==================== ccff_chain_loader
==> src/rtl/ccff_chain_loader.sv <==
// ---------------------------------------------------------------------------
// ccff_chain_loader
//
// Streams a configuration bitstream into a serial configuration flip-flop
// (ccff) chain. At the same time it captures the chain's previous contents
// as they fall out of the tail. Words arrive on a valid/ready handshake, MSB
// first. Each word is shifted out one bit per cycle while the chain is
// enabled. The final word may be partial; only its top bits are used.
//
// Ports
//   prog_clk   clock; all state changes on its rising edge
//   pReset     asynchronous active-low reset
//   start      one-cycle request to begin a load (sampled only in IDLE)
//   abort      ends an in-progress load; wins over every other transition
//   wr_data    bitstream word, MSB shifted first
//   wr_valid   wr_data is valid
//   wr_ready   the block accepts wr_data this cycle (FETCH only)
//   ccff_head  serial bit into the chain head
//   ccff_en    chain shift enable (SHIFT only)
//   ccff_tail  serial bit out of the chain tail
//   rd_data    readback word of old chain contents, MSB first
//   rd_valid   one-cycle strobe for rd_data, no backpressure
//   busy       high in every state except IDLE
//   done       one-cycle pulse when a load completes
// ---------------------------------------------------------------------------
module ccff_chain_loader #(
  parameter int CHAIN_LEN = 58,
  parameter int WORD_W    = 8
) (
  input  logic              prog_clk,
  input  logic              pReset,
  input  logic              start,
  input  logic              abort,
  input  logic [WORD_W-1:0] wr_data,
  input  logic              wr_valid,
  output logic              wr_ready,
  output logic              ccff_head,
  output logic              ccff_en,
  input  logic              ccff_tail,
  output logic [WORD_W-1:0] rd_data,
  output logic              rd_valid,
  output logic              busy,
  output logic              done
);

  // Counters are sized to hold their full start value, so they never wrap.
  localparam int REM_W = $clog2(CHAIN_LEN + 1);
  localparam int WB_W  = $clog2(WORD_W + 1);
  // Common width for comparing remaining against WORD_W. Either one may be
  // the wider of the two.
  localparam int CMP_W = (REM_W > WB_W) ? REM_W : WB_W;
  // Number of bits in the final word (1..WORD_W). The readback of that word
  // is left-justified by PAD positions.
  localparam int LAST_BITS = ((CHAIN_LEN - 1) % WORD_W) + 1;
  localparam int PAD       = WORD_W - LAST_BITS;

  typedef enum logic [1:0] {
    IDLE,
    FETCH,
    SHIFT,
    DONE
  } state_t;

  state_t            state;
  state_t            state_nxt;
  logic [WORD_W-1:0] shreg;       // word being shifted into the chain
  logic [WORD_W-1:0] rb;          // readback bits collected from the tail
  logic [WORD_W-1:0] rb_next;
  logic [REM_W-1:0]  remaining;   // chain bits still to be shifted
  logic [WB_W-1:0]   word_bits;   // bits left in the current word
  logic [WB_W-1:0]   word_len;    // min(WORD_W, remaining)
  logic              abort_hit;
  logic              last_of_word;
  logic              last_of_chain;

  assign abort_hit     = abort && (state != IDLE);
  assign last_of_word  = (word_bits == WB_W'(1));
  assign last_of_chain = (remaining == REM_W'(1));
  // Written as a shift/OR rather than a concatenation so that it also works
  // when WORD_W = 1.
  assign rb_next       = (rb << 1) | WORD_W'(ccff_tail);

  always_comb begin
    if (CMP_W'(remaining) >= CMP_W'(WORD_W)) begin
      word_len = WB_W'(WORD_W);
    end else begin
      word_len = WB_W'(remaining);
    end
  end

  // -------------------------------------------------------------------------
  // State register
  // -------------------------------------------------------------------------
  // NOTE: sequential state uses non-blocking assignments so every flop
  // samples pre-edge values regardless of process ordering.
  always_ff @(posedge prog_clk or negedge pReset) begin
    if (!pReset) begin
      state <= IDLE;
    end else begin
      state <= state_nxt;
    end
  end

  // -------------------------------------------------------------------------
  // Next-state logic
  // -------------------------------------------------------------------------
  // NOTE: the default assignment at the top of the block keeps this purely
  // combinational; without it, paths that leave state_nxt unassigned would
  // infer a latch.
  always_comb begin
    state_nxt = state;
    if (abort_hit) begin
      state_nxt = IDLE;
    end else begin
      unique case (state)
        IDLE:  if (start) state_nxt = FETCH;
        FETCH: if (wr_valid) state_nxt = SHIFT;
        SHIFT: begin
          // word_bits reaches 0 on this edge.
          if (last_of_word) state_nxt = last_of_chain ? DONE : FETCH;
        end
        DONE:  state_nxt = IDLE;
        default: state_nxt = IDLE;
      endcase
    end
  end

  // -------------------------------------------------------------------------
  // Datapath: shift register, readback, counters
  // -------------------------------------------------------------------------
  // NOTE: the datapath registers are reset along with the FSM because the
  // readback word and counters must read as 0 while pReset is low. They are
  // a handful of flops, not a memory array.
  always_ff @(posedge prog_clk or negedge pReset) begin
    if (!pReset) begin
      shreg     <= '0;
      rb        <= '0;
      remaining <= '0;
      word_bits <= '0;
      rd_data   <= '0;
      rd_valid  <= 1'b0;
    end else begin
      rd_valid <= 1'b0;
      // An abort freezes the datapath. The FSM returns to IDLE, and no
      // further readback strobe is issued.
      if (!abort_hit) begin
        unique case (state)
          IDLE: begin
            if (start) begin
              remaining <= REM_W'(CHAIN_LEN);
              rb        <= '0;
            end
          end
          FETCH: begin
            if (wr_valid) begin
              shreg     <= wr_data;
              word_bits <= word_len;
            end
          end
          SHIFT: begin
            shreg     <= shreg << 1;
            rb        <= rb_next;
            remaining <= remaining - REM_W'(1);
            word_bits <= word_bits - WB_W'(1);
            if (last_of_word) begin
              rd_valid <= 1'b1;
              // Only the final word can be short. Shifting drops the stale
              // upper bits and zero-fills the bottom.
              rd_data  <= last_of_chain ? (rb_next << PAD) : rb_next;
            end
          end
          default: ;
        endcase
      end
    end
  end

  // -------------------------------------------------------------------------
  // Outputs (Moore, decoded from state only)
  // -------------------------------------------------------------------------
  always_comb begin
    wr_ready  = 1'b0;
    ccff_en   = 1'b0;
    ccff_head = 1'b0;
    done      = 1'b0;
    busy      = (state != IDLE);
    unique case (state)
      FETCH: wr_ready = 1'b1;
      SHIFT: begin
        ccff_en   = 1'b1;
        ccff_head = shreg[WORD_W-1];
      end
      DONE:  done = 1'b1;
      default: ;
    endcase
  end

endmodule

==> config.mk <==
export PLATFORM = sky130hd
export DESIGN_NAME = ccff_chain_loader
export DESIGN_NICKNAME = d
export VERILOG_FILES = /design/src/rtl/ccff_chain_loader.sv
export SDC_FILE = /design/constraint.sdc
export NUM_CORES = 1
export LEC_CHECK = 0
export ABC_AREA = 0
export CELL_PAD_IN_SITES_DETAIL_PLACEMENT = 0
export CELL_PAD_IN_SITES_GLOBAL_PLACEMENT = 1
export CORE_MARGIN = 4
export CORE_UTILIZATION = 40
export DETAILED_ROUTE_END_ITERATION = 8
export PLACE_DENSITY_LB_ADDON = 0.2
export SETUP_SLACK_MARGIN = 0.5
export SYNTH_ARGS = -nofsm -noshare
export SYNTH_HDL_FRONTEND = slang
export SYNTH_SLANG_ARGS = --single-unit
==> constraint.sdc <==
create_clock -name prog_clk -period 3.3 [get_ports prog_clk]
set_input_delay 0.495 -clock prog_clk [delete_from_list [all_inputs] [get_ports prog_clk]]
set_output_delay 0.495 -clock prog_clk [all_outputs]
set_load 0.02 [all_outputs]
==================== ifetch_prefetch_flat
===== config.mk =====
export PLATFORM = sky130hd
export DESIGN_NAME = ifetch_prefetch_flat
export DESIGN_NICKNAME = d
export VERILOG_FILES = /design/src/rtl/ifetch_prefetch_pkg.sv /design/src/rtl/ifetch_prefetch_if.sv /design/src/rtl/ifetch_prefetch_fifo_sync.sv /design/src/rtl/ifetch_prefetch.sv /design/src/flat_wrapper.sv
export SDC_FILE = /design/constraint.sdc
export NUM_CORES = 1
export LEC_CHECK = 0
export ABC_AREA = 1
export ABC_CLOCK_PERIOD_IN_PS = 4000
export CAP_MARGIN = 5
export CORE_MARGIN = 2
export CORE_UTILIZATION = 40
export CTS_BUF_LIST = sky130_fd_sc_hd__clkbuf_4 sky130_fd_sc_hd__clkbuf_8 sky130_fd_sc_hd__clkbuf_16
export CTS_CLUSTER_SIZE = 12
export DETAILED_ROUTE_END_ITERATION = 7
export GPL_ROUTABILITY_DRIVEN = 1
export HOLD_SLACK_MARGIN = 0.05
export PLACE_DENSITY_LB_ADDON = 0.05
export SYNTH_ARGS = -nofsm -noshare
export SYNTH_HDL_FRONTEND = slang
export SYNTH_SLANG_ARGS = --single-unit

===== constraint.sdc =====
create_clock -name clk -period 4 [get_ports clk]
set_input_delay 0.4 -clock clk [delete_from_list [all_inputs] [get_ports clk]]
set_output_delay 0.4 -clock clk [all_outputs]
set_load 0.02 [all_outputs]

===== src/rtl/ifetch_prefetch_pkg.sv =====
// ifetch_prefetch_pkg
//   Shared widths, constants and the output-queue entry type for the
//   prefetching instruction fetch unit.
//   Contents:
//     INST_ADDR_W / INST_W  instruction bus address and data widths
//     INST_SIZE_WORD        sram-like size code for a 32-bit access
//     fetch_entry_t         {pc, inst, adel} record held in the output queue
//     pc_aligned()          word-alignment test for a fetch PC
package ifetch_prefetch_pkg;

  localparam int unsigned INST_ADDR_W = 32;
  localparam int unsigned INST_W      = 32;

  localparam logic [1:0] INST_SIZE_WORD = 2'b10;

  typedef struct packed {
    logic [INST_ADDR_W-1:0] pc;
    logic [INST_W-1:0]      inst;
    logic                   adel;
  } fetch_entry_t;

  function automatic logic pc_aligned(input logic [INST_ADDR_W-1:0] pc);
    return pc[1:0] == 2'b00;
  endfunction

endpackage


===== src/rtl/ifetch_prefetch_if.sv =====
// ifetch_prefetch_if
//   Instruction-side sram-like bus.
//   Signals:
//     inst_req      request valid (master)
//     inst_wr       write flag, always 0 for fetch (master)
//     inst_size     access size code (master)
//     inst_addr     request address (master)
//     inst_wdata    write data, unused for fetch (master)
//     inst_rdata    response data (slave)
//     inst_addr_ok  request accepted this cycle (slave)
//     inst_data_ok  in-order response valid this cycle (slave)
//   Modports: master = fetch unit, slave = memory / bus bridge.
interface ifetch_prefetch_if;
  import ifetch_prefetch_pkg::*;

  logic                   inst_req;
  logic                   inst_wr;
  logic [1:0]             inst_size;
  logic [INST_ADDR_W-1:0] inst_addr;
  logic [INST_W-1:0]      inst_wdata;
  logic [INST_W-1:0]      inst_rdata;
  logic                   inst_addr_ok;
  logic                   inst_data_ok;

  modport master (
    output inst_req, inst_wr, inst_size, inst_addr, inst_wdata,
    input  inst_rdata, inst_addr_ok, inst_data_ok
  );

  modport slave (
    input  inst_req, inst_wr, inst_size, inst_addr, inst_wdata,
    output inst_rdata, inst_addr_ok, inst_data_ok
  );

endinterface


===== src/rtl/ifetch_prefetch_fifo_sync.sv =====
// fifo_sync
//   Synchronous FIFO with registered storage, used for both the in-flight
//   PC tracker and the fetch output queue.
//   Ports:
//     clk, rst   rising-edge clock, synchronous active-high reset
//     push_i     write din_i (ignored when full unless a pop frees a slot)
//     pop_i      drop the head entry (ignored when empty)
//     clear_i    empty the FIFO; overrides push/pop in the same cycle
//     din_i      write data
//     dout_o     head entry (valid when !empty_o)
//     full_o     DEPTH entries held
//     empty_o    no entries held
//     count_o    number of entries held, 0..DEPTH
module fifo_sync #(
  parameter int unsigned WIDTH = 32,
  parameter int unsigned DEPTH = 4
) (
  input  logic                     clk,
  input  logic                     rst,
  input  logic                     push_i,
  input  logic                     pop_i,
  input  logic                     clear_i,
  input  logic [WIDTH-1:0]         din_i,
  output logic [WIDTH-1:0]         dout_o,
  output logic                     full_o,
  output logic                     empty_o,
  output logic [$clog2(DEPTH):0]   count_o
);

  localparam int unsigned AW = (DEPTH > 1) ? $clog2(DEPTH) : 1;
  localparam int unsigned CW = $clog2(DEPTH) + 1;

  logic [WIDTH-1:0] mem_q [DEPTH];
  logic [AW-1:0]    rd_q, wr_q;
  logic [CW-1:0]    cnt_q;
  logic             do_push, do_pop;

  function automatic logic [AW-1:0] ptr_next(input logic [AW-1:0] p);
    return (p == AW'(DEPTH - 1)) ? '0 : p + AW'(1);
  endfunction

  assign full_o  = (cnt_q == CW'(DEPTH));
  assign empty_o = (cnt_q == '0);
  assign count_o = cnt_q;
  assign dout_o  = mem_q[rd_q];

  assign do_pop  = pop_i & ~empty_o;
  // A pop frees the slot the push lands in, so push is legal even when full.
  assign do_push = push_i & (~full_o | do_pop);

  always_ff @(posedge clk) begin
    if (rst || clear_i) begin
      rd_q  <= '0;
      wr_q  <= '0;
      cnt_q <= '0;
    end else begin
      if (do_push) wr_q <= ptr_next(wr_q);
      if (do_pop)  rd_q <= ptr_next(rd_q);
      cnt_q <= cnt_q + CW'(do_push) - CW'(do_pop);
    end
  end

  always_ff @(posedge clk) begin
    if (!rst && !clear_i && do_push) mem_q[wr_q] <= din_i;
  end

endmodule


===== src/rtl/ifetch_prefetch.sv =====
// ifetch_prefetch
//   Prefetching instruction fetch unit: keeps up to MAX_OUTSTANDING requests
//   in flight on the inst sram-like bus, queues returned instructions with
//   their PCs in a DEPTH-entry queue feeding if_id, drops in-flight responses
//   after a redirect, and flags misaligned fetch PCs as AdEL without a bus
//   access.
//   Ports:
//     clk, rst      rising-edge clock, synchronous active-high reset
//     redirect      flush and refetch from redirect_pc (highest priority)
//     redirect_pc   new fetch PC
//     out_valid     queue head valid
//     out_ready     if_id accepts the head
//     out_pc        PC of head entry
//     out_inst      instruction of head entry (0 for AdEL entries)
//     out_adel      head entry is an address-error fetch
//     inst          inst sram-like bus (master side)
module ifetch_prefetch
  import ifetch_prefetch_pkg::*;
#(
  parameter int unsigned            DEPTH           = 4,
  parameter int unsigned            MAX_OUTSTANDING = 2,
  parameter logic [INST_ADDR_W-1:0] RESET_PC        = 32'hbfc00000
) (
  input  logic                   clk,
  input  logic                   rst,
  input  logic                   redirect,
  input  logic [INST_ADDR_W-1:0] redirect_pc,
  output logic                   out_valid,
  input  logic                   out_ready,
  output logic [INST_ADDR_W-1:0] out_pc,
  output logic [INST_W-1:0]      out_inst,
  output logic                   out_adel,
  ifetch_prefetch_if.master      inst
);

  localparam int unsigned OW = $clog2(MAX_OUTSTANDING) + 1;
  localparam int unsigned CW = $clog2(DEPTH) + 1;

  logic [INST_ADDR_W-1:0] fetch_pc_q, fetch_pc_d;
  logic [OW-1:0]          discard_q, discard_d;
  logic                   adel_hold_q, adel_hold_d;

  // In-flight PC tracker; its occupancy is the outstanding-request count.
  logic [INST_ADDR_W-1:0] pcf_dout;
  logic                   pcf_full, pcf_empty;
  logic [OW-1:0]          outstanding;

  fetch_entry_t           q_din, q_dout;
  logic                   q_push, q_pop, q_full, q_empty;
  logic [CW-1:0]          q_count;

  logic                   issue, accept, rsp, kept, adel_push;
  logic [CW:0]            credit;

  // Queue slots already promised = held entries + requests still in flight.
  // Keeping that below DEPTH means a kept response always finds room.
  assign credit = (CW+1)'(q_count) + (CW+1)'(outstanding);

  assign issue  = ~rst & ~adel_hold_q & pc_aligned(fetch_pc_q) & ~pcf_full
                & (credit < (CW+1)'(DEPTH));
  assign accept = issue & inst.inst_addr_ok;
  // A response with nothing tracked in flight is spurious and ignored.
  assign rsp    = inst.inst_data_ok & ~pcf_empty;
  assign kept   = rsp & (discard_q == '0) & ~redirect;

  assign adel_push = ~redirect & ~adel_hold_q & ~pc_aligned(fetch_pc_q) & ~q_full;

  assign inst.inst_req   = issue;
  assign inst.inst_wr    = 1'b0;
  assign inst.inst_size  = INST_SIZE_WORD;
  assign inst.inst_addr  = fetch_pc_q;
  assign inst.inst_wdata = '0;

  fifo_sync #(
    .WIDTH (INST_ADDR_W),
    .DEPTH (MAX_OUTSTANDING)
  ) u_pc_fifo (
    .clk     (clk),
    .rst     (rst),
    .push_i  (accept),
    .pop_i   (rsp),
    .clear_i (1'b0),
    .din_i   (fetch_pc_q),
    .dout_o  (pcf_dout),
    .full_o  (pcf_full),
    .empty_o (pcf_empty),
    .count_o (outstanding)
  );

  always_comb begin
    q_din = '0;
    if (kept) begin
      q_din.pc   = pcf_dout;
      q_din.inst = inst.inst_rdata;
      q_din.adel = 1'b0;
    end else begin
      q_din.pc   = fetch_pc_q;
      q_din.inst = '0;
      q_din.adel = 1'b1;
    end
  end

  assign q_push = kept | adel_push;
  assign q_pop  = out_valid & out_ready & ~redirect;

  fifo_sync #(
    .WIDTH ($bits(fetch_entry_t)),
    .DEPTH (DEPTH)
  ) u_out_queue (
    .clk     (clk),
    .rst     (rst),
    .push_i  (q_push),
    .pop_i   (q_pop),
    .clear_i (redirect),
    .din_i   (q_din),
    .dout_o  (q_dout),
    .full_o  (q_full),
    .empty_o (q_empty),
    .count_o (q_count)
  );

  assign out_valid = ~rst & ~q_empty;
  assign out_pc    = q_dout.pc;
  assign out_inst  = q_dout.inst;
  assign out_adel  = q_dout.adel;

  always_comb begin
    fetch_pc_d  = fetch_pc_q;
    adel_hold_d = adel_hold_q;
    discard_d   = discard_q;
    if (accept)                    fetch_pc_d  = fetch_pc_q + 32'd4;
    if (adel_push)                 adel_hold_d = 1'b1;
    if (rsp && discard_q != '0)    discard_d   = discard_q - OW'(1);
    if (redirect) begin
      fetch_pc_d  = redirect_pc;
      adel_hold_d = 1'b0;
      // Everything still in flight after this edge belongs to the old path,
      // including a request accepted in this very cycle.
      discard_d   = outstanding + OW'(accept) - OW'(rsp);
    end
  end

  always_ff @(posedge clk) begin
    if (rst) begin
      fetch_pc_q  <= RESET_PC;
      discard_q   <= '0;
      adel_hold_q <= 1'b0;
    end else begin
      fetch_pc_q  <= fetch_pc_d;
      discard_q   <= discard_d;
      adel_hold_q <= adel_hold_d;
    end
  end

  a_kept_has_room: assert property (@(posedge clk) disable iff (rst) kept |-> !q_full);
  a_discard_le_out: assert property (@(posedge clk) disable iff (rst) discard_q <= outstanding);

endmodule


===== src/flat_wrapper.sv =====
// flat-port wrapper written by rule: the top's interface ports become plain ports
module ifetch_prefetch_flat import ifetch_prefetch_pkg::*;
#(
  parameter int unsigned            DEPTH           = 4,
  parameter int unsigned            MAX_OUTSTANDING = 2,
  parameter logic [INST_ADDR_W-1:0] RESET_PC        = 32'hbfc00000
)
  (clk, rst, redirect, redirect_pc, out_valid, out_ready, out_pc, out_inst, out_adel, inst_inst_req, inst_inst_wr, inst_inst_size, inst_inst_addr, inst_inst_wdata, inst_inst_rdata, inst_inst_addr_ok, inst_inst_data_ok);
  ifetch_prefetch_if inst_i ();
  input  logic clk;
  input  logic rst;
  input  logic redirect;
  input  logic [INST_ADDR_W-1:0] redirect_pc;
  output logic out_valid;
  input  logic out_ready;
  output logic [INST_ADDR_W-1:0] out_pc;
  output logic [INST_W-1:0] out_inst;
  output logic out_adel;
  output wire logic [$bits(inst_i.inst_req)-1:0] inst_inst_req;
  output wire logic [$bits(inst_i.inst_wr)-1:0] inst_inst_wr;
  output wire logic [$bits(inst_i.inst_size)-1:0] inst_inst_size;
  output wire logic [$bits(inst_i.inst_addr)-1:0] inst_inst_addr;
  output wire logic [$bits(inst_i.inst_wdata)-1:0] inst_inst_wdata;
  input wire logic [$bits(inst_i.inst_rdata)-1:0] inst_inst_rdata;
  input wire logic [$bits(inst_i.inst_addr_ok)-1:0] inst_inst_addr_ok;
  input wire logic [$bits(inst_i.inst_data_ok)-1:0] inst_inst_data_ok;
  assign inst_inst_req = inst_i.inst_req;
  assign inst_inst_wr = inst_i.inst_wr;
  assign inst_inst_size = inst_i.inst_size;
  assign inst_inst_addr = inst_i.inst_addr;
  assign inst_inst_wdata = inst_i.inst_wdata;
  assign inst_i.inst_rdata = inst_inst_rdata;
  assign inst_i.inst_addr_ok = inst_inst_addr_ok;
  assign inst_i.inst_data_ok = inst_inst_data_ok;
  ifetch_prefetch #(.DEPTH(DEPTH), .MAX_OUTSTANDING(MAX_OUTSTANDING), .RESET_PC(RESET_PC)) u_core (.clk(clk), .rst(rst), .redirect(redirect), .redirect_pc(redirect_pc), .out_valid(out_valid), .out_ready(out_ready), .out_pc(out_pc), .out_inst(out_inst), .out_adel(out_adel), .inst(inst_i));
endmodule


==> gallery <==
Routed metal, one color a layer.
image #1
Scale: 4 px per µm.
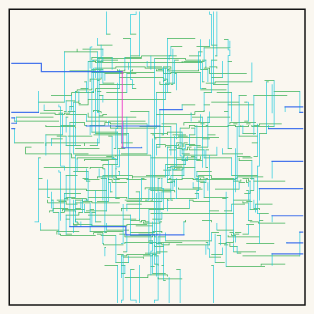
image #2
Scale: 1.5 px per µm.
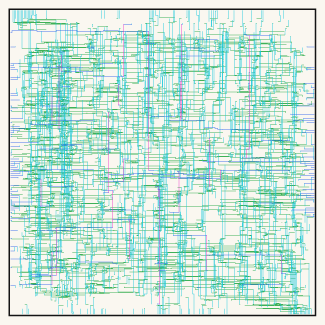
image #2 -> ifetch_prefetch_flat
image #1 -> ccff_chain_loader
Of these, most wire: image #2

Fig. 1: ifetch_prefetch_flat, pin placement
Scale: 2 px per µm. Pins as bars across the die edge, other pins in gray.
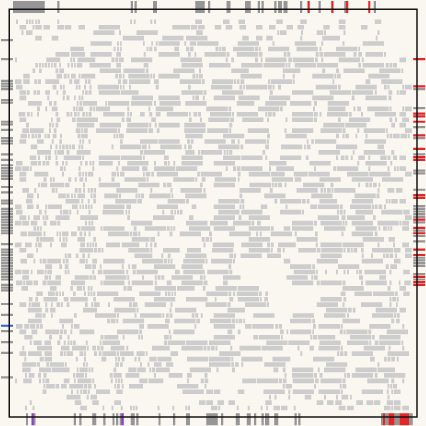
port	color	pins	direction	edge
out_inst	red	32	output	19 right, 9 bottom, 4 top
inst_inst_addr_ok	blue	1	input	left
inst_inst_size	purple	2	output	bottom

Fig. 2: ifetch_prefetch_flat, cells colored by class
Scale: 1.5 px per µm.
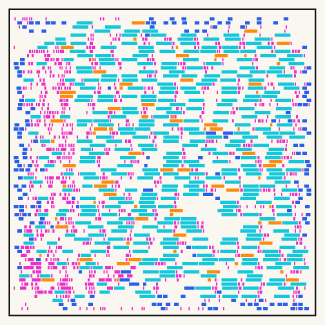
class	color	cells
remaining logic cells	magenta	972
registers	cyan	373
clock drivers and dummy loads	orange	76
remaining buffers and delay cells	blue	187

==> impl_metrics.tcl, ifetch_prefetch_flat <==
# metrics dict for downstream scripts
set metrics [dict create \
    cts_resized 0 \
    p_switching_mw 2.30 \
    logic_family "AND-OR/OR-AND gates" \
    final-comb-area_um2 4160 \
    fin_ws_ns 0.830 \
    crit_path_end_kind "primary output" \
    p_sw_share_pct 24.8 \
    xor_share_pct 0.994 \
    dpl.cell_count 2050 \
    outcome "finished clean" \
    vias_per_cell 4.93 \
    cts.hold.buffers_added 0 \
    clock_latency_ns 0.53 \
    power_density_nw_per_um2 479 \
    cts_tree "built" \
    syn_inst 1418 \
    finalPower_mw 9.25 \
    p_clk_mw 3.62 \
    lay_top_cells "edfxtp_1 (324), nor2_1 (203), clkdlybuf4s50_1 (168)" \
    drt-pass1-iter-count 5 \
    internal_power_mw 6.95 \
]
-- ifetch_prefetch_flat: worst max-delay path by stage --
stage                        startpoint                               to  cells after the start
4_1_cts                        register                        out_pc[2]                      4
6_report                       register                       out_pc[12]                      4
3_5_place_dp                        rst  u_core.u_out_queue.mem_q[3][19]                      9
5_1_grt                        register                       out_pc[17]                      4
2_1_floorplan  u_core.inst.inst_addr[0]   u_core.u_out_queue.mem_q[0][0]                      8
3_3_place_gp                        rst  u_core.u_out_queue.mem_q[3][26]                      9
-- ifetch_prefetch_flat: per-layer routing --
metal | vias up | global-route usage (%)
met2 | 256 | 29.0
met3 | 53 | 2.91
met1 | 4972 | 25.8
met4 | 0 | 4.93
li1 | 5191 | -
met5 | - | 0
-- ifetch_prefetch_flat: registers in the layout (all words and copies together) (netlist names), named ones only --
name,flops
u_core.u_out_queue.rd_q,2
u_core.u_pc_fifo.rd_q,1
u_core.u_out_queue.count_o,3
u_core.inst.inst_addr,32
u_core.u_pc_fifo.count_o,2
u_core.u_out_queue.wr_q,2
u_core.adel_hold_q,1
u_core.u_pc_fifo.wr_q,1
u_core.discard_q,2
u_core.u_out_queue.mem_q,260
u_core.u_pc_fifo.mem_q,64
Fig. 3: ccff_chain_loader, pin placement
Scale: 4 px per µm. Pins as bars across the die edge, other pins in gray.
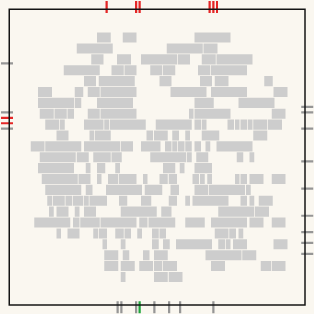
port	color	pins	direction	edge
abort	green	1	input	bottom
rd_data	red	8	output	6 top, 2 left

==> impl_metrics.tcl, ccff_chain_loader <==
# metrics dict for downstream scripts
set metrics [dict create \
    slew_headroom_pct 57.3 \
    die_h_um 73.5 \
    h-tree-depth 2 \
    cts_root_buffer "clkbuf_8" \
    ant_nets 0 \
    flop_cell "dfrtp_1" \
    logic_gates 108 \
    ys_chip_area_um2 1720 \
    top_area_share_pct 52.4 \
    grt_use_total_pct 13.7 \
    r2r-start "state[1]" \
    cts.hold.buffers_added 0 \
    warnings 30 \
    top_cell "dfrtp_1" \
    fin_setup_tns_ns 0 \
    r2r_setup_slack_ns 1.45 \
    path_delay_family "buffers and inverters" \
    fp_util_pct 42.0 \
    skew_ns 0.00922 \
    clock_latency_ns 0.29 \
    final-hold-violation-count 0 \
    synth_area_per_cell_um2 10.7 \
    cts_resized 0 \
    outcome "finished clean" \
    critical_path_class "reg2out" \
    synth_area_um2 1720 \
    clock_path_buffers 2 \
    crit_chain "nand2b_1 > inv_2 > and2_1 > clkdlybuf4s50_1" \
    crit_path_end_kind "primary output" \
    drv_cap 0 \
]
==> ccff_chain_loader: kinds of logic after synthesis <==
| group | Yosys count |
|---|---|
| buffers and inverters | 16 |
| AOI/OAI and AO/OA | 44 |
| DFF | 36 |
| adders and majority gates | 5 |
| xor gates and xnor gates | 4 |
| and+or+nand+nor | 47 |
| muxes | 8 |
==> ccff_chain_loader: metal layers <==
metal	wire, µm	GRT usage [%]
met4	19	4.83
met2	1530	21.1
met1	1680	17.6
met5	0	0
met3	149	5.06
==> ccff_chain_loader: cells in the final DEF (no fill, tap or decap), types with 2 or more instances in the layout <==
cell             count
nor3_1               3
nand2_1             17
xor2_1               4
inv_2                2
clkdlybuf4s50_1     27
nor2_1               8
and2_1               3
a22o_1              13
nor2b_1              2
mux2i_1              7
a2bb2oi_1            3
ha_1                 5
inv_1                7
nand3_1              2
a21oi_1              8
buf_4                2
clkbuf_8             5
nor2_2               3
o21ai_0             13
dfrtp_1             36
==> ccff_chain_loader: where the power goes <==
part           internal (mW)  switching, mW
Combinational         0.0943          0.111
Clock                  0.143          0.145
Sequential             0.511         0.0523
Total                  0.748          0.309

==================== gcd_datapath
Fig. 4: gcd_datapath, the clock network
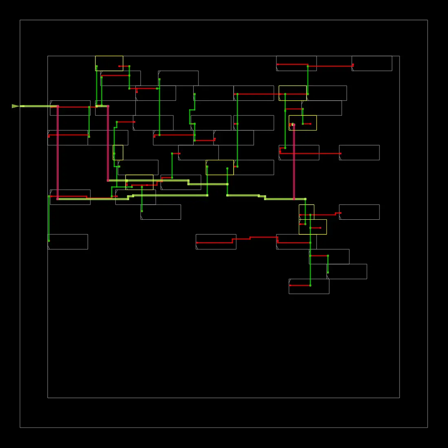

<file path="config.mk">
export PLATFORM = sky130hd
export DESIGN_NAME = gcd_datapath
export DESIGN_NICKNAME = d
export VERILOG_FILES = /design/src/rtl/gcd_datapath.sv
export SDC_FILE = /design/constraint.sdc
export NUM_CORES = 1
export LEC_CHECK = 0
export CORE_MARGIN = 5
export CORE_UTILIZATION = 55
export DETAILED_ROUTE_END_ITERATION = 8
export HOLD_SLACK_MARGIN = 0.05
export PLACE_DENSITY = 0.87
export SKIP_CTS_REPAIR_TIMING = 1
export SLEW_MARGIN = 10
export SYNTH_ARGS = -nofsm -noshare
export SYNTH_HDL_FRONTEND = slang
export SYNTH_SLANG_ARGS = --single-unit
</file>
<file path="constraint.sdc">
create_clock -name clock -period 5.9 [get_ports clock]
set_input_delay 1.18 -clock clock [delete_from_list [all_inputs] [get_ports clock]]
set_output_delay 1.18 -clock clock [all_outputs]
set_load 0.03 [all_outputs]
</file>
<file path="src/rtl/gcd_datapath.sv">
// gcd_datapath: X/Y operand datapath for a subtractive-GCD controller with result capture
// Ports:
//   clock, reset_n            rising-edge clock, synchronous active-low reset
//   data_in                   operand bus, sampled on load commands
//   update_x/data_is_x        write X: load data_in (1) or X-Y (0)
//   update_y/data_is_y        write Y: load data_in (1) or Y-X (0)
//   done                      controller done level; first cycle of a run captures X
//   x_equal_y/x_greater_y     status flags from the current registers
//   result/result_valid       captured GCD and its valid flag
//   iter_count                saturating count of subtract cycles since the last X load
//   sub_error                 sticky flag: a subtract was blocked
module gcd_datapath #(
    parameter int WIDTH = 8,
    parameter int CNT_W = 8
) (
    input  logic             clock,
    input  logic             reset_n,
    input  logic [WIDTH-1:0] data_in,
    input  logic             update_x,
    input  logic             data_is_x,
    input  logic             update_y,
    input  logic             data_is_y,
    input  logic             done,
    output logic             x_equal_y,
    output logic             x_greater_y,
    output logic [WIDTH-1:0] result,
    output logic             result_valid,
    output logic [CNT_W-1:0] iter_count,
    output logic             sub_error
);
    logic [WIDTH-1:0] x_q, x_d, y_q, y_d, res_q, res_d;
    logic [CNT_W-1:0] cnt_q, cnt_d;
    logic             rv_q, rv_d, err_q, err_d;
    logic             x_load, x_sub, y_sub, x_blk, y_blk, x_ok, y_ok, cap;
    always_comb begin
        x_load = update_x & data_is_x;
        x_sub  = update_x & ~data_is_x;
        y_sub  = update_y & ~data_is_y;
        // a subtract is refused on underflow or when the subtrahend is zero (no progress)
        x_blk  = x_sub & ((x_q < y_q) | (y_q == '0));
        y_blk  = y_sub & ((y_q < x_q) | (x_q == '0));
        x_ok   = x_sub & ~x_blk;
        y_ok   = y_sub & ~y_blk;
        cap    = done & ~rv_q & ~x_load;
        x_d    = x_load ? data_in : x_ok ? x_q - y_q : x_q;
        y_d    = (update_y & data_is_y) ? data_in : y_ok ? y_q - x_q : y_q;
        // an X load starts a new run, so it overrides counting and error flagging in its cycle
        cnt_d  = x_load ? '0 : ((x_ok | y_ok) & (cnt_q != '1)) ? cnt_q + CNT_W'(1) : cnt_q;
        err_d  = x_load ? 1'b0 : (x_blk | y_blk) ? 1'b1 : err_q;
        res_d  = cap ? x_q : res_q;
        rv_d   = x_load ? 1'b0 : cap ? 1'b1 : rv_q;
    end
    always_ff @(posedge clock) begin
        if (!reset_n) begin
            x_q   <= '0;
            y_q   <= '0;
            res_q <= '0;
            cnt_q <= '0;
            rv_q  <= 1'b0;
            err_q <= 1'b0;
        end else begin
            x_q   <= x_d;
            y_q   <= y_d;
            res_q <= res_d;
            cnt_q <= cnt_d;
            rv_q  <= rv_d;
            err_q <= err_d;
        end
    end
    assign x_equal_y    = (x_q == y_q);
    assign x_greater_y  = (x_q > y_q);
    assign result       = res_q;
    assign result_valid = rv_q;
    assign iter_count   = cnt_q;
    assign sub_error    = err_q;
endmodule

</file>
==================== demux_1to4_reg_flat
### src/rtl/demux_1to4_reg_pkg.sv
// Shared constants, slot state encoding and helpers for the registered 1-to-4 demultiplexer.
package demux_1to4_reg_pkg;

  localparam int unsigned DMX_NCH   = 4;
  localparam int unsigned DMX_SELW  = 2;
  localparam int unsigned DMX_CNTW  = 8;
  localparam int unsigned DMX_WIDTH = 16;

  typedef enum logic {
    SLOT_EMPTY = 1'b0,
    SLOT_FULL  = 1'b1
  } slot_state_e;

  typedef logic [DMX_CNTW-1:0] drop_cnt_t;

  // Saturating increment: holds at all-ones instead of wrapping.
  function automatic drop_cnt_t sat_inc(input drop_cnt_t v);
    return (v == '1) ? v : v + drop_cnt_t'(1);
  endfunction

endpackage

### src/rtl/demux_1to4_reg_if.sv
// Producer/consumer bus of the 1-to-4 demux: one input stream, four output channels, stall counter.
interface demux_1to4_reg_if
  import demux_1to4_reg_pkg::*;
#(
  parameter int unsigned WIDTH = DMX_WIDTH
);

  logic                in_valid;
  logic                in_ready;
  logic [WIDTH-1:0]    in_data;
  logic [DMX_SELW-1:0] Select;
  logic [DMX_NCH-1:0]  out_valid;
  logic [DMX_NCH-1:0]  out_ready;
  logic [WIDTH-1:0]    out_data0;
  logic [WIDTH-1:0]    out_data1;
  logic [WIDTH-1:0]    out_data2;
  logic [WIDTH-1:0]    out_data3;
  logic [DMX_CNTW-1:0] drop_cnt;

  modport master (
    output in_valid, in_data, Select, out_ready,
    input  in_ready, out_valid, out_data0, out_data1, out_data2, out_data3, drop_cnt
  );

  modport slave (
    input  in_valid, in_data, Select, out_ready,
    output in_ready, out_valid, out_data0, out_data1, out_data2, out_data3, drop_cnt
  );

endinterface

### src/rtl/demux_1to4_reg_slot.sv
// One-entry channel buffer: full flag FSM plus data register, loaded on push, released on pop.
module demux_1to4_reg_slot
  import demux_1to4_reg_pkg::*;
#(
  parameter int unsigned WIDTH = DMX_WIDTH
) (
  input  logic             clk,
  input  logic             rst_n,
  input  logic             i_push,
  input  logic             i_pop,
  input  logic [WIDTH-1:0] i_data,
  output logic             o_full,
  output logic [WIDTH-1:0] o_data
);

  slot_state_e      r_state;
  slot_state_e      w_state_nxt;
  logic [WIDTH-1:0] r_data;

  always_ff @(posedge clk or negedge rst_n) begin
    if (!rst_n) begin
      r_state <= SLOT_EMPTY;
    end else begin
      r_state <= w_state_nxt;
    end
  end

  // Data only moves on push, so it stays stable while the consumer stalls.
  always_ff @(posedge clk or negedge rst_n) begin
    if (!rst_n) begin
      r_data <= '0;
    end else if (i_push) begin
      r_data <= i_data;
    end
  end

  always_comb begin
    w_state_nxt = r_state;
    case (r_state)
      SLOT_EMPTY: if (i_push)            w_state_nxt = SLOT_FULL;
      SLOT_FULL:  if (i_pop && !i_push)  w_state_nxt = SLOT_EMPTY;
      default:                           w_state_nxt = SLOT_EMPTY;
    endcase
  end

  always_comb begin
    o_full = (r_state == SLOT_FULL);
    o_data = r_data;
  end

endmodule

### src/rtl/demux_1to4_reg.sv
// Registered 1-to-4 demultiplexer: steers each accepted word into one of four single-word channel buffers.
module demux_1to4_reg
  import demux_1to4_reg_pkg::*;
#(
  parameter int unsigned WIDTH = DMX_WIDTH
) (
  input  logic             clk,
  input  logic             rst_n,
  demux_1to4_reg_if.slave  bus
);

  logic [DMX_NCH-1:0] w_sel_oh;
  logic [DMX_NCH-1:0] w_full;
  logic [DMX_NCH-1:0] w_push;
  logic [DMX_NCH-1:0] w_pop;
  logic               w_in_ready;
  logic [WIDTH-1:0]   w_data [DMX_NCH];
  drop_cnt_t          r_drop_cnt;

  // An unknown Select falls to default: no channel selected, so no push and in_ready=0.
  always_comb begin
    w_sel_oh = '0;
    case (bus.Select)
      2'd0:    w_sel_oh = 4'b0001;
      2'd1:    w_sel_oh = 4'b0010;
      2'd2:    w_sel_oh = 4'b0100;
      2'd3:    w_sel_oh = 4'b1000;
      default: w_sel_oh = '0;
    endcase
  end

  always_comb begin
    w_pop      = w_full & bus.out_ready;
    w_in_ready = |(w_sel_oh & (~w_full | bus.out_ready));
    w_push     = w_sel_oh & {DMX_NCH{bus.in_valid & w_in_ready}};
  end

  for (genvar g = 0; g < DMX_NCH; g++) begin : g_slot
    demux_1to4_reg_slot #(
      .WIDTH (WIDTH)
    ) u_slot (
      .clk    (clk),
      .rst_n  (rst_n),
      .i_push (w_push[g]),
      .i_pop  (w_pop[g]),
      .i_data (bus.in_data),
      .o_full (w_full[g]),
      .o_data (w_data[g])
    );
  end

  always_ff @(posedge clk or negedge rst_n) begin
    if (!rst_n) begin
      r_drop_cnt <= '0;
    end else if (bus.in_valid && !w_in_ready) begin
      r_drop_cnt <= sat_inc(r_drop_cnt);
    end
  end

  always_comb begin
    bus.in_ready  = w_in_ready;
    bus.out_valid = w_full;
    bus.out_data0 = w_data[0];
    bus.out_data1 = w_data[1];
    bus.out_data2 = w_data[2];
    bus.out_data3 = w_data[3];
    bus.drop_cnt  = r_drop_cnt;
  end

endmodule

### src/flat_wrapper.sv
// flat-port wrapper written by rule: the top's interface ports become plain ports
module demux_1to4_reg_flat import demux_1to4_reg_pkg::*;
#(
  parameter int unsigned WIDTH = DMX_WIDTH
)
  (clk, rst_n, bus_in_valid, bus_in_data, bus_Select, bus_out_ready, bus_in_ready, bus_out_valid, bus_out_data0, bus_out_data1, bus_out_data2, bus_out_data3, bus_drop_cnt);
  demux_1to4_reg_if #(.WIDTH(WIDTH)) bus_i ();
  input  logic clk;
  input  logic rst_n;
  input wire logic [$bits(bus_i.in_valid)-1:0] bus_in_valid;
  input wire logic [$bits(bus_i.in_data)-1:0] bus_in_data;
  input wire logic [$bits(bus_i.Select)-1:0] bus_Select;
  input wire logic [$bits(bus_i.out_ready)-1:0] bus_out_ready;
  output wire logic [$bits(bus_i.in_ready)-1:0] bus_in_ready;
  output wire logic [$bits(bus_i.out_valid)-1:0] bus_out_valid;
  output wire logic [$bits(bus_i.out_data0)-1:0] bus_out_data0;
  output wire logic [$bits(bus_i.out_data1)-1:0] bus_out_data1;
  output wire logic [$bits(bus_i.out_data2)-1:0] bus_out_data2;
  output wire logic [$bits(bus_i.out_data3)-1:0] bus_out_data3;
  output wire logic [$bits(bus_i.drop_cnt)-1:0] bus_drop_cnt;
  assign bus_i.in_valid = bus_in_valid;
  assign bus_i.in_data = bus_in_data;
  assign bus_i.Select = bus_Select;
  assign bus_i.out_ready = bus_out_ready;
  assign bus_in_ready = bus_i.in_ready;
  assign bus_out_valid = bus_i.out_valid;
  assign bus_out_data0 = bus_i.out_data0;
  assign bus_out_data1 = bus_i.out_data1;
  assign bus_out_data2 = bus_i.out_data2;
  assign bus_out_data3 = bus_i.out_data3;
  assign bus_drop_cnt = bus_i.drop_cnt;
  demux_1to4_reg #(.WIDTH(WIDTH)) u_core (.clk(clk), .rst_n(rst_n), .bus(bus_i));
endmodule
### config.mk
export PLATFORM = sky130hd
export DESIGN_NAME = demux_1to4_reg_flat
export DESIGN_NICKNAME = d
export VERILOG_FILES = /design/src/rtl/demux_1to4_reg_pkg.sv /design/src/rtl/demux_1to4_reg_if.sv /design/src/rtl/demux_1to4_reg_slot.sv /design/src/rtl/demux_1to4_reg.sv /design/src/flat_wrapper.sv
export SDC_FILE = /design/constraint.sdc
export NUM_CORES = 1
export LEC_CHECK = 0
export CAP_MARGIN = 15
export CORE_AREA = 2 2 81 83
export CTS_BUF_LIST = sky130_fd_sc_hd__clkbuf_8
export CTS_CLUSTER_SIZE = 24
export DETAILED_ROUTE_END_ITERATION = 6
export DIE_AREA = 0 0 83 85
export PLACE_DENSITY_LB_ADDON = 0.25
export SYNTH_ARGS = -nofsm -noshare
export SYNTH_HDL_FRONTEND = slang
export SYNTH_SLANG_ARGS = --single-unit
### constraint.sdc
create_clock -name clk -period 4.84 [get_ports clk]
set_input_delay 0.968 -clock clk [delete_from_list [all_inputs] [get_ports clk]]
set_output_delay 0.968 -clock clk [all_outputs]
set_load 0.01 [all_outputs]
==================== dmem_arbiter
File: src/rtl/dmem_arbiter.sv
// Two-port data-memory arbiter: round-robin grant with locked bursts of up to BURST_MAX beats.
// Defining DMEM_ARB_FIXED_PRIO_EN makes port 0 win every idle tie instead.
module dmem_arbiter #(
    parameter int BURST_MAX = 4
) (
    input  logic        clk,
    input  logic        reset,
    input  logic        req0,
    input  logic        req1,
    input  logic        we0,
    input  logic        we1,
    input  logic        lock0,
    input  logic        lock1,
    input  logic [31:0] addr0,
    input  logic [31:0] addr1,
    input  logic [31:0] wdata0,
    input  logic [31:0] wdata1,
    output logic        gnt0,
    output logic        gnt1,
    output logic        rvalid0,
    output logic        rvalid1,
    output logic [31:0] rdata0,
    output logic [31:0] rdata1,
    output logic        err0,
    output logic        err1,
    output logic        mem_we,
    output logic [31:0] mem_a,
    output logic [31:0] mem_wd,
    input  logic [31:0] mem_rd
);

    typedef enum logic [1:0] {IDLE, OWN0, OWN1} state_t;

    localparam logic [3:0] BMAX     = 4'(BURST_MAX);
    localparam logic       CAN_LOCK = (BURST_MAX > 1);

    state_t      state_q, state_d;
    logic        last_q, last_d;
    logic [3:0]  cnt_q, cnt_d;
    logic [3:0]  cnt_inc;
    logic        rvalid0_q, rvalid1_q;
    logic        err0_q, err1_q;
    logic [31:0] rdata0_q, rdata1_q;
    logic        al0, al1;
    logic        rd_beat0, rd_beat1;

    assign al0      = (addr0[1:0] == 2'b00);
    assign al1      = (addr1[1:0] == 2'b00);
    assign cnt_inc  = cnt_q + 4'd1;
    assign rd_beat0 = gnt0 && !we0 && al0;
    assign rd_beat1 = gnt1 && !we1 && al1;

    // Grants are combinational and forced low while reset is asserted.
    always_comb begin
        gnt0 = 1'b0;
        gnt1 = 1'b0;
        if (!reset) begin
            case (state_q)
                IDLE: begin
                    if (req0 && req1) begin
`ifdef DMEM_ARB_FIXED_PRIO_EN
                        gnt0 = 1'b1;
`else
                        if (last_q) gnt0 = 1'b1;
                        else        gnt1 = 1'b1;
`endif
                    end else begin
                        gnt0 = req0;
                        gnt1 = req1;
                    end
                end
                OWN0:    gnt0 = req0 && lock0;
                OWN1:    gnt1 = req1 && lock1;
                default: ;
            endcase
        end
    end

    always_comb begin
        state_d = state_q;
        last_d  = last_q;
        cnt_d   = cnt_q;
        case (state_q)
            IDLE: begin
                if (gnt0) begin
                    if (lock0 && CAN_LOCK) begin
                        state_d = OWN0;
                        cnt_d   = 4'd1;
                    end else begin
                        last_d = 1'b0;
                    end
                end else if (gnt1) begin
                    if (lock1 && CAN_LOCK) begin
                        state_d = OWN1;
                        cnt_d   = 4'd1;
                    end else begin
                        last_d = 1'b1;
                    end
                end
            end
            OWN0: begin
                if (gnt0 && cnt_inc != BMAX) begin
                    cnt_d = cnt_inc;
                end else begin
                    state_d = IDLE;
                    last_d  = 1'b0;
                    cnt_d   = 4'd0;
                end
            end
            OWN1: begin
                if (gnt1 && cnt_inc != BMAX) begin
                    cnt_d = cnt_inc;
                end else begin
                    state_d = IDLE;
                    last_d  = 1'b1;
                    cnt_d   = 4'd0;
                end
            end
            default: begin
                state_d = IDLE;
                cnt_d   = 4'd0;
            end
        endcase
    end

    // Misaligned beats are consumed but never write and never return data.
    assign mem_a  = gnt1 ? addr1 : addr0;
    assign mem_wd = gnt1 ? wdata1 : wdata0;
    assign mem_we = (gnt0 && we0 && al0) || (gnt1 && we1 && al1);

    always_ff @(posedge clk or posedge reset) begin
        if (reset) begin
            state_q   <= IDLE;
            last_q    <= 1'b1;
            cnt_q     <= 4'd0;
            rvalid0_q <= 1'b0;
            rvalid1_q <= 1'b0;
            err0_q    <= 1'b0;
            err1_q    <= 1'b0;
            rdata0_q  <= 32'd0;
            rdata1_q  <= 32'd0;
        end else begin
            state_q   <= state_d;
            last_q    <= last_d;
            cnt_q     <= cnt_d;
            rvalid0_q <= rd_beat0;
            rvalid1_q <= rd_beat1;
            err0_q    <= gnt0 && !al0;
            err1_q    <= gnt1 && !al1;
            if (rd_beat0) rdata0_q <= mem_rd;
            if (rd_beat1) rdata1_q <= mem_rd;
        end
    end

    assign rvalid0 = rvalid0_q;
    assign rvalid1 = rvalid1_q;
    assign err0    = err0_q;
    assign err1    = err1_q;
    assign rdata0  = rdata0_q;
    assign rdata1  = rdata1_q;

endmodule
File: config.mk
export PLATFORM = sky130hd
export DESIGN_NAME = dmem_arbiter
export DESIGN_NICKNAME = d
export VERILOG_FILES = /design/src/rtl/dmem_arbiter.sv
export SDC_FILE = /design/constraint.sdc
export NUM_CORES = 1
export LEC_CHECK = 0
export CORE_AREA = 2 2 119 121
export CTS_CLUSTER_DIAMETER = 30
export CTS_CLUSTER_SIZE = 10
export DETAILED_ROUTE_END_ITERATION = 10
export DIE_AREA = 0 0 121 123
export PLACE_DENSITY = 0.74
export SYNTH_ARGS = -nofsm -noshare
export SYNTH_HDL_FRONTEND = slang
export SYNTH_SLANG_ARGS = --single-unit
File: constraint.sdc
create_clock -name clk -period 3 [get_ports clk]
set_input_delay 0.6 -clock clk [delete_from_list [all_inputs] [get_ports clk]]
set_output_delay 0.6 -clock clk [all_outputs]
set_load 0.01 [all_outputs]
==================== data_mem_arbiter
===== src/rtl/data_mem_arbiter.sv =====
// Two-port arbiter in front of a single-ported synchronous data memory.
// Round-robin on ties, optional lock for read-modify-write with a forced timeout.
module data_mem_arbiter #(
    parameter int N        = 10,
    parameter int M        = 32,
    parameter int LOCK_MAX = 15
) (
    input  logic         clk,
    input  logic         rst_n,
    input  logic         p0_req,
    input  logic         p0_we,
    input  logic [N-1:0] p0_addr,
    input  logic [M-1:0] p0_wdata,
    input  logic         p0_lock,
    output logic         p0_gnt,
    output logic         p0_rvalid,
    output logic [M-1:0] p0_rdata,
    input  logic         p1_req,
    input  logic         p1_we,
    input  logic [N-1:0] p1_addr,
    input  logic [M-1:0] p1_wdata,
    input  logic         p1_lock,
    output logic         p1_gnt,
    output logic         p1_rvalid,
    output logic [M-1:0] p1_rdata,
    output logic         mem_we,
    output logic [N-1:0] mem_addr,
    output logic [M-1:0] mem_wdata,
    input  logic [M-1:0] mem_rdata
);
    localparam int CW = (LOCK_MAX < 1) ? 1 : $clog2(LOCK_MAX + 1);
    localparam logic [CW-1:0] LMAX = CW'(LOCK_MAX);

    typedef enum logic [1:0] {IDLE, LOCK0, LOCK1} state_t;

    state_t        r_state, w_next;
    logic          r_last_grant;
    logic [CW-1:0] r_lock_cnt;
    logic          r_rvalid0, r_rvalid1;
    logic          w_gnt0, w_gnt1, w_timeout;

    always_comb begin
        w_gnt0    = 1'b0;
        w_gnt1    = 1'b0;
        w_next    = r_state;
        w_timeout = (r_state != IDLE) && (r_lock_cnt == LMAX);
        // Grants are suppressed in reset; the timeout cycle grants nobody.
        if (rst_n) begin
            case (r_state)
                IDLE: begin
                    if (p0_req && p1_req) begin
                        w_gnt0 = r_last_grant;
                        w_gnt1 = ~r_last_grant;
                    end else begin
                        w_gnt0 = p0_req;
                        w_gnt1 = p1_req;
                    end
                end
                LOCK0:   w_gnt0 = p0_req && !w_timeout;
                LOCK1:   w_gnt1 = p1_req && !w_timeout;
                default: ;
            endcase
        end
        if (w_gnt0)
            w_next = p0_lock ? LOCK0 : IDLE;
        else if (w_gnt1)
            w_next = p1_lock ? LOCK1 : IDLE;
        else if (w_timeout)
            w_next = IDLE;
    end

    always_ff @(posedge clk or negedge rst_n) begin
        if (!rst_n) begin
            r_state      <= IDLE;
            r_last_grant <= 1'b1;
            r_lock_cnt   <= '0;
            r_rvalid0    <= 1'b0;
            r_rvalid1    <= 1'b0;
        end else begin
            r_state   <= w_next;
            r_rvalid0 <= w_gnt0 && !p0_we;
            r_rvalid1 <= w_gnt1 && !p1_we;
            if (w_gnt0)
                r_last_grant <= 1'b0;
            else if (w_gnt1)
                r_last_grant <= 1'b1;
            else if (w_timeout)
                r_last_grant <= (r_state == LOCK1);
            // Counter runs only while locked; any cycle in or leaving IDLE restarts it.
            if (r_state == IDLE || w_next == IDLE)
                r_lock_cnt <= '0;
            else
                r_lock_cnt <= r_lock_cnt + 1'b1;
        end
    end

    assign p0_gnt    = w_gnt0;
    assign p1_gnt    = w_gnt1;
    assign p0_rvalid = r_rvalid0;
    assign p1_rvalid = r_rvalid1;
    assign p0_rdata  = mem_rdata;
    assign p1_rdata  = mem_rdata;
    assign mem_we    = (w_gnt0 && p0_we) || (w_gnt1 && p1_we);
    assign mem_addr  = w_gnt1 ? p1_addr  : p0_addr;
    assign mem_wdata = w_gnt1 ? p1_wdata : p0_wdata;
endmodule

===== config.mk =====
export PLATFORM = sky130hd
export DESIGN_NAME = data_mem_arbiter
export DESIGN_NICKNAME = d
export VERILOG_FILES = /design/src/rtl/data_mem_arbiter.sv
export SDC_FILE = /design/constraint.sdc
export NUM_CORES = 1
export LEC_CHECK = 0
export CORE_MARGIN = 5
export CORE_UTILIZATION = 25
export DETAILED_ROUTE_END_ITERATION = 8
export GPL_TIMING_DRIVEN = 0
export HOLD_SLACK_MARGIN = 0.06
export PLACE_DENSITY = 0.84
export SLEW_MARGIN = 25
export SYNTH_ARGS = -nofsm -noshare
export SYNTH_HDL_FRONTEND = slang
export SYNTH_SLANG_ARGS = --single-unit

===== constraint.sdc =====
create_clock -name clk -period 2.4 [get_ports clk]
set_clock_uncertainty 0.1 [all_clocks]
set_input_delay 0.48 -clock clk [delete_from_list [all_inputs] [get_ports clk]]
set_output_delay 0.48 -clock clk [all_outputs]
set_load 0.01 [all_outputs]

Fig. 5: dmem_arbiter, routed metal, one color a layer
Scale: 2 px per µm.
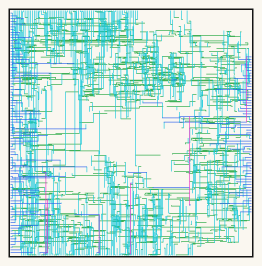
layer	color	wire length
M1	green	5440 µm
M2	cyan	7620 µm
M4	magenta	199 µm
M3	blue	1100 µm

==> impl_metrics.tcl, dmem_arbiter <==
# metrics dict for downstream scripts
set metrics [dict create \
    outcome "finished clean" \
    cts_root_buffer "clkbuf_16" \
    synth_area_per_cell_um2 14.0 \
    stdcell_count 803 \
    grt_use_total_pct 18.1 \
    ys_chip_area_um2 4120 \
    drt-pass1-iter-count 4 \
    top_cell "mux2_2" \
    rows 43 \
    slew_headroom_pct 37.1 \
    p_clk_mw 1.13 \
    wl_per_cell_um 17.9 \
    vias_per_cell 4.54 \
    cts.hold.buffers_added 0 \
    dpl_worst_slack_ns -0.241 \
    timing.final.crit_period_ns 2.95 \
    synth_area_um2 4120 \
    finalPower_mw 5.64 \
    io_pins 303 \
    fin_crit_sh_pct 98.3 \
    min_from "rdata0[30]" \
    drc 0 \
    gp_congestion 0.831 \
    drive_above_1_share_pct 31.8 \
    core_area_um2 13600 \
    syn_inst 295 \
    clk_pin_slew_ns 0.05 \
    cts_resized 77 \
    flop_cell "dfrtp_1" \
    peakVddDrop_v 0.000282 \
    fin_util_pct 57.3 \
    fmax_ghz 0.339 \
    cts.sinks 75 \
    ys_sh_mux_pct 38.4 \
    pg_seq_mw 1.69 \
    p_sw_share_pct 29.5 \
    async_flop_share_pct 100 \
    diodes 0 \
    top_cells_by_count "mux2_2 (100), dfrtp_1 (74), mux2_4 (29)" \
    xor_share_pct 0 \
    clock_latency_ns 0.32 \
    fp_nets 469 \
    synth-edff-count 0 \
    ys_cells 295 \
    yosysWarnings 0 \
    internal_power_mw 3.97 \
    holdPathEnd "rdata0[30]" \
    r2r_setup_slack_ns 0.72 \
    synth_cell_types 40 \
    start_kind "input port" \
    startpoint "req1" \
    h-tree-depth 3 \
    final_area_um2 7810 \
    synthTopCellsByArea "dfrtp_1 (45%), mux2_2 (27%), mux2_4 (11%)" \
    slew_violations 0 \
]
## dmem_arbiter: worst max-delay path, stage by stage
cell             delay [ns]
clkdlybuf4s50_1        0.48
nor2b_4                0.14
nor2b_4                0.21
buf_6                  0.16
buf_16                 0.14
mux2_2                 0.33
dlygate4sd2_1          0.28
## dmem_arbiter: layer usage
metal  track usage, %  part of all wire (%)
met3             5.72                   7.7
met5                0                     0
met2             32.8                    53
met1             20.7                    38
met4             4.72                   1.4
## dmem_arbiter: cell usage in the layout, fill, tap and decap left out, types with 9 or more instances in the layout
| cell | n |
|---|---|
| nand2_1 | 9 |
| clkbuf_2 | 14 |
| mux2_2 | 100 |
| clkbuf_16 | 10 |
| dfrtp_1 | 74 |
| clkdlybuf4s50_1 | 236 |
| clkdlybuf4s15_1 | 33 |
| dlygate4sd2_1 | 18 |
| buf_4 | 14 |
| mux2_4 | 29 |
## dmem_arbiter: area by class of cell
cell class	instances	area [µm²]
sequential	75	1880
clock buffer	10	229
inverter	8	33.8
tap	180	225
timing repair buffer	328	3260
multi-input combinational	196	2090
fill	1138	5810
clock inverter	6	90.1
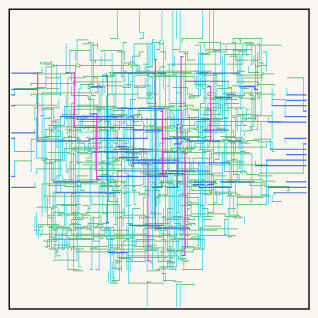
Fig. 6. Routed metal, one color a layer (gcd_datapath).
Scale: 4 px per µm.
layer	color	wire length
M3	blue	517 µm
M1	green	2410 µm
M2	cyan	3060 µm
M4	magenta	254 µm

Notes on Fig. 4 above:
# clk buffers: 6
count of flip-flops and latches: 34
CTS Buf Count: 5
Fin Clk Skew: 0.00346 ns
clock sink count: 34

==> impl_metrics.tcl, gcd_datapath <==
# metrics dict for downstream scripts
set metrics [dict create \
    outcome "finished clean" \
    static-leakage-power_nw 1.04 \
    hold_ws_ns 0.468 \
    die_area_um2 5560 \
    timing.final.crit_period_ns 3.89 \
    fin_crit_sh_pct 66.0 \
    r2r_setup_slack_ns 3.15 \
    worstRegToRegCells 8 \
    gp_congestion 0.951 \
    xor_share_pct 4.20 \
    fin_ws_ns 2.01 \
    grt_pass1_vias 2144 \
    cp.arrival_ns 2.71 \
    grt_overflow 0 \
    ys_cells 283 \
    rows 23 \
    placed_cell_area_um2 2630 \
    yosysSeqAreaShare_pct 29.7 \
    fmax_ghz 0.257 \
]
-- gcd_datapath: sequential cells by signal (all words and copies together) (netlist names) --
signal,cells
result_valid,1
sub_error,1
x_q,8
y_q,8
iter_count,8
result,8
-- gcd_datapath: cell type report --
type	count	area share, %
clock buffers	6	3.04
clock inverters	2	0.460
inverters	21	2.90
multi-input cells	215	53.8
flip-flops and latches	34	25.0
well taps	50	2.30
repair buffers	34	12.5
-- gcd_datapath: Yosys cell counts (all sizes together) --
cell and number:
a32oi 1, a2bb2oi 1, nand2b 5, xnor2 4
o221ai 1, o21ai 8, inv 21, or3 3
o31ai 4, fa 2, and4b 2, nor2b 2
a22oi 5, o311ai 1, and2 5, nor2 42
nor4 4, nor3 8, a221oi 3, and3 8
a21oi 30, nand4 3, ha 17, a31oi 2
nand3b 3, a211oi 5, nand2 15, a21o 3
clkbuf 6, buf 7, o21a 3, o22ai 5
nand3 7, a31o 1, xor2 7, or3b 1
o211ai 2, dfxtp 34, mux2i 2
-- gcd_datapath: report_power, final --
part	internal, mW	leakage, nW	switching (mW)	total (mW)
sequential	0.248	0.277	0.0210	0.269
combinational	0.161	0.716	0.241	0.402
clock	0.0937	0.0472	0.0845	0.178
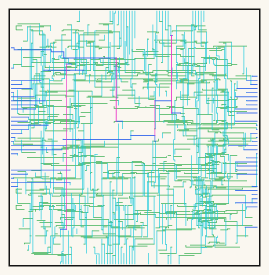
Fig. 7. Routed metal, one color a layer (demux_1to4_reg_flat).
Scale: 3 px per µm.
layer	color	wire length
M3	blue	402 µm
M4	magenta	114 µm
M2	cyan	3050 µm
M1	green	2790 µm

Fig. 8: demux_1to4_reg_flat, pin placement
Scale: 4 px per µm. Pins as bars across the die edge, other pins in gray.
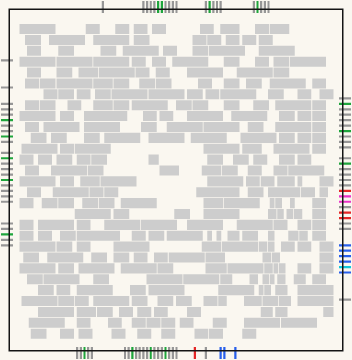
port	color	pins	direction	edge
bus_in_ready	cyan	1	output	right
bus_out_data3	green	16	output	5 left, 4 top, 4 bottom, 3 right
bus_drop_cnt	blue	8	output	5 right, 3 bottom
bus_Select	magenta	2	input	right
bus_out_ready	red	4	input	3 right, 1 bottom
all pins by edge	31 right, 25 bottom, 25 left, 21 top

==> impl_metrics.tcl, demux_1to4_reg_flat <==
# metrics dict for downstream scripts
set metrics [dict create \
    outcome "finished clean" \
    drive_above_1_share_pct 29.7 \
    power_frac_clock_pct 31.3 \
    grt_max_degree 77 \
    r2r-start "u_core.g_slot[1].u_slot.o_full" \
    flop_cell "dfrtp_1" \
    wl_met2_mm 3.05 \
    drc 0 \
    worstSetupEndpoint "bus_in_ready" \
    pg_comb_mw 0.526 \
    core_area_um2 6200 \
    io_pins 102 \
    top_area_share_pct 63.6 \
    place.port_buffers 101 \
    hp-class "reg2reg" \
    grt_pass1_vias 1982 \
]
-- demux_1to4_reg_flat: per-layer routing --
layer	vias to the layer above	GRT usage, %
met4	0	8.94
met1	979	23.3
met3	10	6.42
li1	880	-
met5	-	0
met2	66	29.8
-- demux_1to4_reg_flat: worst max-delay path: cells and delay by family --
family / cells / cell delay [ns]
mux: 1 / 0.63
buf+inv: 2 / 1.11
-- demux_1to4_reg_flat: final cells by class --
cell class / instances / area [µm²] / area share (%)
clock buffer: 13 / 179 / 4.15
clock inverter: 3 / 90.1 / 2.09
inverter: 1 / 3.75 / 0.0872
multi-input combinational: 105 / 1020 / 23.7
sequential: 76 / 1900 / 44.2
tap: 77 / 96.3 / 2.24
timing repair buffer: 102 / 1020 / 23.6
-- demux_1to4_reg_flat: sequential cells by signal, summed over array words and instances (netlist names) --
| name | flops |
|---|---|
| u_core.bus.drop_cnt | 8 |
| u_core.g_slot.u_slot.o_data | 64 |
| u_core.g_slot.u_slot.o_full | 4 |
-- demux_1to4_reg_flat: through the flow --
stage	total power, mW	instance area (µm²)
after global placement	1.37	4040
after floorplan	1.05	2990
after global routing	2.08	4310
final	1.99	4310
after CTS	2.01	4310
after detailed placement	1.39	4040
Fig. 9: data_mem_arbiter, the clock network
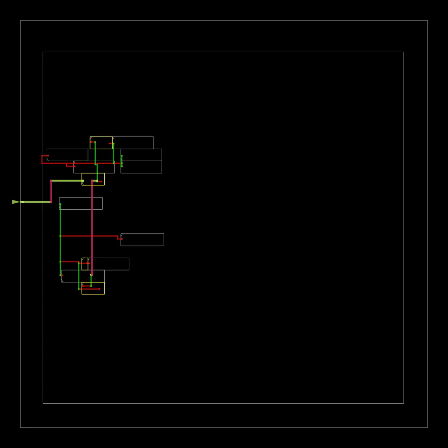
Skew-Pair Late Insertion Delay: 0.24 ns
# clk buffers: 4
CTS Buf Count: 3

==> impl_metrics.tcl, data_mem_arbiter <==
# metrics dict for downstream scripts
set metrics [dict create \
    pg_comb_mw 1.42 \
    path_depth 8 \
    synth-edff-count 0 \
    syn2layout_area_growth_pct 154 \
    finalSetupViolations 22 \
    cts_root_buffer "clkbuf_8" \
    layout.nonclk_buf_share_pct 70.2 \
    io_pins 235 \
    seq_share_pct 5.44 \
    lay_top_cells "clkdlybuf4s50_1 (154), buf_4 (83), buf_6 (43)" \
    outcome "finished with violations" \
    syn_inst 154 \
    synth_area_per_cell_um2 10.8 \
    drt-pass1-iter-count 4 \
    warnings 28 \
    worstRegToRegCells 13 \
    synth_area_um2 1660 \
    clk_pin_slew_ns 0.05 \
    fp_nets 279 \
    violations "setup timing" \
    inv_count 0 \
    clk_share_pct 1.07 \
    fmax_ghz 0.400 \
    crit_path_end_kind "primary output" \
    fin_ws_ns -0.101 \
    crit_top_cell "buf_12" \
    fin_setup_tns_ns -1.36 \
    cts_resized 209 \
    async_flop_share_pct 100 \
    pg_seq_mw 0.259 \
    ys_chip_area_um2 1660 \
    flop_cell "dfrtp_1" \
    synth_cell_types 28 \
    power_frac_seq_pct 13.9 \
    drc 0 \
    h-tree-depth 1 \
    final-comb-area_um2 887 \
    p_clk_mw 0.180 \
]
-- data_mem_arbiter: registers in the layout, summed over array words and instances (netlist names) --
signal,cells
r_lock_cnt,4
r_state,2
p0_rvalid,1
p1_rvalid,1
r_last_grant,1
-- data_mem_arbiter: cells by family (layout without fill, tap and decap cells) --
kind of cell             after synthesis  in the layout  synth area share [%]
AND/OR/NAND/NOR                       23             23                  9.14
XOR/XNOR                               2              2                  1.06
multiplexers                          42             42                  36.9
adder cells (fa/ha/maj)                1              1                 0.755
AND-OR/OR-AND                          8              8                  3.40
flip-flops                             9              9                  13.7
buffers and inverters                 69            303                  35.0
-- data_mem_arbiter: Yosys cell counts (all sizes together), types with 2 or more instances --
cell | number | area (µm²)
nor3 | 2 | 10.0
nand2b | 2 | 12.5
nand3 | 4 | 20.0
a21boi | 2 | 15.0
buf | 69 | 581
nor2b | 2 | 12.5
mux2 | 42 | 612
nand3b | 3 | 22.5
a211oi | 2 | 15.0
and3 | 2 | 17.5
nand4bb | 2 | 22.5
dfrtp | 8 | 200
nor2 | 2 | 7.51
-- data_mem_arbiter: per-layer routing --
layer  routed length (µm)  GRT usage [%]
met1                 2850           19.4
met2                 4780           34.5
met3                  340           2.23
met4                   88           3.42
met5                    0              0

==================== victim_buffer
Fig. 10: victim_buffer, cells colored by class
Scale: 1 px per µm.
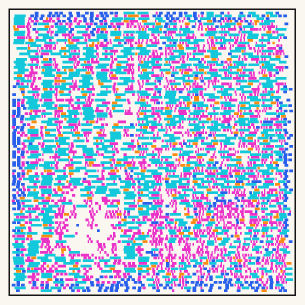

File: src/rtl/mem_defs_pkg.sv
// Shared memory-system definitions used by d_cache, dmem and anything placed
// between them: bus command encoding, address/line widths and memory size.
package mem_defs_pkg;

  localparam int XLEN        = 32;
  localparam int DATA_LENGTH = 64;
  localparam int MEM_SIZE    = 65536;

  typedef enum logic [1:0] {
    BUS_NONE  = 2'h0,
    BUS_LOAD  = 2'h1,
    BUS_STORE = 2'h2
  } bus_command_t;

endpackage

File: src/rtl/victim_buffer_pkg.sv
// Definitions for the victim buffer that sits between d_cache and dmem:
// the reserved buffer-sourced tag, default sizes, line-key width, the
// completion-queue entry layout and a helper to extract a line key.
package victim_buffer_pkg;
  import mem_defs_pkg::*;

  // dmem issues tags 1..14; 15 marks a response produced by the buffer itself.
  localparam logic [3:0] VB_TAG = 4'd15;

  localparam int VB_ENTRIES_DEFAULT = 4;
  localparam int CQ_DEPTH_DEFAULT   = 4;

  // A line is 8 bytes, so the low three address bits do not take part in matching.
  localparam int LINE_KEY_W = XLEN - 3;

  // A load hit is only accepted while fewer than this many completions wait.
  // With one dmem completion and one hit per cycle and one dequeue per cycle,
  // this bounds the queue occupancy at 3.
  localparam int CQ_HIT_LIMIT = 3;

  typedef struct packed {
    logic [3:0]             tag;
    logic [DATA_LENGTH-1:0] data;
  } cq_entry_t;

  function automatic logic [LINE_KEY_W-1:0] line_key(input logic [XLEN-1:0] addr);
    return addr[XLEN-1:3];
  endfunction

endpackage

File: src/rtl/vb_completion_queue.sv
// Synchronous FIFO of completion entries {tag, data} with two ordered push
// ports and one pop port. push0 is always written ahead of push1 in a cycle;
// push1 may be used alone. Reports its occupancy on count.
//   clk, rst      : clock, synchronous active-high reset
//   push0_valid/push0_entry : first entry written this cycle
//   push1_valid/push1_entry : second entry written this cycle
//   pop           : remove the head entry (ignored when empty)
//   head          : oldest entry (undefined when count == 0)
//   count         : number of stored entries
module vb_completion_queue
  import victim_buffer_pkg::*;
#(
  parameter int  DEPTH = CQ_DEPTH_DEFAULT,
  localparam int CNT_W = $clog2(DEPTH + 1),
  localparam int PTR_W = (DEPTH > 1) ? $clog2(DEPTH) : 1
) (
  input  logic             clk,
  input  logic             rst,
  input  logic             push0_valid,
  input  cq_entry_t        push0_entry,
  input  logic             push1_valid,
  input  cq_entry_t        push1_entry,
  input  logic             pop,
  output cq_entry_t        head,
  output logic [CNT_W-1:0] count
);

  cq_entry_t        mem [DEPTH];
  logic [PTR_W-1:0] head_ptr;
  logic [PTR_W-1:0] tail_ptr;
  logic [PTR_W-1:0] slot_b;
  logic             pop_eff;

  function automatic logic [PTR_W-1:0] wrap_inc(input logic [PTR_W-1:0] p);
    return (p == PTR_W'(DEPTH - 1)) ? '0 : p + 1'b1;
  endfunction

  assign pop_eff = pop && (count != '0);
  assign slot_b  = push0_valid ? wrap_inc(tail_ptr) : tail_ptr;
  assign head    = mem[head_ptr];

  // NOTE: sequential state is updated with <= so every flop samples the
  // pre-edge values regardless of statement order.
  always_ff @(posedge clk) begin
    if (rst) begin
      head_ptr <= '0;
      tail_ptr <= '0;
      count    <= '0;
    end else begin
      if (pop_eff) head_ptr <= wrap_inc(head_ptr);
      case ({push0_valid, push1_valid})
        2'b11:        tail_ptr <= wrap_inc(wrap_inc(tail_ptr));
        2'b10, 2'b01: tail_ptr <= wrap_inc(tail_ptr);
        default:      tail_ptr <= tail_ptr;
      endcase
      count <= count + CNT_W'(push0_valid) + CNT_W'(push1_valid) - CNT_W'(pop_eff);
    end
  end

  // NOTE: the storage array has no reset; only the pointers and count decide
  // which slots are meaningful, so clearing the data would be wasted logic.
  always_ff @(posedge clk) begin
    if (push0_valid) mem[tail_ptr] <= push0_entry;
    if (push1_valid) mem[slot_b]   <= push1_entry;
  end

endmodule

File: src/rtl/victim_buffer.sv
// Victim buffer between d_cache and dmem. Holds evicted (stored) lines in a
// small fully associative FIFO, serves load hits from it with tag VB_TAG,
// forwards load misses to dmem and drains the oldest line to dmem whenever
// the cache is idle or a new victim finds the buffer full. All completions
// (dmem and buffer) return to the cache through a registered queue.
//   clk, rst                         : clock, synchronous active-high reset
//   cache2vb_command/address/data    : request from d_cache
//   vb2cache_response                : same-cycle accept tag, 0 = retry
//   vb2cache_tag/data                : registered completion, tag 0 = none
//   vb2mem_command/address/data      : request to dmem
//   mem2vb_response/tag/data         : dmem accept, completion tag and data
//   vb_hit_counter/vb_miss_counter   : accepted load hits / accepted load misses
module victim_buffer
  import mem_defs_pkg::*, victim_buffer_pkg::*;
#(
  parameter int VB_ENTRIES = VB_ENTRIES_DEFAULT,
  parameter int CQ_DEPTH   = CQ_DEPTH_DEFAULT
) (
  input  logic                   clk,
  input  logic                   rst,
  input  logic [1:0]             cache2vb_command,
  input  logic [XLEN-1:0]        cache2vb_address,
  input  logic [DATA_LENGTH-1:0] cache2vb_data,
  output logic [3:0]             vb2cache_response,
  output logic [3:0]             vb2cache_tag,
  output logic [DATA_LENGTH-1:0] vb2cache_data,
  output logic [1:0]             vb2mem_command,
  output logic [XLEN-1:0]        vb2mem_address,
  output logic [DATA_LENGTH-1:0] vb2mem_data,
  input  logic [3:0]             mem2vb_response,
  input  logic [3:0]             mem2vb_tag,
  input  logic [DATA_LENGTH-1:0] mem2vb_data,
  output integer                 vb_hit_counter,
  output integer                 vb_miss_counter
);

  localparam int PTR_W = (VB_ENTRIES > 1) ? $clog2(VB_ENTRIES) : 1;
  localparam int CNT_W = $clog2(CQ_DEPTH + 1);
  localparam logic [CNT_W-1:0] HIT_LIMIT = CNT_W'(CQ_HIT_LIMIT);

  // Line storage; valid bits and pointers are reset, key/data are not.
  logic [VB_ENTRIES-1:0]  entry_valid;
  logic [LINE_KEY_W-1:0]  entry_key  [VB_ENTRIES];
  logic [DATA_LENGTH-1:0] entry_data [VB_ENTRIES];
  logic [PTR_W-1:0]       head_ptr;
  logic [PTR_W-1:0]       tail_ptr;

  logic                   full;
  logic                   empty;
  logic [LINE_KEY_W-1:0]  req_key;
  logic                   hit;
  logic [PTR_W-1:0]       hit_idx;

  // Per-cycle decisions.
  logic                   hit_accept;
  logic                   store_update;
  logic                   store_alloc;
  logic                   head_pop;
  logic                   miss_accept;

  // Completion path.
  logic [CNT_W-1:0]       cq_count;
  cq_entry_t              cq_head;
  cq_entry_t              hit_entry;
  cq_entry_t              mem_cpl;
  logic                   mem_cpl_valid;
  logic                   cq_pop;
  logic                   cq_push0_valid;
  cq_entry_t              cq_push0;
  logic                   cq_push1_valid;
  cq_entry_t              cq_push1;
  cq_entry_t              out_next;

  function automatic logic [PTR_W-1:0] wrap_inc(input logic [PTR_W-1:0] p);
    return (p == PTR_W'(VB_ENTRIES - 1)) ? '0 : p + 1'b1;
  endfunction

  assign full    = &entry_valid;
  assign empty   = ~|entry_valid;
  assign req_key = line_key(cache2vb_address);

  // Store hits overwrite in place, so at most one entry can match a key.
  always_comb begin
    hit     = 1'b0;
    hit_idx = '0;
    for (int i = 0; i < VB_ENTRIES; i++) begin
      if (entry_valid[i] && (entry_key[i] == req_key)) begin
        hit     = 1'b1;
        hit_idx = PTR_W'(i);
      end
    end
  end

  // NOTE: every signal written here gets a default first, so no path through
  // the case statement can leave one unassigned and infer a latch.
  always_comb begin
    vb2cache_response = '0;
    vb2mem_command    = BUS_NONE;
    vb2mem_address    = '0;
    vb2mem_data       = '0;
    hit_accept        = 1'b0;
    store_update      = 1'b0;
    store_alloc       = 1'b0;
    head_pop          = 1'b0;
    miss_accept       = 1'b0;
    if (!rst) begin
      case (cache2vb_command)
        BUS_LOAD: begin
          if (hit) begin
            // Refuse the hit while the completion queue is near capacity.
            if (cq_count < HIT_LIMIT) begin
              vb2cache_response = VB_TAG;
              hit_accept        = 1'b1;
            end
          end else begin
            vb2mem_command    = BUS_LOAD;
            vb2mem_address    = cache2vb_address;
            vb2mem_data       = cache2vb_data;
            vb2cache_response = mem2vb_response;
            miss_accept       = (mem2vb_response != '0);
          end
        end
        BUS_STORE: begin
          if (hit) begin
            vb2cache_response = VB_TAG;
            store_update      = 1'b1;
          end else if (!full) begin
            vb2cache_response = VB_TAG;
            store_alloc       = 1'b1;
          end else begin
            // Make room: write the oldest line back; the cache retries.
            vb2mem_command = BUS_STORE;
            vb2mem_address = {entry_key[head_ptr], 3'b000};
            vb2mem_data    = entry_data[head_ptr];
            head_pop       = (mem2vb_response != '0);
          end
        end
        BUS_NONE: begin
          if (!empty) begin
            vb2mem_command = BUS_STORE;
            vb2mem_address = {entry_key[head_ptr], 3'b000};
            vb2mem_data    = entry_data[head_ptr];
            head_pop       = (mem2vb_response != '0);
          end
        end
        default: ;
      endcase
    end
  end

  always_ff @(posedge clk) begin
    if (rst) begin
      entry_valid     <= '0;
      head_ptr        <= '0;
      tail_ptr        <= '0;
      vb_hit_counter  <= 0;
      vb_miss_counter <= 0;
    end else begin
      // Allocation and pop are mutually exclusive (different commands).
      if (store_alloc) begin
        entry_valid[tail_ptr] <= 1'b1;
        tail_ptr              <= wrap_inc(tail_ptr);
      end
      if (head_pop) begin
        entry_valid[head_ptr] <= 1'b0;
        head_ptr              <= wrap_inc(head_ptr);
      end
      if (hit_accept)  vb_hit_counter  <= vb_hit_counter + 1;
      if (miss_accept) vb_miss_counter <= vb_miss_counter + 1;
    end
  end

  always_ff @(posedge clk) begin
    if (store_alloc) begin
      entry_key[tail_ptr]  <= req_key;
      entry_data[tail_ptr] <= cache2vb_data;
    end
    if (store_update) entry_data[hit_idx] <= cache2vb_data;
  end

  // Completion ordering: entries already queued, then this cycle's dmem
  // completion, then this cycle's hit. The first of these is registered to
  // the output and the rest are queued, so an otherwise idle path has
  // one-cycle latency.
  assign hit_entry     = '{tag: VB_TAG, data: entry_data[hit_idx]};
  assign mem_cpl       = '{tag: mem2vb_tag, data: mem2vb_data};
  assign mem_cpl_valid = !rst && (mem2vb_tag != '0);

  always_comb begin
    out_next       = '0;
    cq_pop         = 1'b0;
    cq_push0_valid = 1'b0;
    cq_push0       = mem_cpl;
    cq_push1_valid = 1'b0;
    cq_push1       = hit_entry;
    if (cq_count != '0) begin
      out_next       = cq_head;
      cq_pop         = 1'b1;
      cq_push0_valid = mem_cpl_valid;
      cq_push1_valid = hit_accept;
    end else if (mem_cpl_valid) begin
      out_next       = mem_cpl;
      cq_push0_valid = hit_accept;
      cq_push0       = hit_entry;
    end else if (hit_accept) begin
      out_next = hit_entry;
    end
  end

  vb_completion_queue #(.DEPTH(CQ_DEPTH)) u_cq (
    .clk         (clk),
    .rst         (rst),
    .push0_valid (cq_push0_valid),
    .push0_entry (cq_push0),
    .push1_valid (cq_push1_valid),
    .push1_entry (cq_push1),
    .pop         (cq_pop),
    .head        (cq_head),
    .count       (cq_count)
  );

  always_ff @(posedge clk) begin
    if (rst) begin
      vb2cache_tag  <= '0;
      vb2cache_data <= '0;
    end else begin
      vb2cache_tag  <= out_next.tag;
      vb2cache_data <= out_next.data;
    end
  end

endmodule

File: config.mk
export PLATFORM = sky130hd
export DESIGN_NAME = victim_buffer
export DESIGN_NICKNAME = d
export VERILOG_FILES = /design/src/rtl/mem_defs_pkg.sv /design/src/rtl/victim_buffer_pkg.sv /design/src/rtl/vb_completion_queue.sv /design/src/rtl/victim_buffer.sv
export SDC_FILE = /design/constraint.sdc
export NUM_CORES = 1
export LEC_CHECK = 0
export CAP_MARGIN = 30
export CELL_PAD_IN_SITES_DETAIL_PLACEMENT = 1
export CELL_PAD_IN_SITES_GLOBAL_PLACEMENT = 1
export CORE_MARGIN = 1.5
export CORE_UTILIZATION = 48
export CTS_BUF_LIST = sky130_fd_sc_hd__clkbuf_8
export DETAILED_ROUTE_END_ITERATION = 8
export HOLD_SLACK_MARGIN = 0.15
export PLACE_DENSITY_LB_ADDON = 0.1
export SYNTH_ARGS = -nofsm -noshare
export SYNTH_HDL_FRONTEND = slang
export SYNTH_SLANG_ARGS = --single-unit
export TNS_END_PERCENT = 20
File: constraint.sdc
create_clock -name clk -period 11 [get_ports clk]
set_input_delay 2.75 -clock clk [delete_from_list [all_inputs] [get_ports clk]]
set_output_delay 2.75 -clock clk [all_outputs]
set_load 0.005 [all_outputs]
==================== wb_port_arbiter_flat
==> config.mk <==
export PLATFORM = sky130hd
export DESIGN_NAME = wb_port_arbiter_flat
export DESIGN_NICKNAME = d
export VERILOG_FILES = /design/src/rtl/wb_port_arbiter_if.sv /design/src/rtl/wb_port_arbiter.sv /design/src/flat_wrapper.sv
export SDC_FILE = /design/constraint.sdc
export NUM_CORES = 1
export LEC_CHECK = 0
export ABC_AREA = 1
export CORE_ASPECT_RATIO = 0.6
export CORE_MARGIN = 1
export CORE_UTILIZATION = 47
export CTS_CLUSTER_SIZE = 30
export DETAILED_ROUTE_END_ITERATION = 7
export PLACE_DENSITY = 0.81
export RECOVER_POWER = 100
export SETUP_SLACK_MARGIN = 0.05
export SYNTH_ARGS = -nofsm -noshare
export SYNTH_HDL_FRONTEND = slang
export SYNTH_SLANG_ARGS = --single-unit
==> constraint.sdc <==
create_clock -name CLK -period 1.28 [get_ports CLK]
set_input_delay 0.128 -clock CLK [delete_from_list [all_inputs] [get_ports CLK]]
set_output_delay 0.128 -clock CLK [all_outputs]
set_load 0.02 [all_outputs]
==> src/rtl/wb_port_arbiter_if.sv <==
// Write-port bundle between the ALU/load requesters and the write-back arbiter.
// The master side drives the requests; the slave side is the arbiter.
interface wb_port_arbiter_if #(
    parameter int unsigned DW = 8,
    parameter int unsigned AW = 3
);
    logic          ALU_VALID;
    logic          ALU_READY;
    logic [AW-1:0] ALU_RX;
    logic [DW-1:0] ALU_DATA;
    logic          LD_VALID;
    logic          LD_READY;
    logic [AW-1:0] LD_RY;
    logic [DW-1:0] LD_DATA;
    logic [AW-1:0] RX;
    logic [AW-1:0] RY;
    logic          SEL_R;
    logic          WE;
    logic [DW-1:0] WDATA;
    logic          BUSY;

    modport master (
        output ALU_VALID, ALU_RX, ALU_DATA, LD_VALID, LD_RY, LD_DATA,
        input  ALU_READY, LD_READY, RX, RY, SEL_R, WE, WDATA, BUSY
    );

    modport slave (
        input  ALU_VALID, ALU_RX, ALU_DATA, LD_VALID, LD_RY, LD_DATA,
        output ALU_READY, LD_READY, RX, RY, SEL_R, WE, WDATA, BUSY
    );
endinterface

==> src/rtl/wb_port_arbiter.sv <==
// Write-back arbiter for the single register-file write port (ALU vs. load).
// Tie policy: WB_RR_ARB_EN defined -> round-robin, undefined -> load has fixed priority.
module wb_port_arbiter #(
    parameter int unsigned DW = 8,
    parameter int unsigned AW = 3
) (
    input  logic             CLK,
    input  logic             RST_N,
    wb_port_arbiter_if.slave bus
);
    // WE is decoded from bit 0 only in practice: every transition keeps it glitch-free
    typedef enum logic [1:0] {
        IDLE   = 2'b00,
        WR_ALU = 2'b01,
        WR_LD  = 2'b11
    } state_t;

    state_t        state;
    state_t        state_nxt;
    logic          alu_full;
    logic          ld_full;
    logic [AW-1:0] alu_addr;
    logic [AW-1:0] ld_addr;
    logic [DW-1:0] alu_data;
    logic [DW-1:0] ld_data;
    logic          alu_acc;
    logic          ld_acc;
    logic          grant_alu;
    logic          grant_ld;
    logic          pref_ld;
    logic          alu_full_nxt;
    logic          ld_full_nxt;

`ifdef WB_RR_ARB_EN
    // Last-grant pointer: the state while granting, remembered across IDLE
    logic last_ld;
    logic eff_ld;

    always_comb begin
        eff_ld  = (state == IDLE) ? last_ld : (state == WR_LD);
        pref_ld = ~eff_ld;
    end
`else
    always_comb begin
        pref_ld = 1'b1;
    end
`endif

    // Accept, grant and next-state decode
    always_comb begin
        alu_acc      = bus.ALU_VALID & bus.ALU_READY;
        ld_acc       = bus.LD_VALID & bus.LD_READY;
        grant_ld     = ld_full & (~alu_full | pref_ld);
        grant_alu    = alu_full & ~grant_ld;
        state_nxt    = IDLE;
        if (grant_alu) begin
            state_nxt = WR_ALU;
        end else if (grant_ld) begin
            state_nxt = WR_LD;
        end
        alu_full_nxt = grant_alu ? 1'b0 : (alu_full | alu_acc);
        ld_full_nxt  = grant_ld  ? 1'b0 : (ld_full  | ld_acc);
    end

    assign bus.WE = (state != IDLE);

    always_ff @(posedge CLK) begin
        if (!RST_N) begin
            state         <= IDLE;
            alu_full      <= 1'b0;
            ld_full       <= 1'b0;
            alu_addr      <= '0;
            ld_addr       <= '0;
            alu_data      <= '0;
            ld_data       <= '0;
            bus.ALU_READY <= 1'b0;
            bus.LD_READY  <= 1'b0;
            bus.RX        <= '0;
            bus.RY        <= '0;
            bus.SEL_R     <= 1'b0;
            bus.WDATA     <= '0;
            bus.BUSY      <= 1'b0;
`ifdef WB_RR_ARB_EN
            last_ld       <= 1'b1;
`endif
        end else begin
            state         <= state_nxt;
            alu_full      <= alu_full_nxt;
            ld_full       <= ld_full_nxt;
            bus.ALU_READY <= ~alu_full_nxt;
            bus.LD_READY  <= ~ld_full_nxt;
            bus.BUSY      <= alu_full_nxt | ld_full_nxt | (state_nxt != IDLE);
`ifdef WB_RR_ARB_EN
            last_ld       <= eff_ld;
`endif
            if (alu_acc) begin
                alu_addr <= bus.ALU_RX;
                alu_data <= bus.ALU_DATA;
            end
            if (ld_acc) begin
                ld_addr <= bus.LD_RY;
                ld_data <= bus.LD_DATA;
            end
            if (grant_alu) begin
                bus.RX    <= alu_addr;
                bus.SEL_R <= 1'b0;
                bus.WDATA <= alu_data;
            end else if (grant_ld) begin
                bus.RY    <= ld_addr;
                bus.SEL_R <= 1'b1;
                bus.WDATA <= ld_data;
            end
        end
    end
endmodule

==> src/flat_wrapper.sv <==
// flat-port wrapper written by rule: the top's interface ports become plain ports
module wb_port_arbiter_flat 
#(
    parameter int unsigned DW = 8,
    parameter int unsigned AW = 3
)
  (CLK, RST_N, bus_ALU_VALID, bus_ALU_RX, bus_ALU_DATA, bus_LD_VALID, bus_LD_RY, bus_LD_DATA, bus_ALU_READY, bus_LD_READY, bus_RX, bus_RY, bus_SEL_R, bus_WE, bus_WDATA, bus_BUSY);
  wb_port_arbiter_if #(.DW(DW), .AW(AW)) bus_i ();
  input  logic CLK;
  input  logic RST_N;
  input wire logic [$bits(bus_i.ALU_VALID)-1:0] bus_ALU_VALID;
  input wire logic [$bits(bus_i.ALU_RX)-1:0] bus_ALU_RX;
  input wire logic [$bits(bus_i.ALU_DATA)-1:0] bus_ALU_DATA;
  input wire logic [$bits(bus_i.LD_VALID)-1:0] bus_LD_VALID;
  input wire logic [$bits(bus_i.LD_RY)-1:0] bus_LD_RY;
  input wire logic [$bits(bus_i.LD_DATA)-1:0] bus_LD_DATA;
  output wire logic [$bits(bus_i.ALU_READY)-1:0] bus_ALU_READY;
  output wire logic [$bits(bus_i.LD_READY)-1:0] bus_LD_READY;
  output wire logic [$bits(bus_i.RX)-1:0] bus_RX;
  output wire logic [$bits(bus_i.RY)-1:0] bus_RY;
  output wire logic [$bits(bus_i.SEL_R)-1:0] bus_SEL_R;
  output wire logic [$bits(bus_i.WE)-1:0] bus_WE;
  output wire logic [$bits(bus_i.WDATA)-1:0] bus_WDATA;
  output wire logic [$bits(bus_i.BUSY)-1:0] bus_BUSY;
  assign bus_i.ALU_VALID = bus_ALU_VALID;
  assign bus_i.ALU_RX = bus_ALU_RX;
  assign bus_i.ALU_DATA = bus_ALU_DATA;
  assign bus_i.LD_VALID = bus_LD_VALID;
  assign bus_i.LD_RY = bus_LD_RY;
  assign bus_i.LD_DATA = bus_LD_DATA;
  assign bus_ALU_READY = bus_i.ALU_READY;
  assign bus_LD_READY = bus_i.LD_READY;
  assign bus_RX = bus_i.RX;
  assign bus_RY = bus_i.RY;
  assign bus_SEL_R = bus_i.SEL_R;
  assign bus_WE = bus_i.WE;
  assign bus_WDATA = bus_i.WDATA;
  assign bus_BUSY = bus_i.BUSY;
  wb_port_arbiter #(.DW(DW), .AW(AW)) u_core (.CLK(CLK), .RST_N(RST_N), .bus(bus_i));
endmodule
==================== pipelined_adder
===== config.mk =====
export PLATFORM = sky130hd
export DESIGN_NAME = pipelined_adder
export DESIGN_NICKNAME = d
export VERILOG_FILES = /design/src/rtl/adder_pkg.sv /design/src/rtl/adder_slice.sv /design/src/rtl/pipelined_adder.sv
export SDC_FILE = /design/constraint.sdc
export NUM_CORES = 1
export LEC_CHECK = 0
export ABC_AREA = 0
export ABC_CLOCK_PERIOD_IN_PS = 4800
export CAP_MARGIN = 20
export CORE_UTILIZATION = 25
export CTS_CLUSTER_SIZE = 14
export DETAILED_ROUTE_END_ITERATION = 7
export GPL_ROUTABILITY_DRIVEN = 1
export PLACE_DENSITY = 0.5
export SYNTH_ARGS = -nofsm -noshare
export SYNTH_HDL_FRONTEND = slang
export SYNTH_SLANG_ARGS = --single-unit

===== constraint.sdc =====
create_clock -name clk -period 4.8 [get_ports clk]
set_input_delay 0.96 -clock clk [delete_from_list [all_inputs] [get_ports clk]]
set_output_delay 0.96 -clock clk [all_outputs]
set_load 0.05 [all_outputs]

===== src/rtl/adder_pkg.sv =====
// Shared helpers for the pipelined adder: default geometry and chunk-width math.
package adder_pkg;

  localparam int unsigned DEF_WIDTH  = 8;
  localparam int unsigned DEF_STAGES = 4;

  // Bits handled by each pipeline stage.
  function automatic int unsigned chunk_width(input int unsigned width, input int unsigned stages);
    return (stages == 0) ? width : width / stages;
  endfunction

  // True when the width splits evenly into at least one stage.
  function automatic bit legal_split(input int unsigned width, input int unsigned stages);
    return (stages >= 1) && (stages <= width) && ((width % stages) == 0);
  endfunction

endpackage


===== src/rtl/adder_slice.sv =====
// Combinational CW-bit ripple adder made of chained full-adder cells.
module adder_slice #(
  parameter int unsigned CW = 2
) (
  input  logic [CW-1:0] a,
  input  logic [CW-1:0] b,
  input  logic          cin,
  output logic [CW-1:0] s,
  output logic          cout,
  output logic          c_msb_in
);

  // Ripple the carry bit by bit; also expose the carry entering the top bit.
  always_comb begin
    logic c;
    c        = cin;
    s        = '0;
    c_msb_in = cin;
    for (int i = 0; i < int'(CW); i++) begin
      if (i == int'(CW) - 1) c_msb_in = c;
      s[i] = a[i] ^ b[i] ^ c;
      c    = (a[i] & b[i]) | (c & (a[i] ^ b[i]));
    end
    cout = c;
  end

endmodule


===== src/rtl/pipelined_adder.sv =====
// Pipelined ripple-carry adder: one CW-bit chunk per stage, carry registered
// between stages, valid/ready on both ends with full backpressure.
module pipelined_adder
  import adder_pkg::*;
#(
  parameter int unsigned WIDTH  = DEF_WIDTH,
  parameter int unsigned STAGES = DEF_STAGES,
  parameter bit          SIGNED = 1'b0
) (
  input  logic             clk,
  input  logic             rst,
  input  logic             in_valid,
  output logic             in_ready,
  input  logic [WIDTH-1:0] a,
  input  logic [WIDTH-1:0] b,
  input  logic             cin,
  output logic             out_valid,
  input  logic             out_ready,
  output logic [WIDTH-1:0] sum,
  output logic             cout,
  output logic             ovf
);

  localparam int unsigned CW   = chunk_width(WIDTH, STAGES);
  localparam int unsigned LAST = STAGES - 1;

  // Per-stage payload; a/b carry full width so later stages can pick their chunk.
  typedef struct packed {
    logic             valid;
    logic [WIDTH-1:0] sum;
    logic             carry;
    logic             msb_in;
    logic [WIDTH-1:0] a;
    logic [WIDTH-1:0] b;
  } stage_t;

  if (!legal_split(WIDTH, STAGES)) begin : g_bad_params
    $error("pipelined_adder: WIDTH must be a multiple of STAGES and STAGES >= 1");
  end

  stage_t             st [STAGES];
  logic [STAGES-1:0]  vld;
  logic [STAGES-1:0]  adv;

  // Advance chain: a stage moves when empty or when the stage after it moves.
  always_comb begin
    logic run;
    adv       = '0;
    run       = !vld[LAST] || out_ready;
    adv[LAST] = run;
    for (int k = int'(LAST) - 1; k >= 0; k--) begin
      run    = !vld[k] || run;
      adv[k] = run;
    end
  end

  for (genvar k = 0; k < STAGES; k++) begin : g_stage
    logic [WIDTH-1:0] a_src;
    logic [WIDTH-1:0] b_src;
    logic [WIDTH-1:0] sum_src;
    logic             c_src;
    logic             v_src;
    logic [CW-1:0]    s;
    logic             co;
    logic             cm;
    stage_t           q;
    stage_t           nxt;

    if (k == 0) begin : g_first
      assign a_src   = a;
      assign b_src   = b;
      assign sum_src = '0;
      assign c_src   = cin;
      assign v_src   = in_valid;
    end else begin : g_next
      assign a_src   = st[k-1].a;
      assign b_src   = st[k-1].b;
      assign sum_src = st[k-1].sum;
      assign c_src   = st[k-1].carry;
      assign v_src   = st[k-1].valid;
    end

    adder_slice #(.CW(CW)) u_slice (
      .a        (a_src[k*CW +: CW]),
      .b        (b_src[k*CW +: CW]),
      .cin      (c_src),
      .s        (s),
      .cout     (co),
      .c_msb_in (cm)
    );

    // Fold this stage's chunk result into the running sum.
    always_comb begin
      nxt        = '0;
      nxt.valid  = v_src;
      nxt.sum    = sum_src;
      nxt.carry  = co;
      nxt.msb_in = cm;
      nxt.a      = a_src;
      nxt.b      = b_src;
      nxt.sum[k*CW +: CW] = s;
    end

    // Stage register; holds while the downstream stage is blocked.
    always_ff @(posedge clk or posedge rst) begin
      if (rst) begin
        q <= '0;
      end else if (adv[k]) begin
        q <= nxt;
      end
    end

    assign st[k]  = q;
    assign vld[k] = q.valid;
  end

  assign in_ready  = adv[0];
  assign out_valid = st[LAST].valid;
  assign sum       = st[LAST].sum;
  assign cout      = st[LAST].carry;
  assign ovf       = SIGNED ? (st[LAST].carry ^ st[LAST].msb_in) : 1'b0;

  // Operand copies in the last stage have no consumer.
  logic unused_last;
  assign unused_last = ^{st[LAST].a, st[LAST].b, st[LAST].msb_in};

endmodule

==================== rf_wb_arbiter
**config.mk**
```make
export PLATFORM = sky130hd
export DESIGN_NAME = rf_wb_arbiter
export DESIGN_NICKNAME = d
export VERILOG_FILES = /design/src/rtl/rf_wb_arbiter.sv
export SDC_FILE = /design/constraint.sdc
export NUM_CORES = 1
export LEC_CHECK = 0
export ABC_AREA = 0
export CAP_MARGIN = 20
export CORE_UTILIZATION = 38
export CTS_CLUSTER_DIAMETER = 120
export DETAILED_ROUTE_END_ITERATION = 12
export PLACE_DENSITY_LB_ADDON = 0.12
export SLEW_MARGIN = 20
export SYNTH_ARGS = -nofsm -noshare
export SYNTH_HDL_FRONTEND = slang
export SYNTH_SLANG_ARGS = --single-unit
```
**constraint.sdc**
```tcl
create_clock -name clk_in -period 2.21 [get_ports clk_in]
set_input_delay 0.3315 -clock clk_in [delete_from_list [all_inputs] [get_ports clk_in]]
set_output_delay 0.3315 -clock clk_in [all_outputs]
set_load 0.05 [all_outputs]
```
**src/rtl/rf_wb_arbiter.sv**
```systemverilog
// ============================================================================
// Module   : rf_wb_arbiter
// Purpose  : Two-requester (ALU/LSU) write-back arbiter for the integer
//            register file write port, with a saturating conflict counter.
//            Optional macro RF_WB_ROUND_ROBIN_EN selects round-robin
//            arbitration; otherwise the LSU has fixed priority.
// Revision : 1.0 - initial release
// ============================================================================
`default_nettype none

module rf_wb_arbiter #(
  parameter int REG_DATA_WIDTH_POW = 6,
  parameter int REG_MEM_DEPTH_POW  = 5,
  parameter int CNT_WIDTH          = 16
) (
  input  logic                                     clk_in,
  input  logic                                     rst_n_in,
  input  logic [1:0]                               req_valid_in,
  input  logic [2*REG_MEM_DEPTH_POW-1:0]           req_rd_in,
  input  logic [2*(1<<REG_DATA_WIDTH_POW)-1:0]     req_data_in,
  output logic [1:0]                               req_ready_out,
  output logic                                     wb_write_en_out,
  output logic [REG_MEM_DEPTH_POW-1:0]             wb_rd_out,
  output logic [(1<<REG_DATA_WIDTH_POW)-1:0]       wb_data_out,
  output logic [CNT_WIDTH-1:0]                     conflict_cnt_out
);

  localparam int DATA_W = 1 << REG_DATA_WIDTH_POW;
  localparam int RD_W   = REG_MEM_DEPTH_POW;
  localparam logic [CNT_WIDTH-1:0] CNT_MAX = '1;

  logic [RD_W-1:0]   rd0, rd1, sel_rd;
  logic [DATA_W-1:0] data0, data1, sel_data;
  logic [1:0]        cand, sink, grant;
  logic              conflict, winner;

  assign rd0   = req_rd_in[RD_W-1:0];
  assign rd1   = req_rd_in[2*RD_W-1:RD_W];
  assign data0 = req_data_in[DATA_W-1:0];
  assign data1 = req_data_in[2*DATA_W-1:DATA_W];

  // Requests to x0 are sinks: accepted immediately, never written.
  assign cand[0] = req_valid_in[0] && (rd0 != '0);
  assign cand[1] = req_valid_in[1] && (rd1 != '0);
  assign sink[0] = req_valid_in[0] && (rd0 == '0);
  assign sink[1] = req_valid_in[1] && (rd1 == '0);
  assign conflict = cand[0] && cand[1];

`ifdef RF_WB_ROUND_ROBIN_EN
  logic last_grant;

  // last_grant = 1 means the LSU won the previous conflict, so the ALU is next.
  assign winner = ~last_grant;

  always_ff @(posedge clk_in or negedge rst_n_in) begin
    if (!rst_n_in) begin
      last_grant <= 1'b1;
    end else if (conflict) begin
      last_grant <= winner;
    end
  end
`else
  assign winner = 1'b1;
`endif

  always_comb begin
    grant = cand;
    if (conflict) begin
      grant = winner ? 2'b10 : 2'b01;
    end
  end

  assign req_ready_out = rst_n_in ? (sink | grant) : 2'b00;
  assign sel_rd        = grant[1] ? rd1   : rd0;
  assign sel_data      = grant[1] ? data1 : data0;

  always_ff @(posedge clk_in or negedge rst_n_in) begin
    if (!rst_n_in) begin
      wb_write_en_out <= 1'b0;
      wb_rd_out       <= '0;
      wb_data_out     <= '0;
    end else if (grant != 2'b00) begin
      wb_write_en_out <= 1'b1;
      wb_rd_out       <= sel_rd;
      wb_data_out     <= sel_data;
    end else begin
      wb_write_en_out <= 1'b0;
    end
  end

  always_ff @(posedge clk_in or negedge rst_n_in) begin
    if (!rst_n_in) begin
      conflict_cnt_out <= '0;
    end else if (conflict && (conflict_cnt_out != CNT_MAX)) begin
      conflict_cnt_out <= conflict_cnt_out + CNT_WIDTH'(1);
    end
  end

endmodule

`default_nettype wire

```
Fig. 11: rf_wb_arbiter, routed metal, one color a layer
Scale: 3 px per µm.
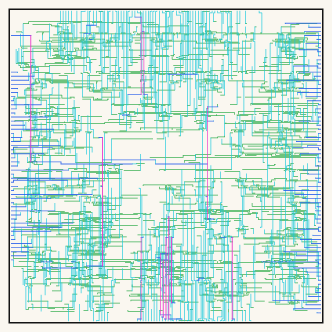
layer	color	wire length
M1	green	5320 µm
M2	cyan	6120 µm
M3	blue	832 µm
M4	magenta	346 µm

==> impl_metrics.tcl, rf_wb_arbiter <==
# metrics dict for downstream scripts
set metrics [dict create \
    outcome "finished clean" \
    power_frac_clock_pct 21.2 \
    critical_path_class "in2out" \
    wl_met1_mm 5.32 \
    grt_pass1_vias 4159 \
    flop_cell "dfrtp_1" \
    synth_area_per_cell_um2 8.64 \
    diodes 0 \
    synth_area_um2 3960 \
    h-tree-depth 3 \
    r2r-start "conflict_cnt_out[2]" \
    drtIter0Drc 267 \
    slowest_stage "or4_4" \
    p_clk_mw 0.992 \
    path_buffers 2 \
    numCtsBuffers 9 \
    crit_path_end_kind "primary output" \
    hp-class "in2reg" \
    path_delay_family "simple AND/OR/NAND/NOR gates" \
    ys.flops 86 \
    cts.hold.buffers_added 1 \
    holdPathEnd "wb_rd_out[3]" \
    fin_ws_ns 0.0581 \
    ys_cells 458 \
    tightest_slew_ns 0.636 \
    internal_power_mw 2.93 \
]
-- rf_wb_arbiter: area by class of cell --
| type | instances | area [µm²] | area share, % |
|---|---|---|---|
| multi-input cells | 340 | 1660 | 24.8 |
| clock buffers | 14 | 163 | 2.43 |
| well taps | 133 | 166 | 2.49 |
| clock inverters | 1 | 5.00 | 0.0747 |
| flip-flops and latches | 86 | 2150 | 32.1 |
| inverters | 2 | 7.51 | 0.112 |
| repair buffers | 250 | 2540 | 37.9 |
-- rf_wb_arbiter: state kept, by name (all words and copies together), names as in the netlist --
| name | flops |
|---|---|
| wb_rd_out | 5 |
| wb_data_out | 64 |
| wb_write_en_out | 1 |
| conflict_cnt_out | 16 |
-- rf_wb_arbiter: per-stage QoR --
stage / setup TNS [ns] / power [mW] / util (%) / std cells
2_1_floorplan: 0 / 2.90 / - / 458
5_1_grt: -0.0151 / 4.91 / 67.6 / 826
6_report: 0 / 4.68 / 67.6 / 826
4_1_cts: 0 / 4.72 / 67.5 / 826
3_3_place_gp: -0.0960 / 3.68 / 65.6 / 808
3_5_place_dp: -0.363 / 3.71 / 65.6 / 808
Fig. 12: victim_buffer, placement density heat map
Scale: 1.5 px per µm. 28 x 28 tiles, from black (low) to pale yellow (high), 0 to 100% covered.
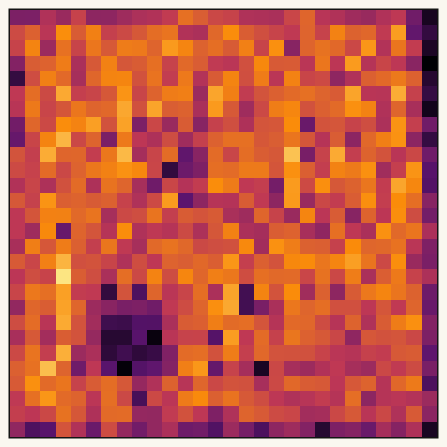
mean over tiles	55%
tiles over 75% full	7.9%
nearly empty tiles	0.30%
fullest tile	94%

Notes on Fig. 10 above:
class	color	cells
registers	cyan	795
clock drivers and dummy loads	orange	253
remaining logic cells	magenta	1992
remaining buffers and delay cells	blue	450

==> impl_metrics.tcl, victim_buffer <==
# metrics dict for downstream scripts
set metrics [dict create \
    ant_nets 0 \
    cts_setup_buffers 0 \
    hpwl_mm 82.8 \
    slew_headroom_pct 26.9 \
    skew_ns 0.0433 \
    synthAdderAreaFrac_pct 0.796 \
    outcome "finished clean" \
    warnings 38 \
    busiest_layer "met2" \
    critical_path_class "in2out" \
    hp-class "reg2reg" \
    wl_met1_mm 54.7 \
    ys_cells 3040 \
    ys_sh_mux_pct 9.99 \
    logic_family "AND-OR/OR-AND gates" \
    fin_crit_sh_pct 89.2 \
    place.port_buffers 405 \
    path_delay_family "buffers and inverters" \
    crit_required_ns 8.25 \
    cts.sinks 795 \
    gp_congestion 0.897 \
    r2r-start "entry_key[1][17]" \
]
==> victim_buffer: sequential cells by signal, indices dropped and copies added, names as in the netlist, named ones only <==
signal	cells
u_cq.tail_ptr	2
u_cq.head_ptr	2
vb2cache_tag	4
vb2cache_data	64
vb_miss_counter	32
entry_data	256
head_ptr	2
u_cq.mem	272
tail_ptr	2
vb_hit_counter	32
entry_valid	4
entry_key	116
u_cq.count	3
==> victim_buffer: power by group <==
group / internal (mW) / switching [mW] / leakage, nW
clock: 1.35 / 1.25 / 1.51
combinational: 0.919 / 1.04 / 5.86
sequential: 3.57 / 0.169 / 7.30
total: 5.84 / 2.46 / 14.7
==> victim_buffer: cell usage in the layout (no fill, tap or decap), types with 128 or more instances in the layout <==
master,n
edfxtp_1,628
xnor2_1,143
nor2_1,212
clkbuf_8,154
mux4_2,161
o21ai_0,217
dfxtp_1,163
clkdlybuf4s50_1,404
nand2_1,306
o31a_1,128
==> victim_buffer: kinds of logic after synthesis <==
group           count (synthesis)
mux                           178
flops                         795
buf+inv                       282
simple gates                  835
xor+xnor                      154
compound gates                773
fa+ha+maj                      23
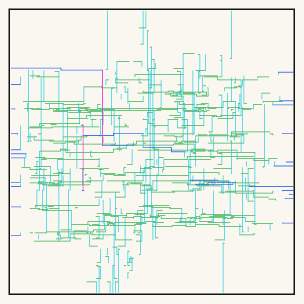
Fig. 13. Routed metal, one color a layer (pipelined_adder).
Scale: 3 px per µm.
layer	color	wire length
M2	cyan	1470 µm
M1	green	1790 µm
M3	blue	192 µm
M4	magenta	46.9 µm

Fig. 14: pipelined_adder, placement density heat map
Scale: 4 px per µm. 9 x 9 tiles, from black (low) to pale yellow (high), 0 to 100% covered.
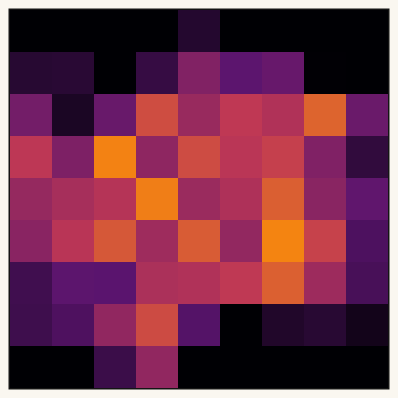
nearly empty tiles	24%
fullest tile	73%
emptiest ninth of the die	upper left
mean over tiles	28%

==> impl_metrics.tcl, pipelined_adder <==
# metrics dict for downstream scripts
set metrics [dict create \
    seq_share_pct 48.6 \
    drv_cap 0 \
    simple_gate_area_share_pct 6.08 \
    rsz0062_at_grt "no" \
    finalSetupViolations 0 \
    min_from "g_stage[2].v_src" \
    core_area_um2 8260 \
    io_pins 33 \
    synthAdderAreaFrac_pct 7.49 \
    layout.nonclk_buf_share_pct 12.8 \
    hold_path_depth 1 \
    synthTopCellsByArea "dfrtp_1 (61%), mux2_2 (12%), fa_1 (7.5%)" \
    n_all_buffers 34 \
    vias 1237 \
    outcome "finished clean" \
    logic_gates 89 \
    hpwl_mm 2.45 \
    cts_resized 0 \
    drt-pass1-iter-count 4 \
    p_clk_mw 0.297 \
    slew_violations 0 \
    die_h_um 94.5 \
    comb-cell-share_pct 26.4 \
    yosysSeqAreaShare_pct 60.8 \
    slew_headroom_pct 53.6 \
    aoi_share_pct 6.55 \
    cts.hold.buffers_added 0 \
    fin_crit_sh_pct 67.5 \
    crit_chain "clkdlybuf4s50_1 > nand4b_1 > buf_4 > or2_1 > buf_4" \
    synth_area_um2 2140 \
    path_delay_family "buffers and inverters" \
    fp_nets 200 \
    vias_per_cell 3.99 \
    grt_pass1_wl_mm 6.04 \
    start_kind "input port" \
]
## pipelined_adder: stage by stage
step           utilization, %  setup WS (ns)  instances  power, mW  hold slack, ns
6_report                 32.4           1.56        310       1.32           0.470
5_1_grt                  32.4           1.44        310       1.41           0.510
4_1_cts                  32.4           1.56        310       1.34           0.476
3_5_place_dp             31.1           1.58        302       1.04           0.452
3_3_place_gp             30.8           1.56        301       1.03           0.445
2_1_floorplan               -           2.19        171      0.897           0.435
## pipelined_adder: sequential cells by signal, summed over array words and instances, names as in the netlist
name,cells
cout,1
g_stage.v_src,3
sum,8
g_stage.a_src,12
g_stage.b_src,12
g_stage.sum_src,12
g_stage.c_src,3
out_valid,1
## pipelined_adder: routing by layer
| metal | vias up | share of wire (%) | track usage (%) | routed length, µm |
|---|---|---|---|---|
| met5 | - | 0 | 0 | 0 |
| met4 | 0 | 1.3 | 3.41 | 46 |
| met3 | 5 | 5.4 | 2.50 | 191 |
| met2 | 34 | 42 | 12.8 | 1470 |
| met1 | 580 | 51 | 12.9 | 1790 |
| li1 | 618 | - | - | - |
Fig. 15: wb_port_arbiter_flat, routed metal, one color a layer
Scale: 4 px per µm.
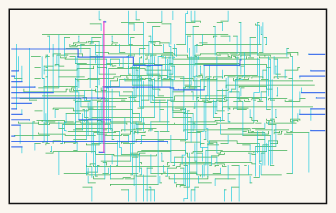
layer	color	wire length
M1	green	1740 µm
M2	cyan	1500 µm
M4	magenta	32.6 µm
M3	blue	223 µm

==> impl_metrics.tcl, wb_port_arbiter_flat <==
# metrics dict for downstream scripts
set metrics [dict create \
    yosysSeqAreaShare_pct 52.7 \
    dpl_worst_slack_ns 0.0665 \
    skew_ns 0.00379 \
    startpoint "u_core.alu_full" \
    outcome "finished clean" \
    clock_path_buffers 2 \
    largest_class "flip-flops and latches" \
    grt_max_degree 40 \
    nClkBuffers 8 \
    wl_per_cell_um 11.5 \
    vias_per_cell 4.65 \
    top_area_share_pct 52.7 \
    min_from "bus_LD_RY[0]" \
    logic_family "simple AND/OR/NAND/NOR gates" \
    h-tree-depth 2 \
    top_area_cell "dfxtp_1" \
    hpwl_mm 2.47 \
    drive_above_1_share_pct 10.8 \
    fp_nets 237 \
    dpl.cell_count 296 \
    r2r-start "u_core.alu_full" \
    die_x_um 79.0 \
    cts_root_buffer "clkbuf_8" \
]
-- wb_port_arbiter_flat: layer usage --
layer	track usage, %	vias up	wire (µm)
li1	-	755	-
met1	26.0	624	1740
met2	32.8	32	1500
met3	7.29	3	222
met4	6.91	0	32
met5	0	-	0
-- wb_port_arbiter_flat: report_power, final --
part	leakage, nW	internal (mW)	switching, mW	total, mW
combinational	0.629	0.185	0.217	0.402
sequential	0.361	1.46	0.0515	1.51
clock	0.0455	0.440	0.441	0.881
-- wb_port_arbiter_flat: cell usage in the layout, fill, tap and decap left out --
cell             count
nor2_1              59
clkbuf_4             1
nor3_1               1
clkbuf_8             6
o21ai_0             25
clkbuf_2             1
inv_1               10
nor2_4               1
or2_2                1
nand3_1             10
a31oi_1              1
dlygate4sd2_1       18
o21ai_1              3
nand2_4              1
dfxtp_1             44
a21oi_1              3
clkdlybuf4s50_1     25
clkinv_2             1
inv_2                3
clkbuf_1             3
buf_4                6
nand2_1             29
inv_6                1
nand3_2              6
-- wb_port_arbiter_flat: timing repair --
action,CTS,global route
resized,22,0
setup endpoints to repair,19,0
hold buffers,0,0

==> screenshots <==
Cells colored by class.
shot_01.png
Scale: 3 px per µm.
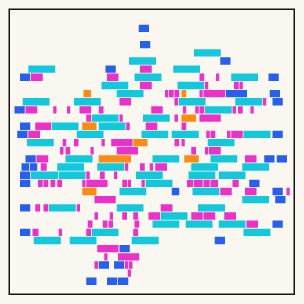
shot_02.png
Scale: 3 px per µm.
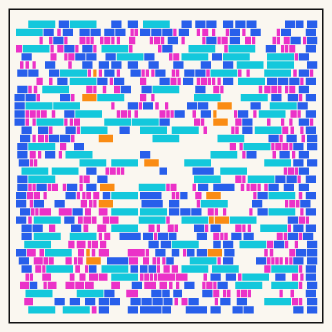
shot_03.png
Scale: 4 px per µm.
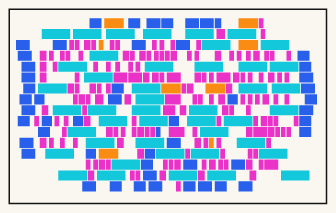
| from | picture |
|---|---|
| wb_port_arbiter_flat | shot_03.png |
| rf_wb_arbiter | shot_02.png |
| pipelined_adder | shot_01.png |



==> gallery <==
Placement density heat map.
panel A
Scale: 4 px per µm. 10 x 10 tiles, from black (low) to pale yellow (high), 0 to 100% covered.
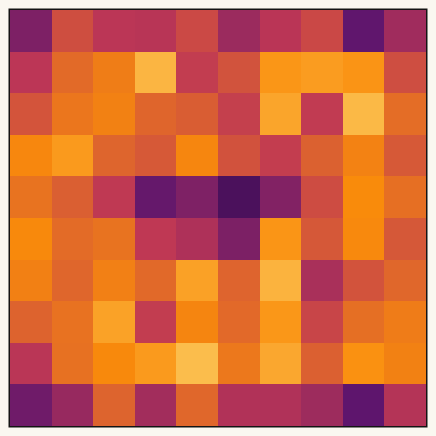
panel B
Scale: 4 px per µm. 7 x 7 tiles, from black (low) to pale yellow (high), 0 to 100% covered.
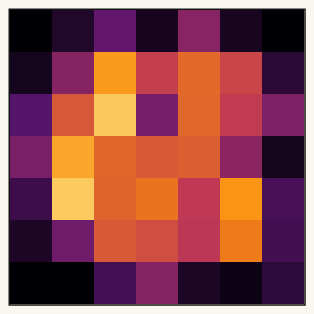
panel C
Scale: 2 px per µm. 20 x 20 tiles, from black (low) to pale yellow (high), 0 to 100% covered.
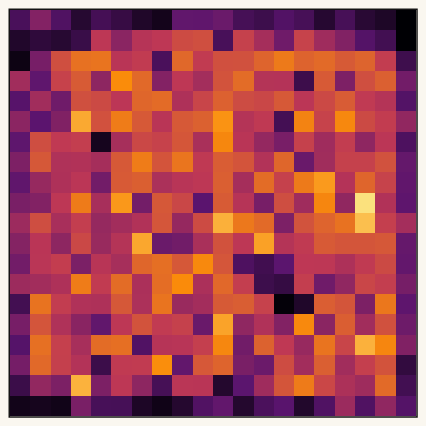
panel D
Scale: 4 px per µm. 9 x 9 tiles, from black (low) to pale yellow (high), 0 to 100% covered.
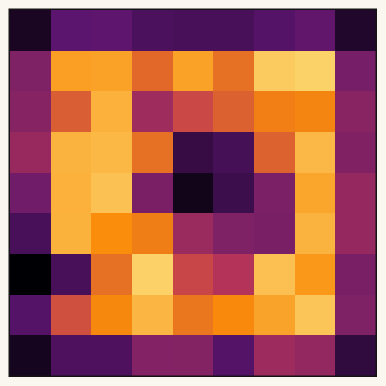
panel E
Scale: 3 px per µm. 12 x 12 tiles, from black (low) to pale yellow (high), 0 to 100% covered.
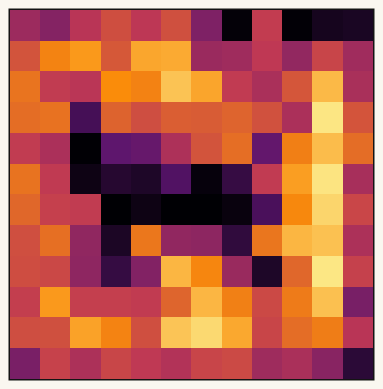
panel F
Scale: 4 px per µm. 8 x 8 tiles, from black (low) to pale yellow (high), 0 to 100% covered.
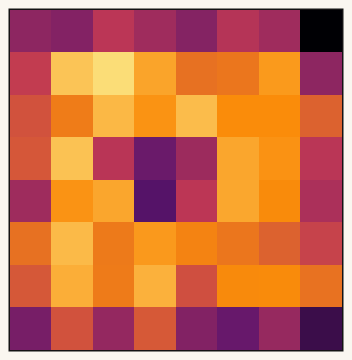
| picture | from |
|---|---|
| panel C | ifetch_prefetch_flat |
| panel E | dmem_arbiter |
| panel B | ccff_chain_loader |
| panel D | data_mem_arbiter |
| panel F | demux_1to4_reg_flat |
| panel A | rf_wb_arbiter |

Key to panel B:
nearly empty tiles	8.2%
fullest tile	89%
mean over tiles	38%


==> screenshots <==
The clock network.
picture 1
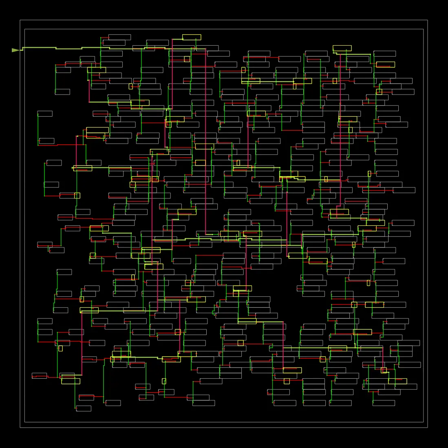
picture 2
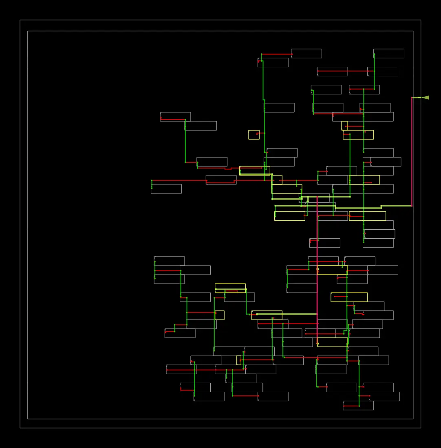
picture 3
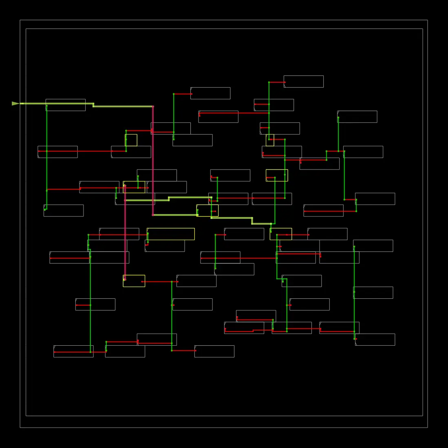
picture 4
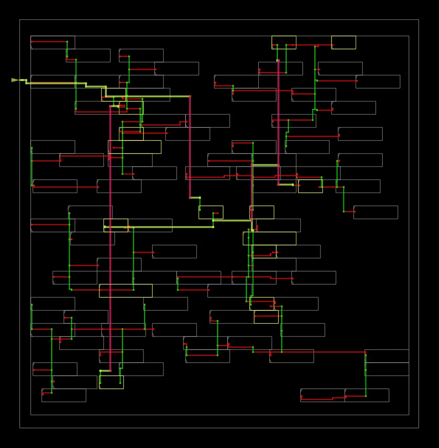
picture 5
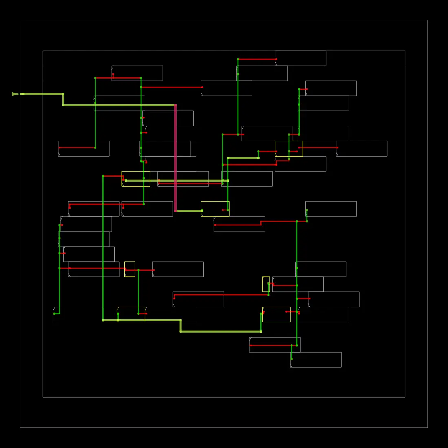
picture 6
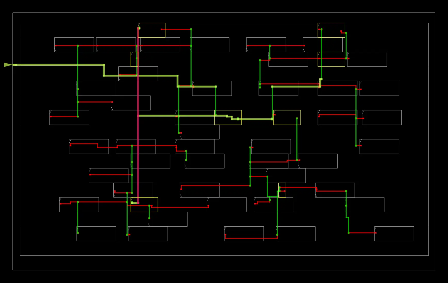
picture 3: pipelined_adder
picture 2: dmem_arbiter
picture 6: wb_port_arbiter_flat
picture 1: ifetch_prefetch_flat
picture 5: ccff_chain_loader
picture 4: demux_1to4_reg_flat

Power and IR drop assume default switching activity.
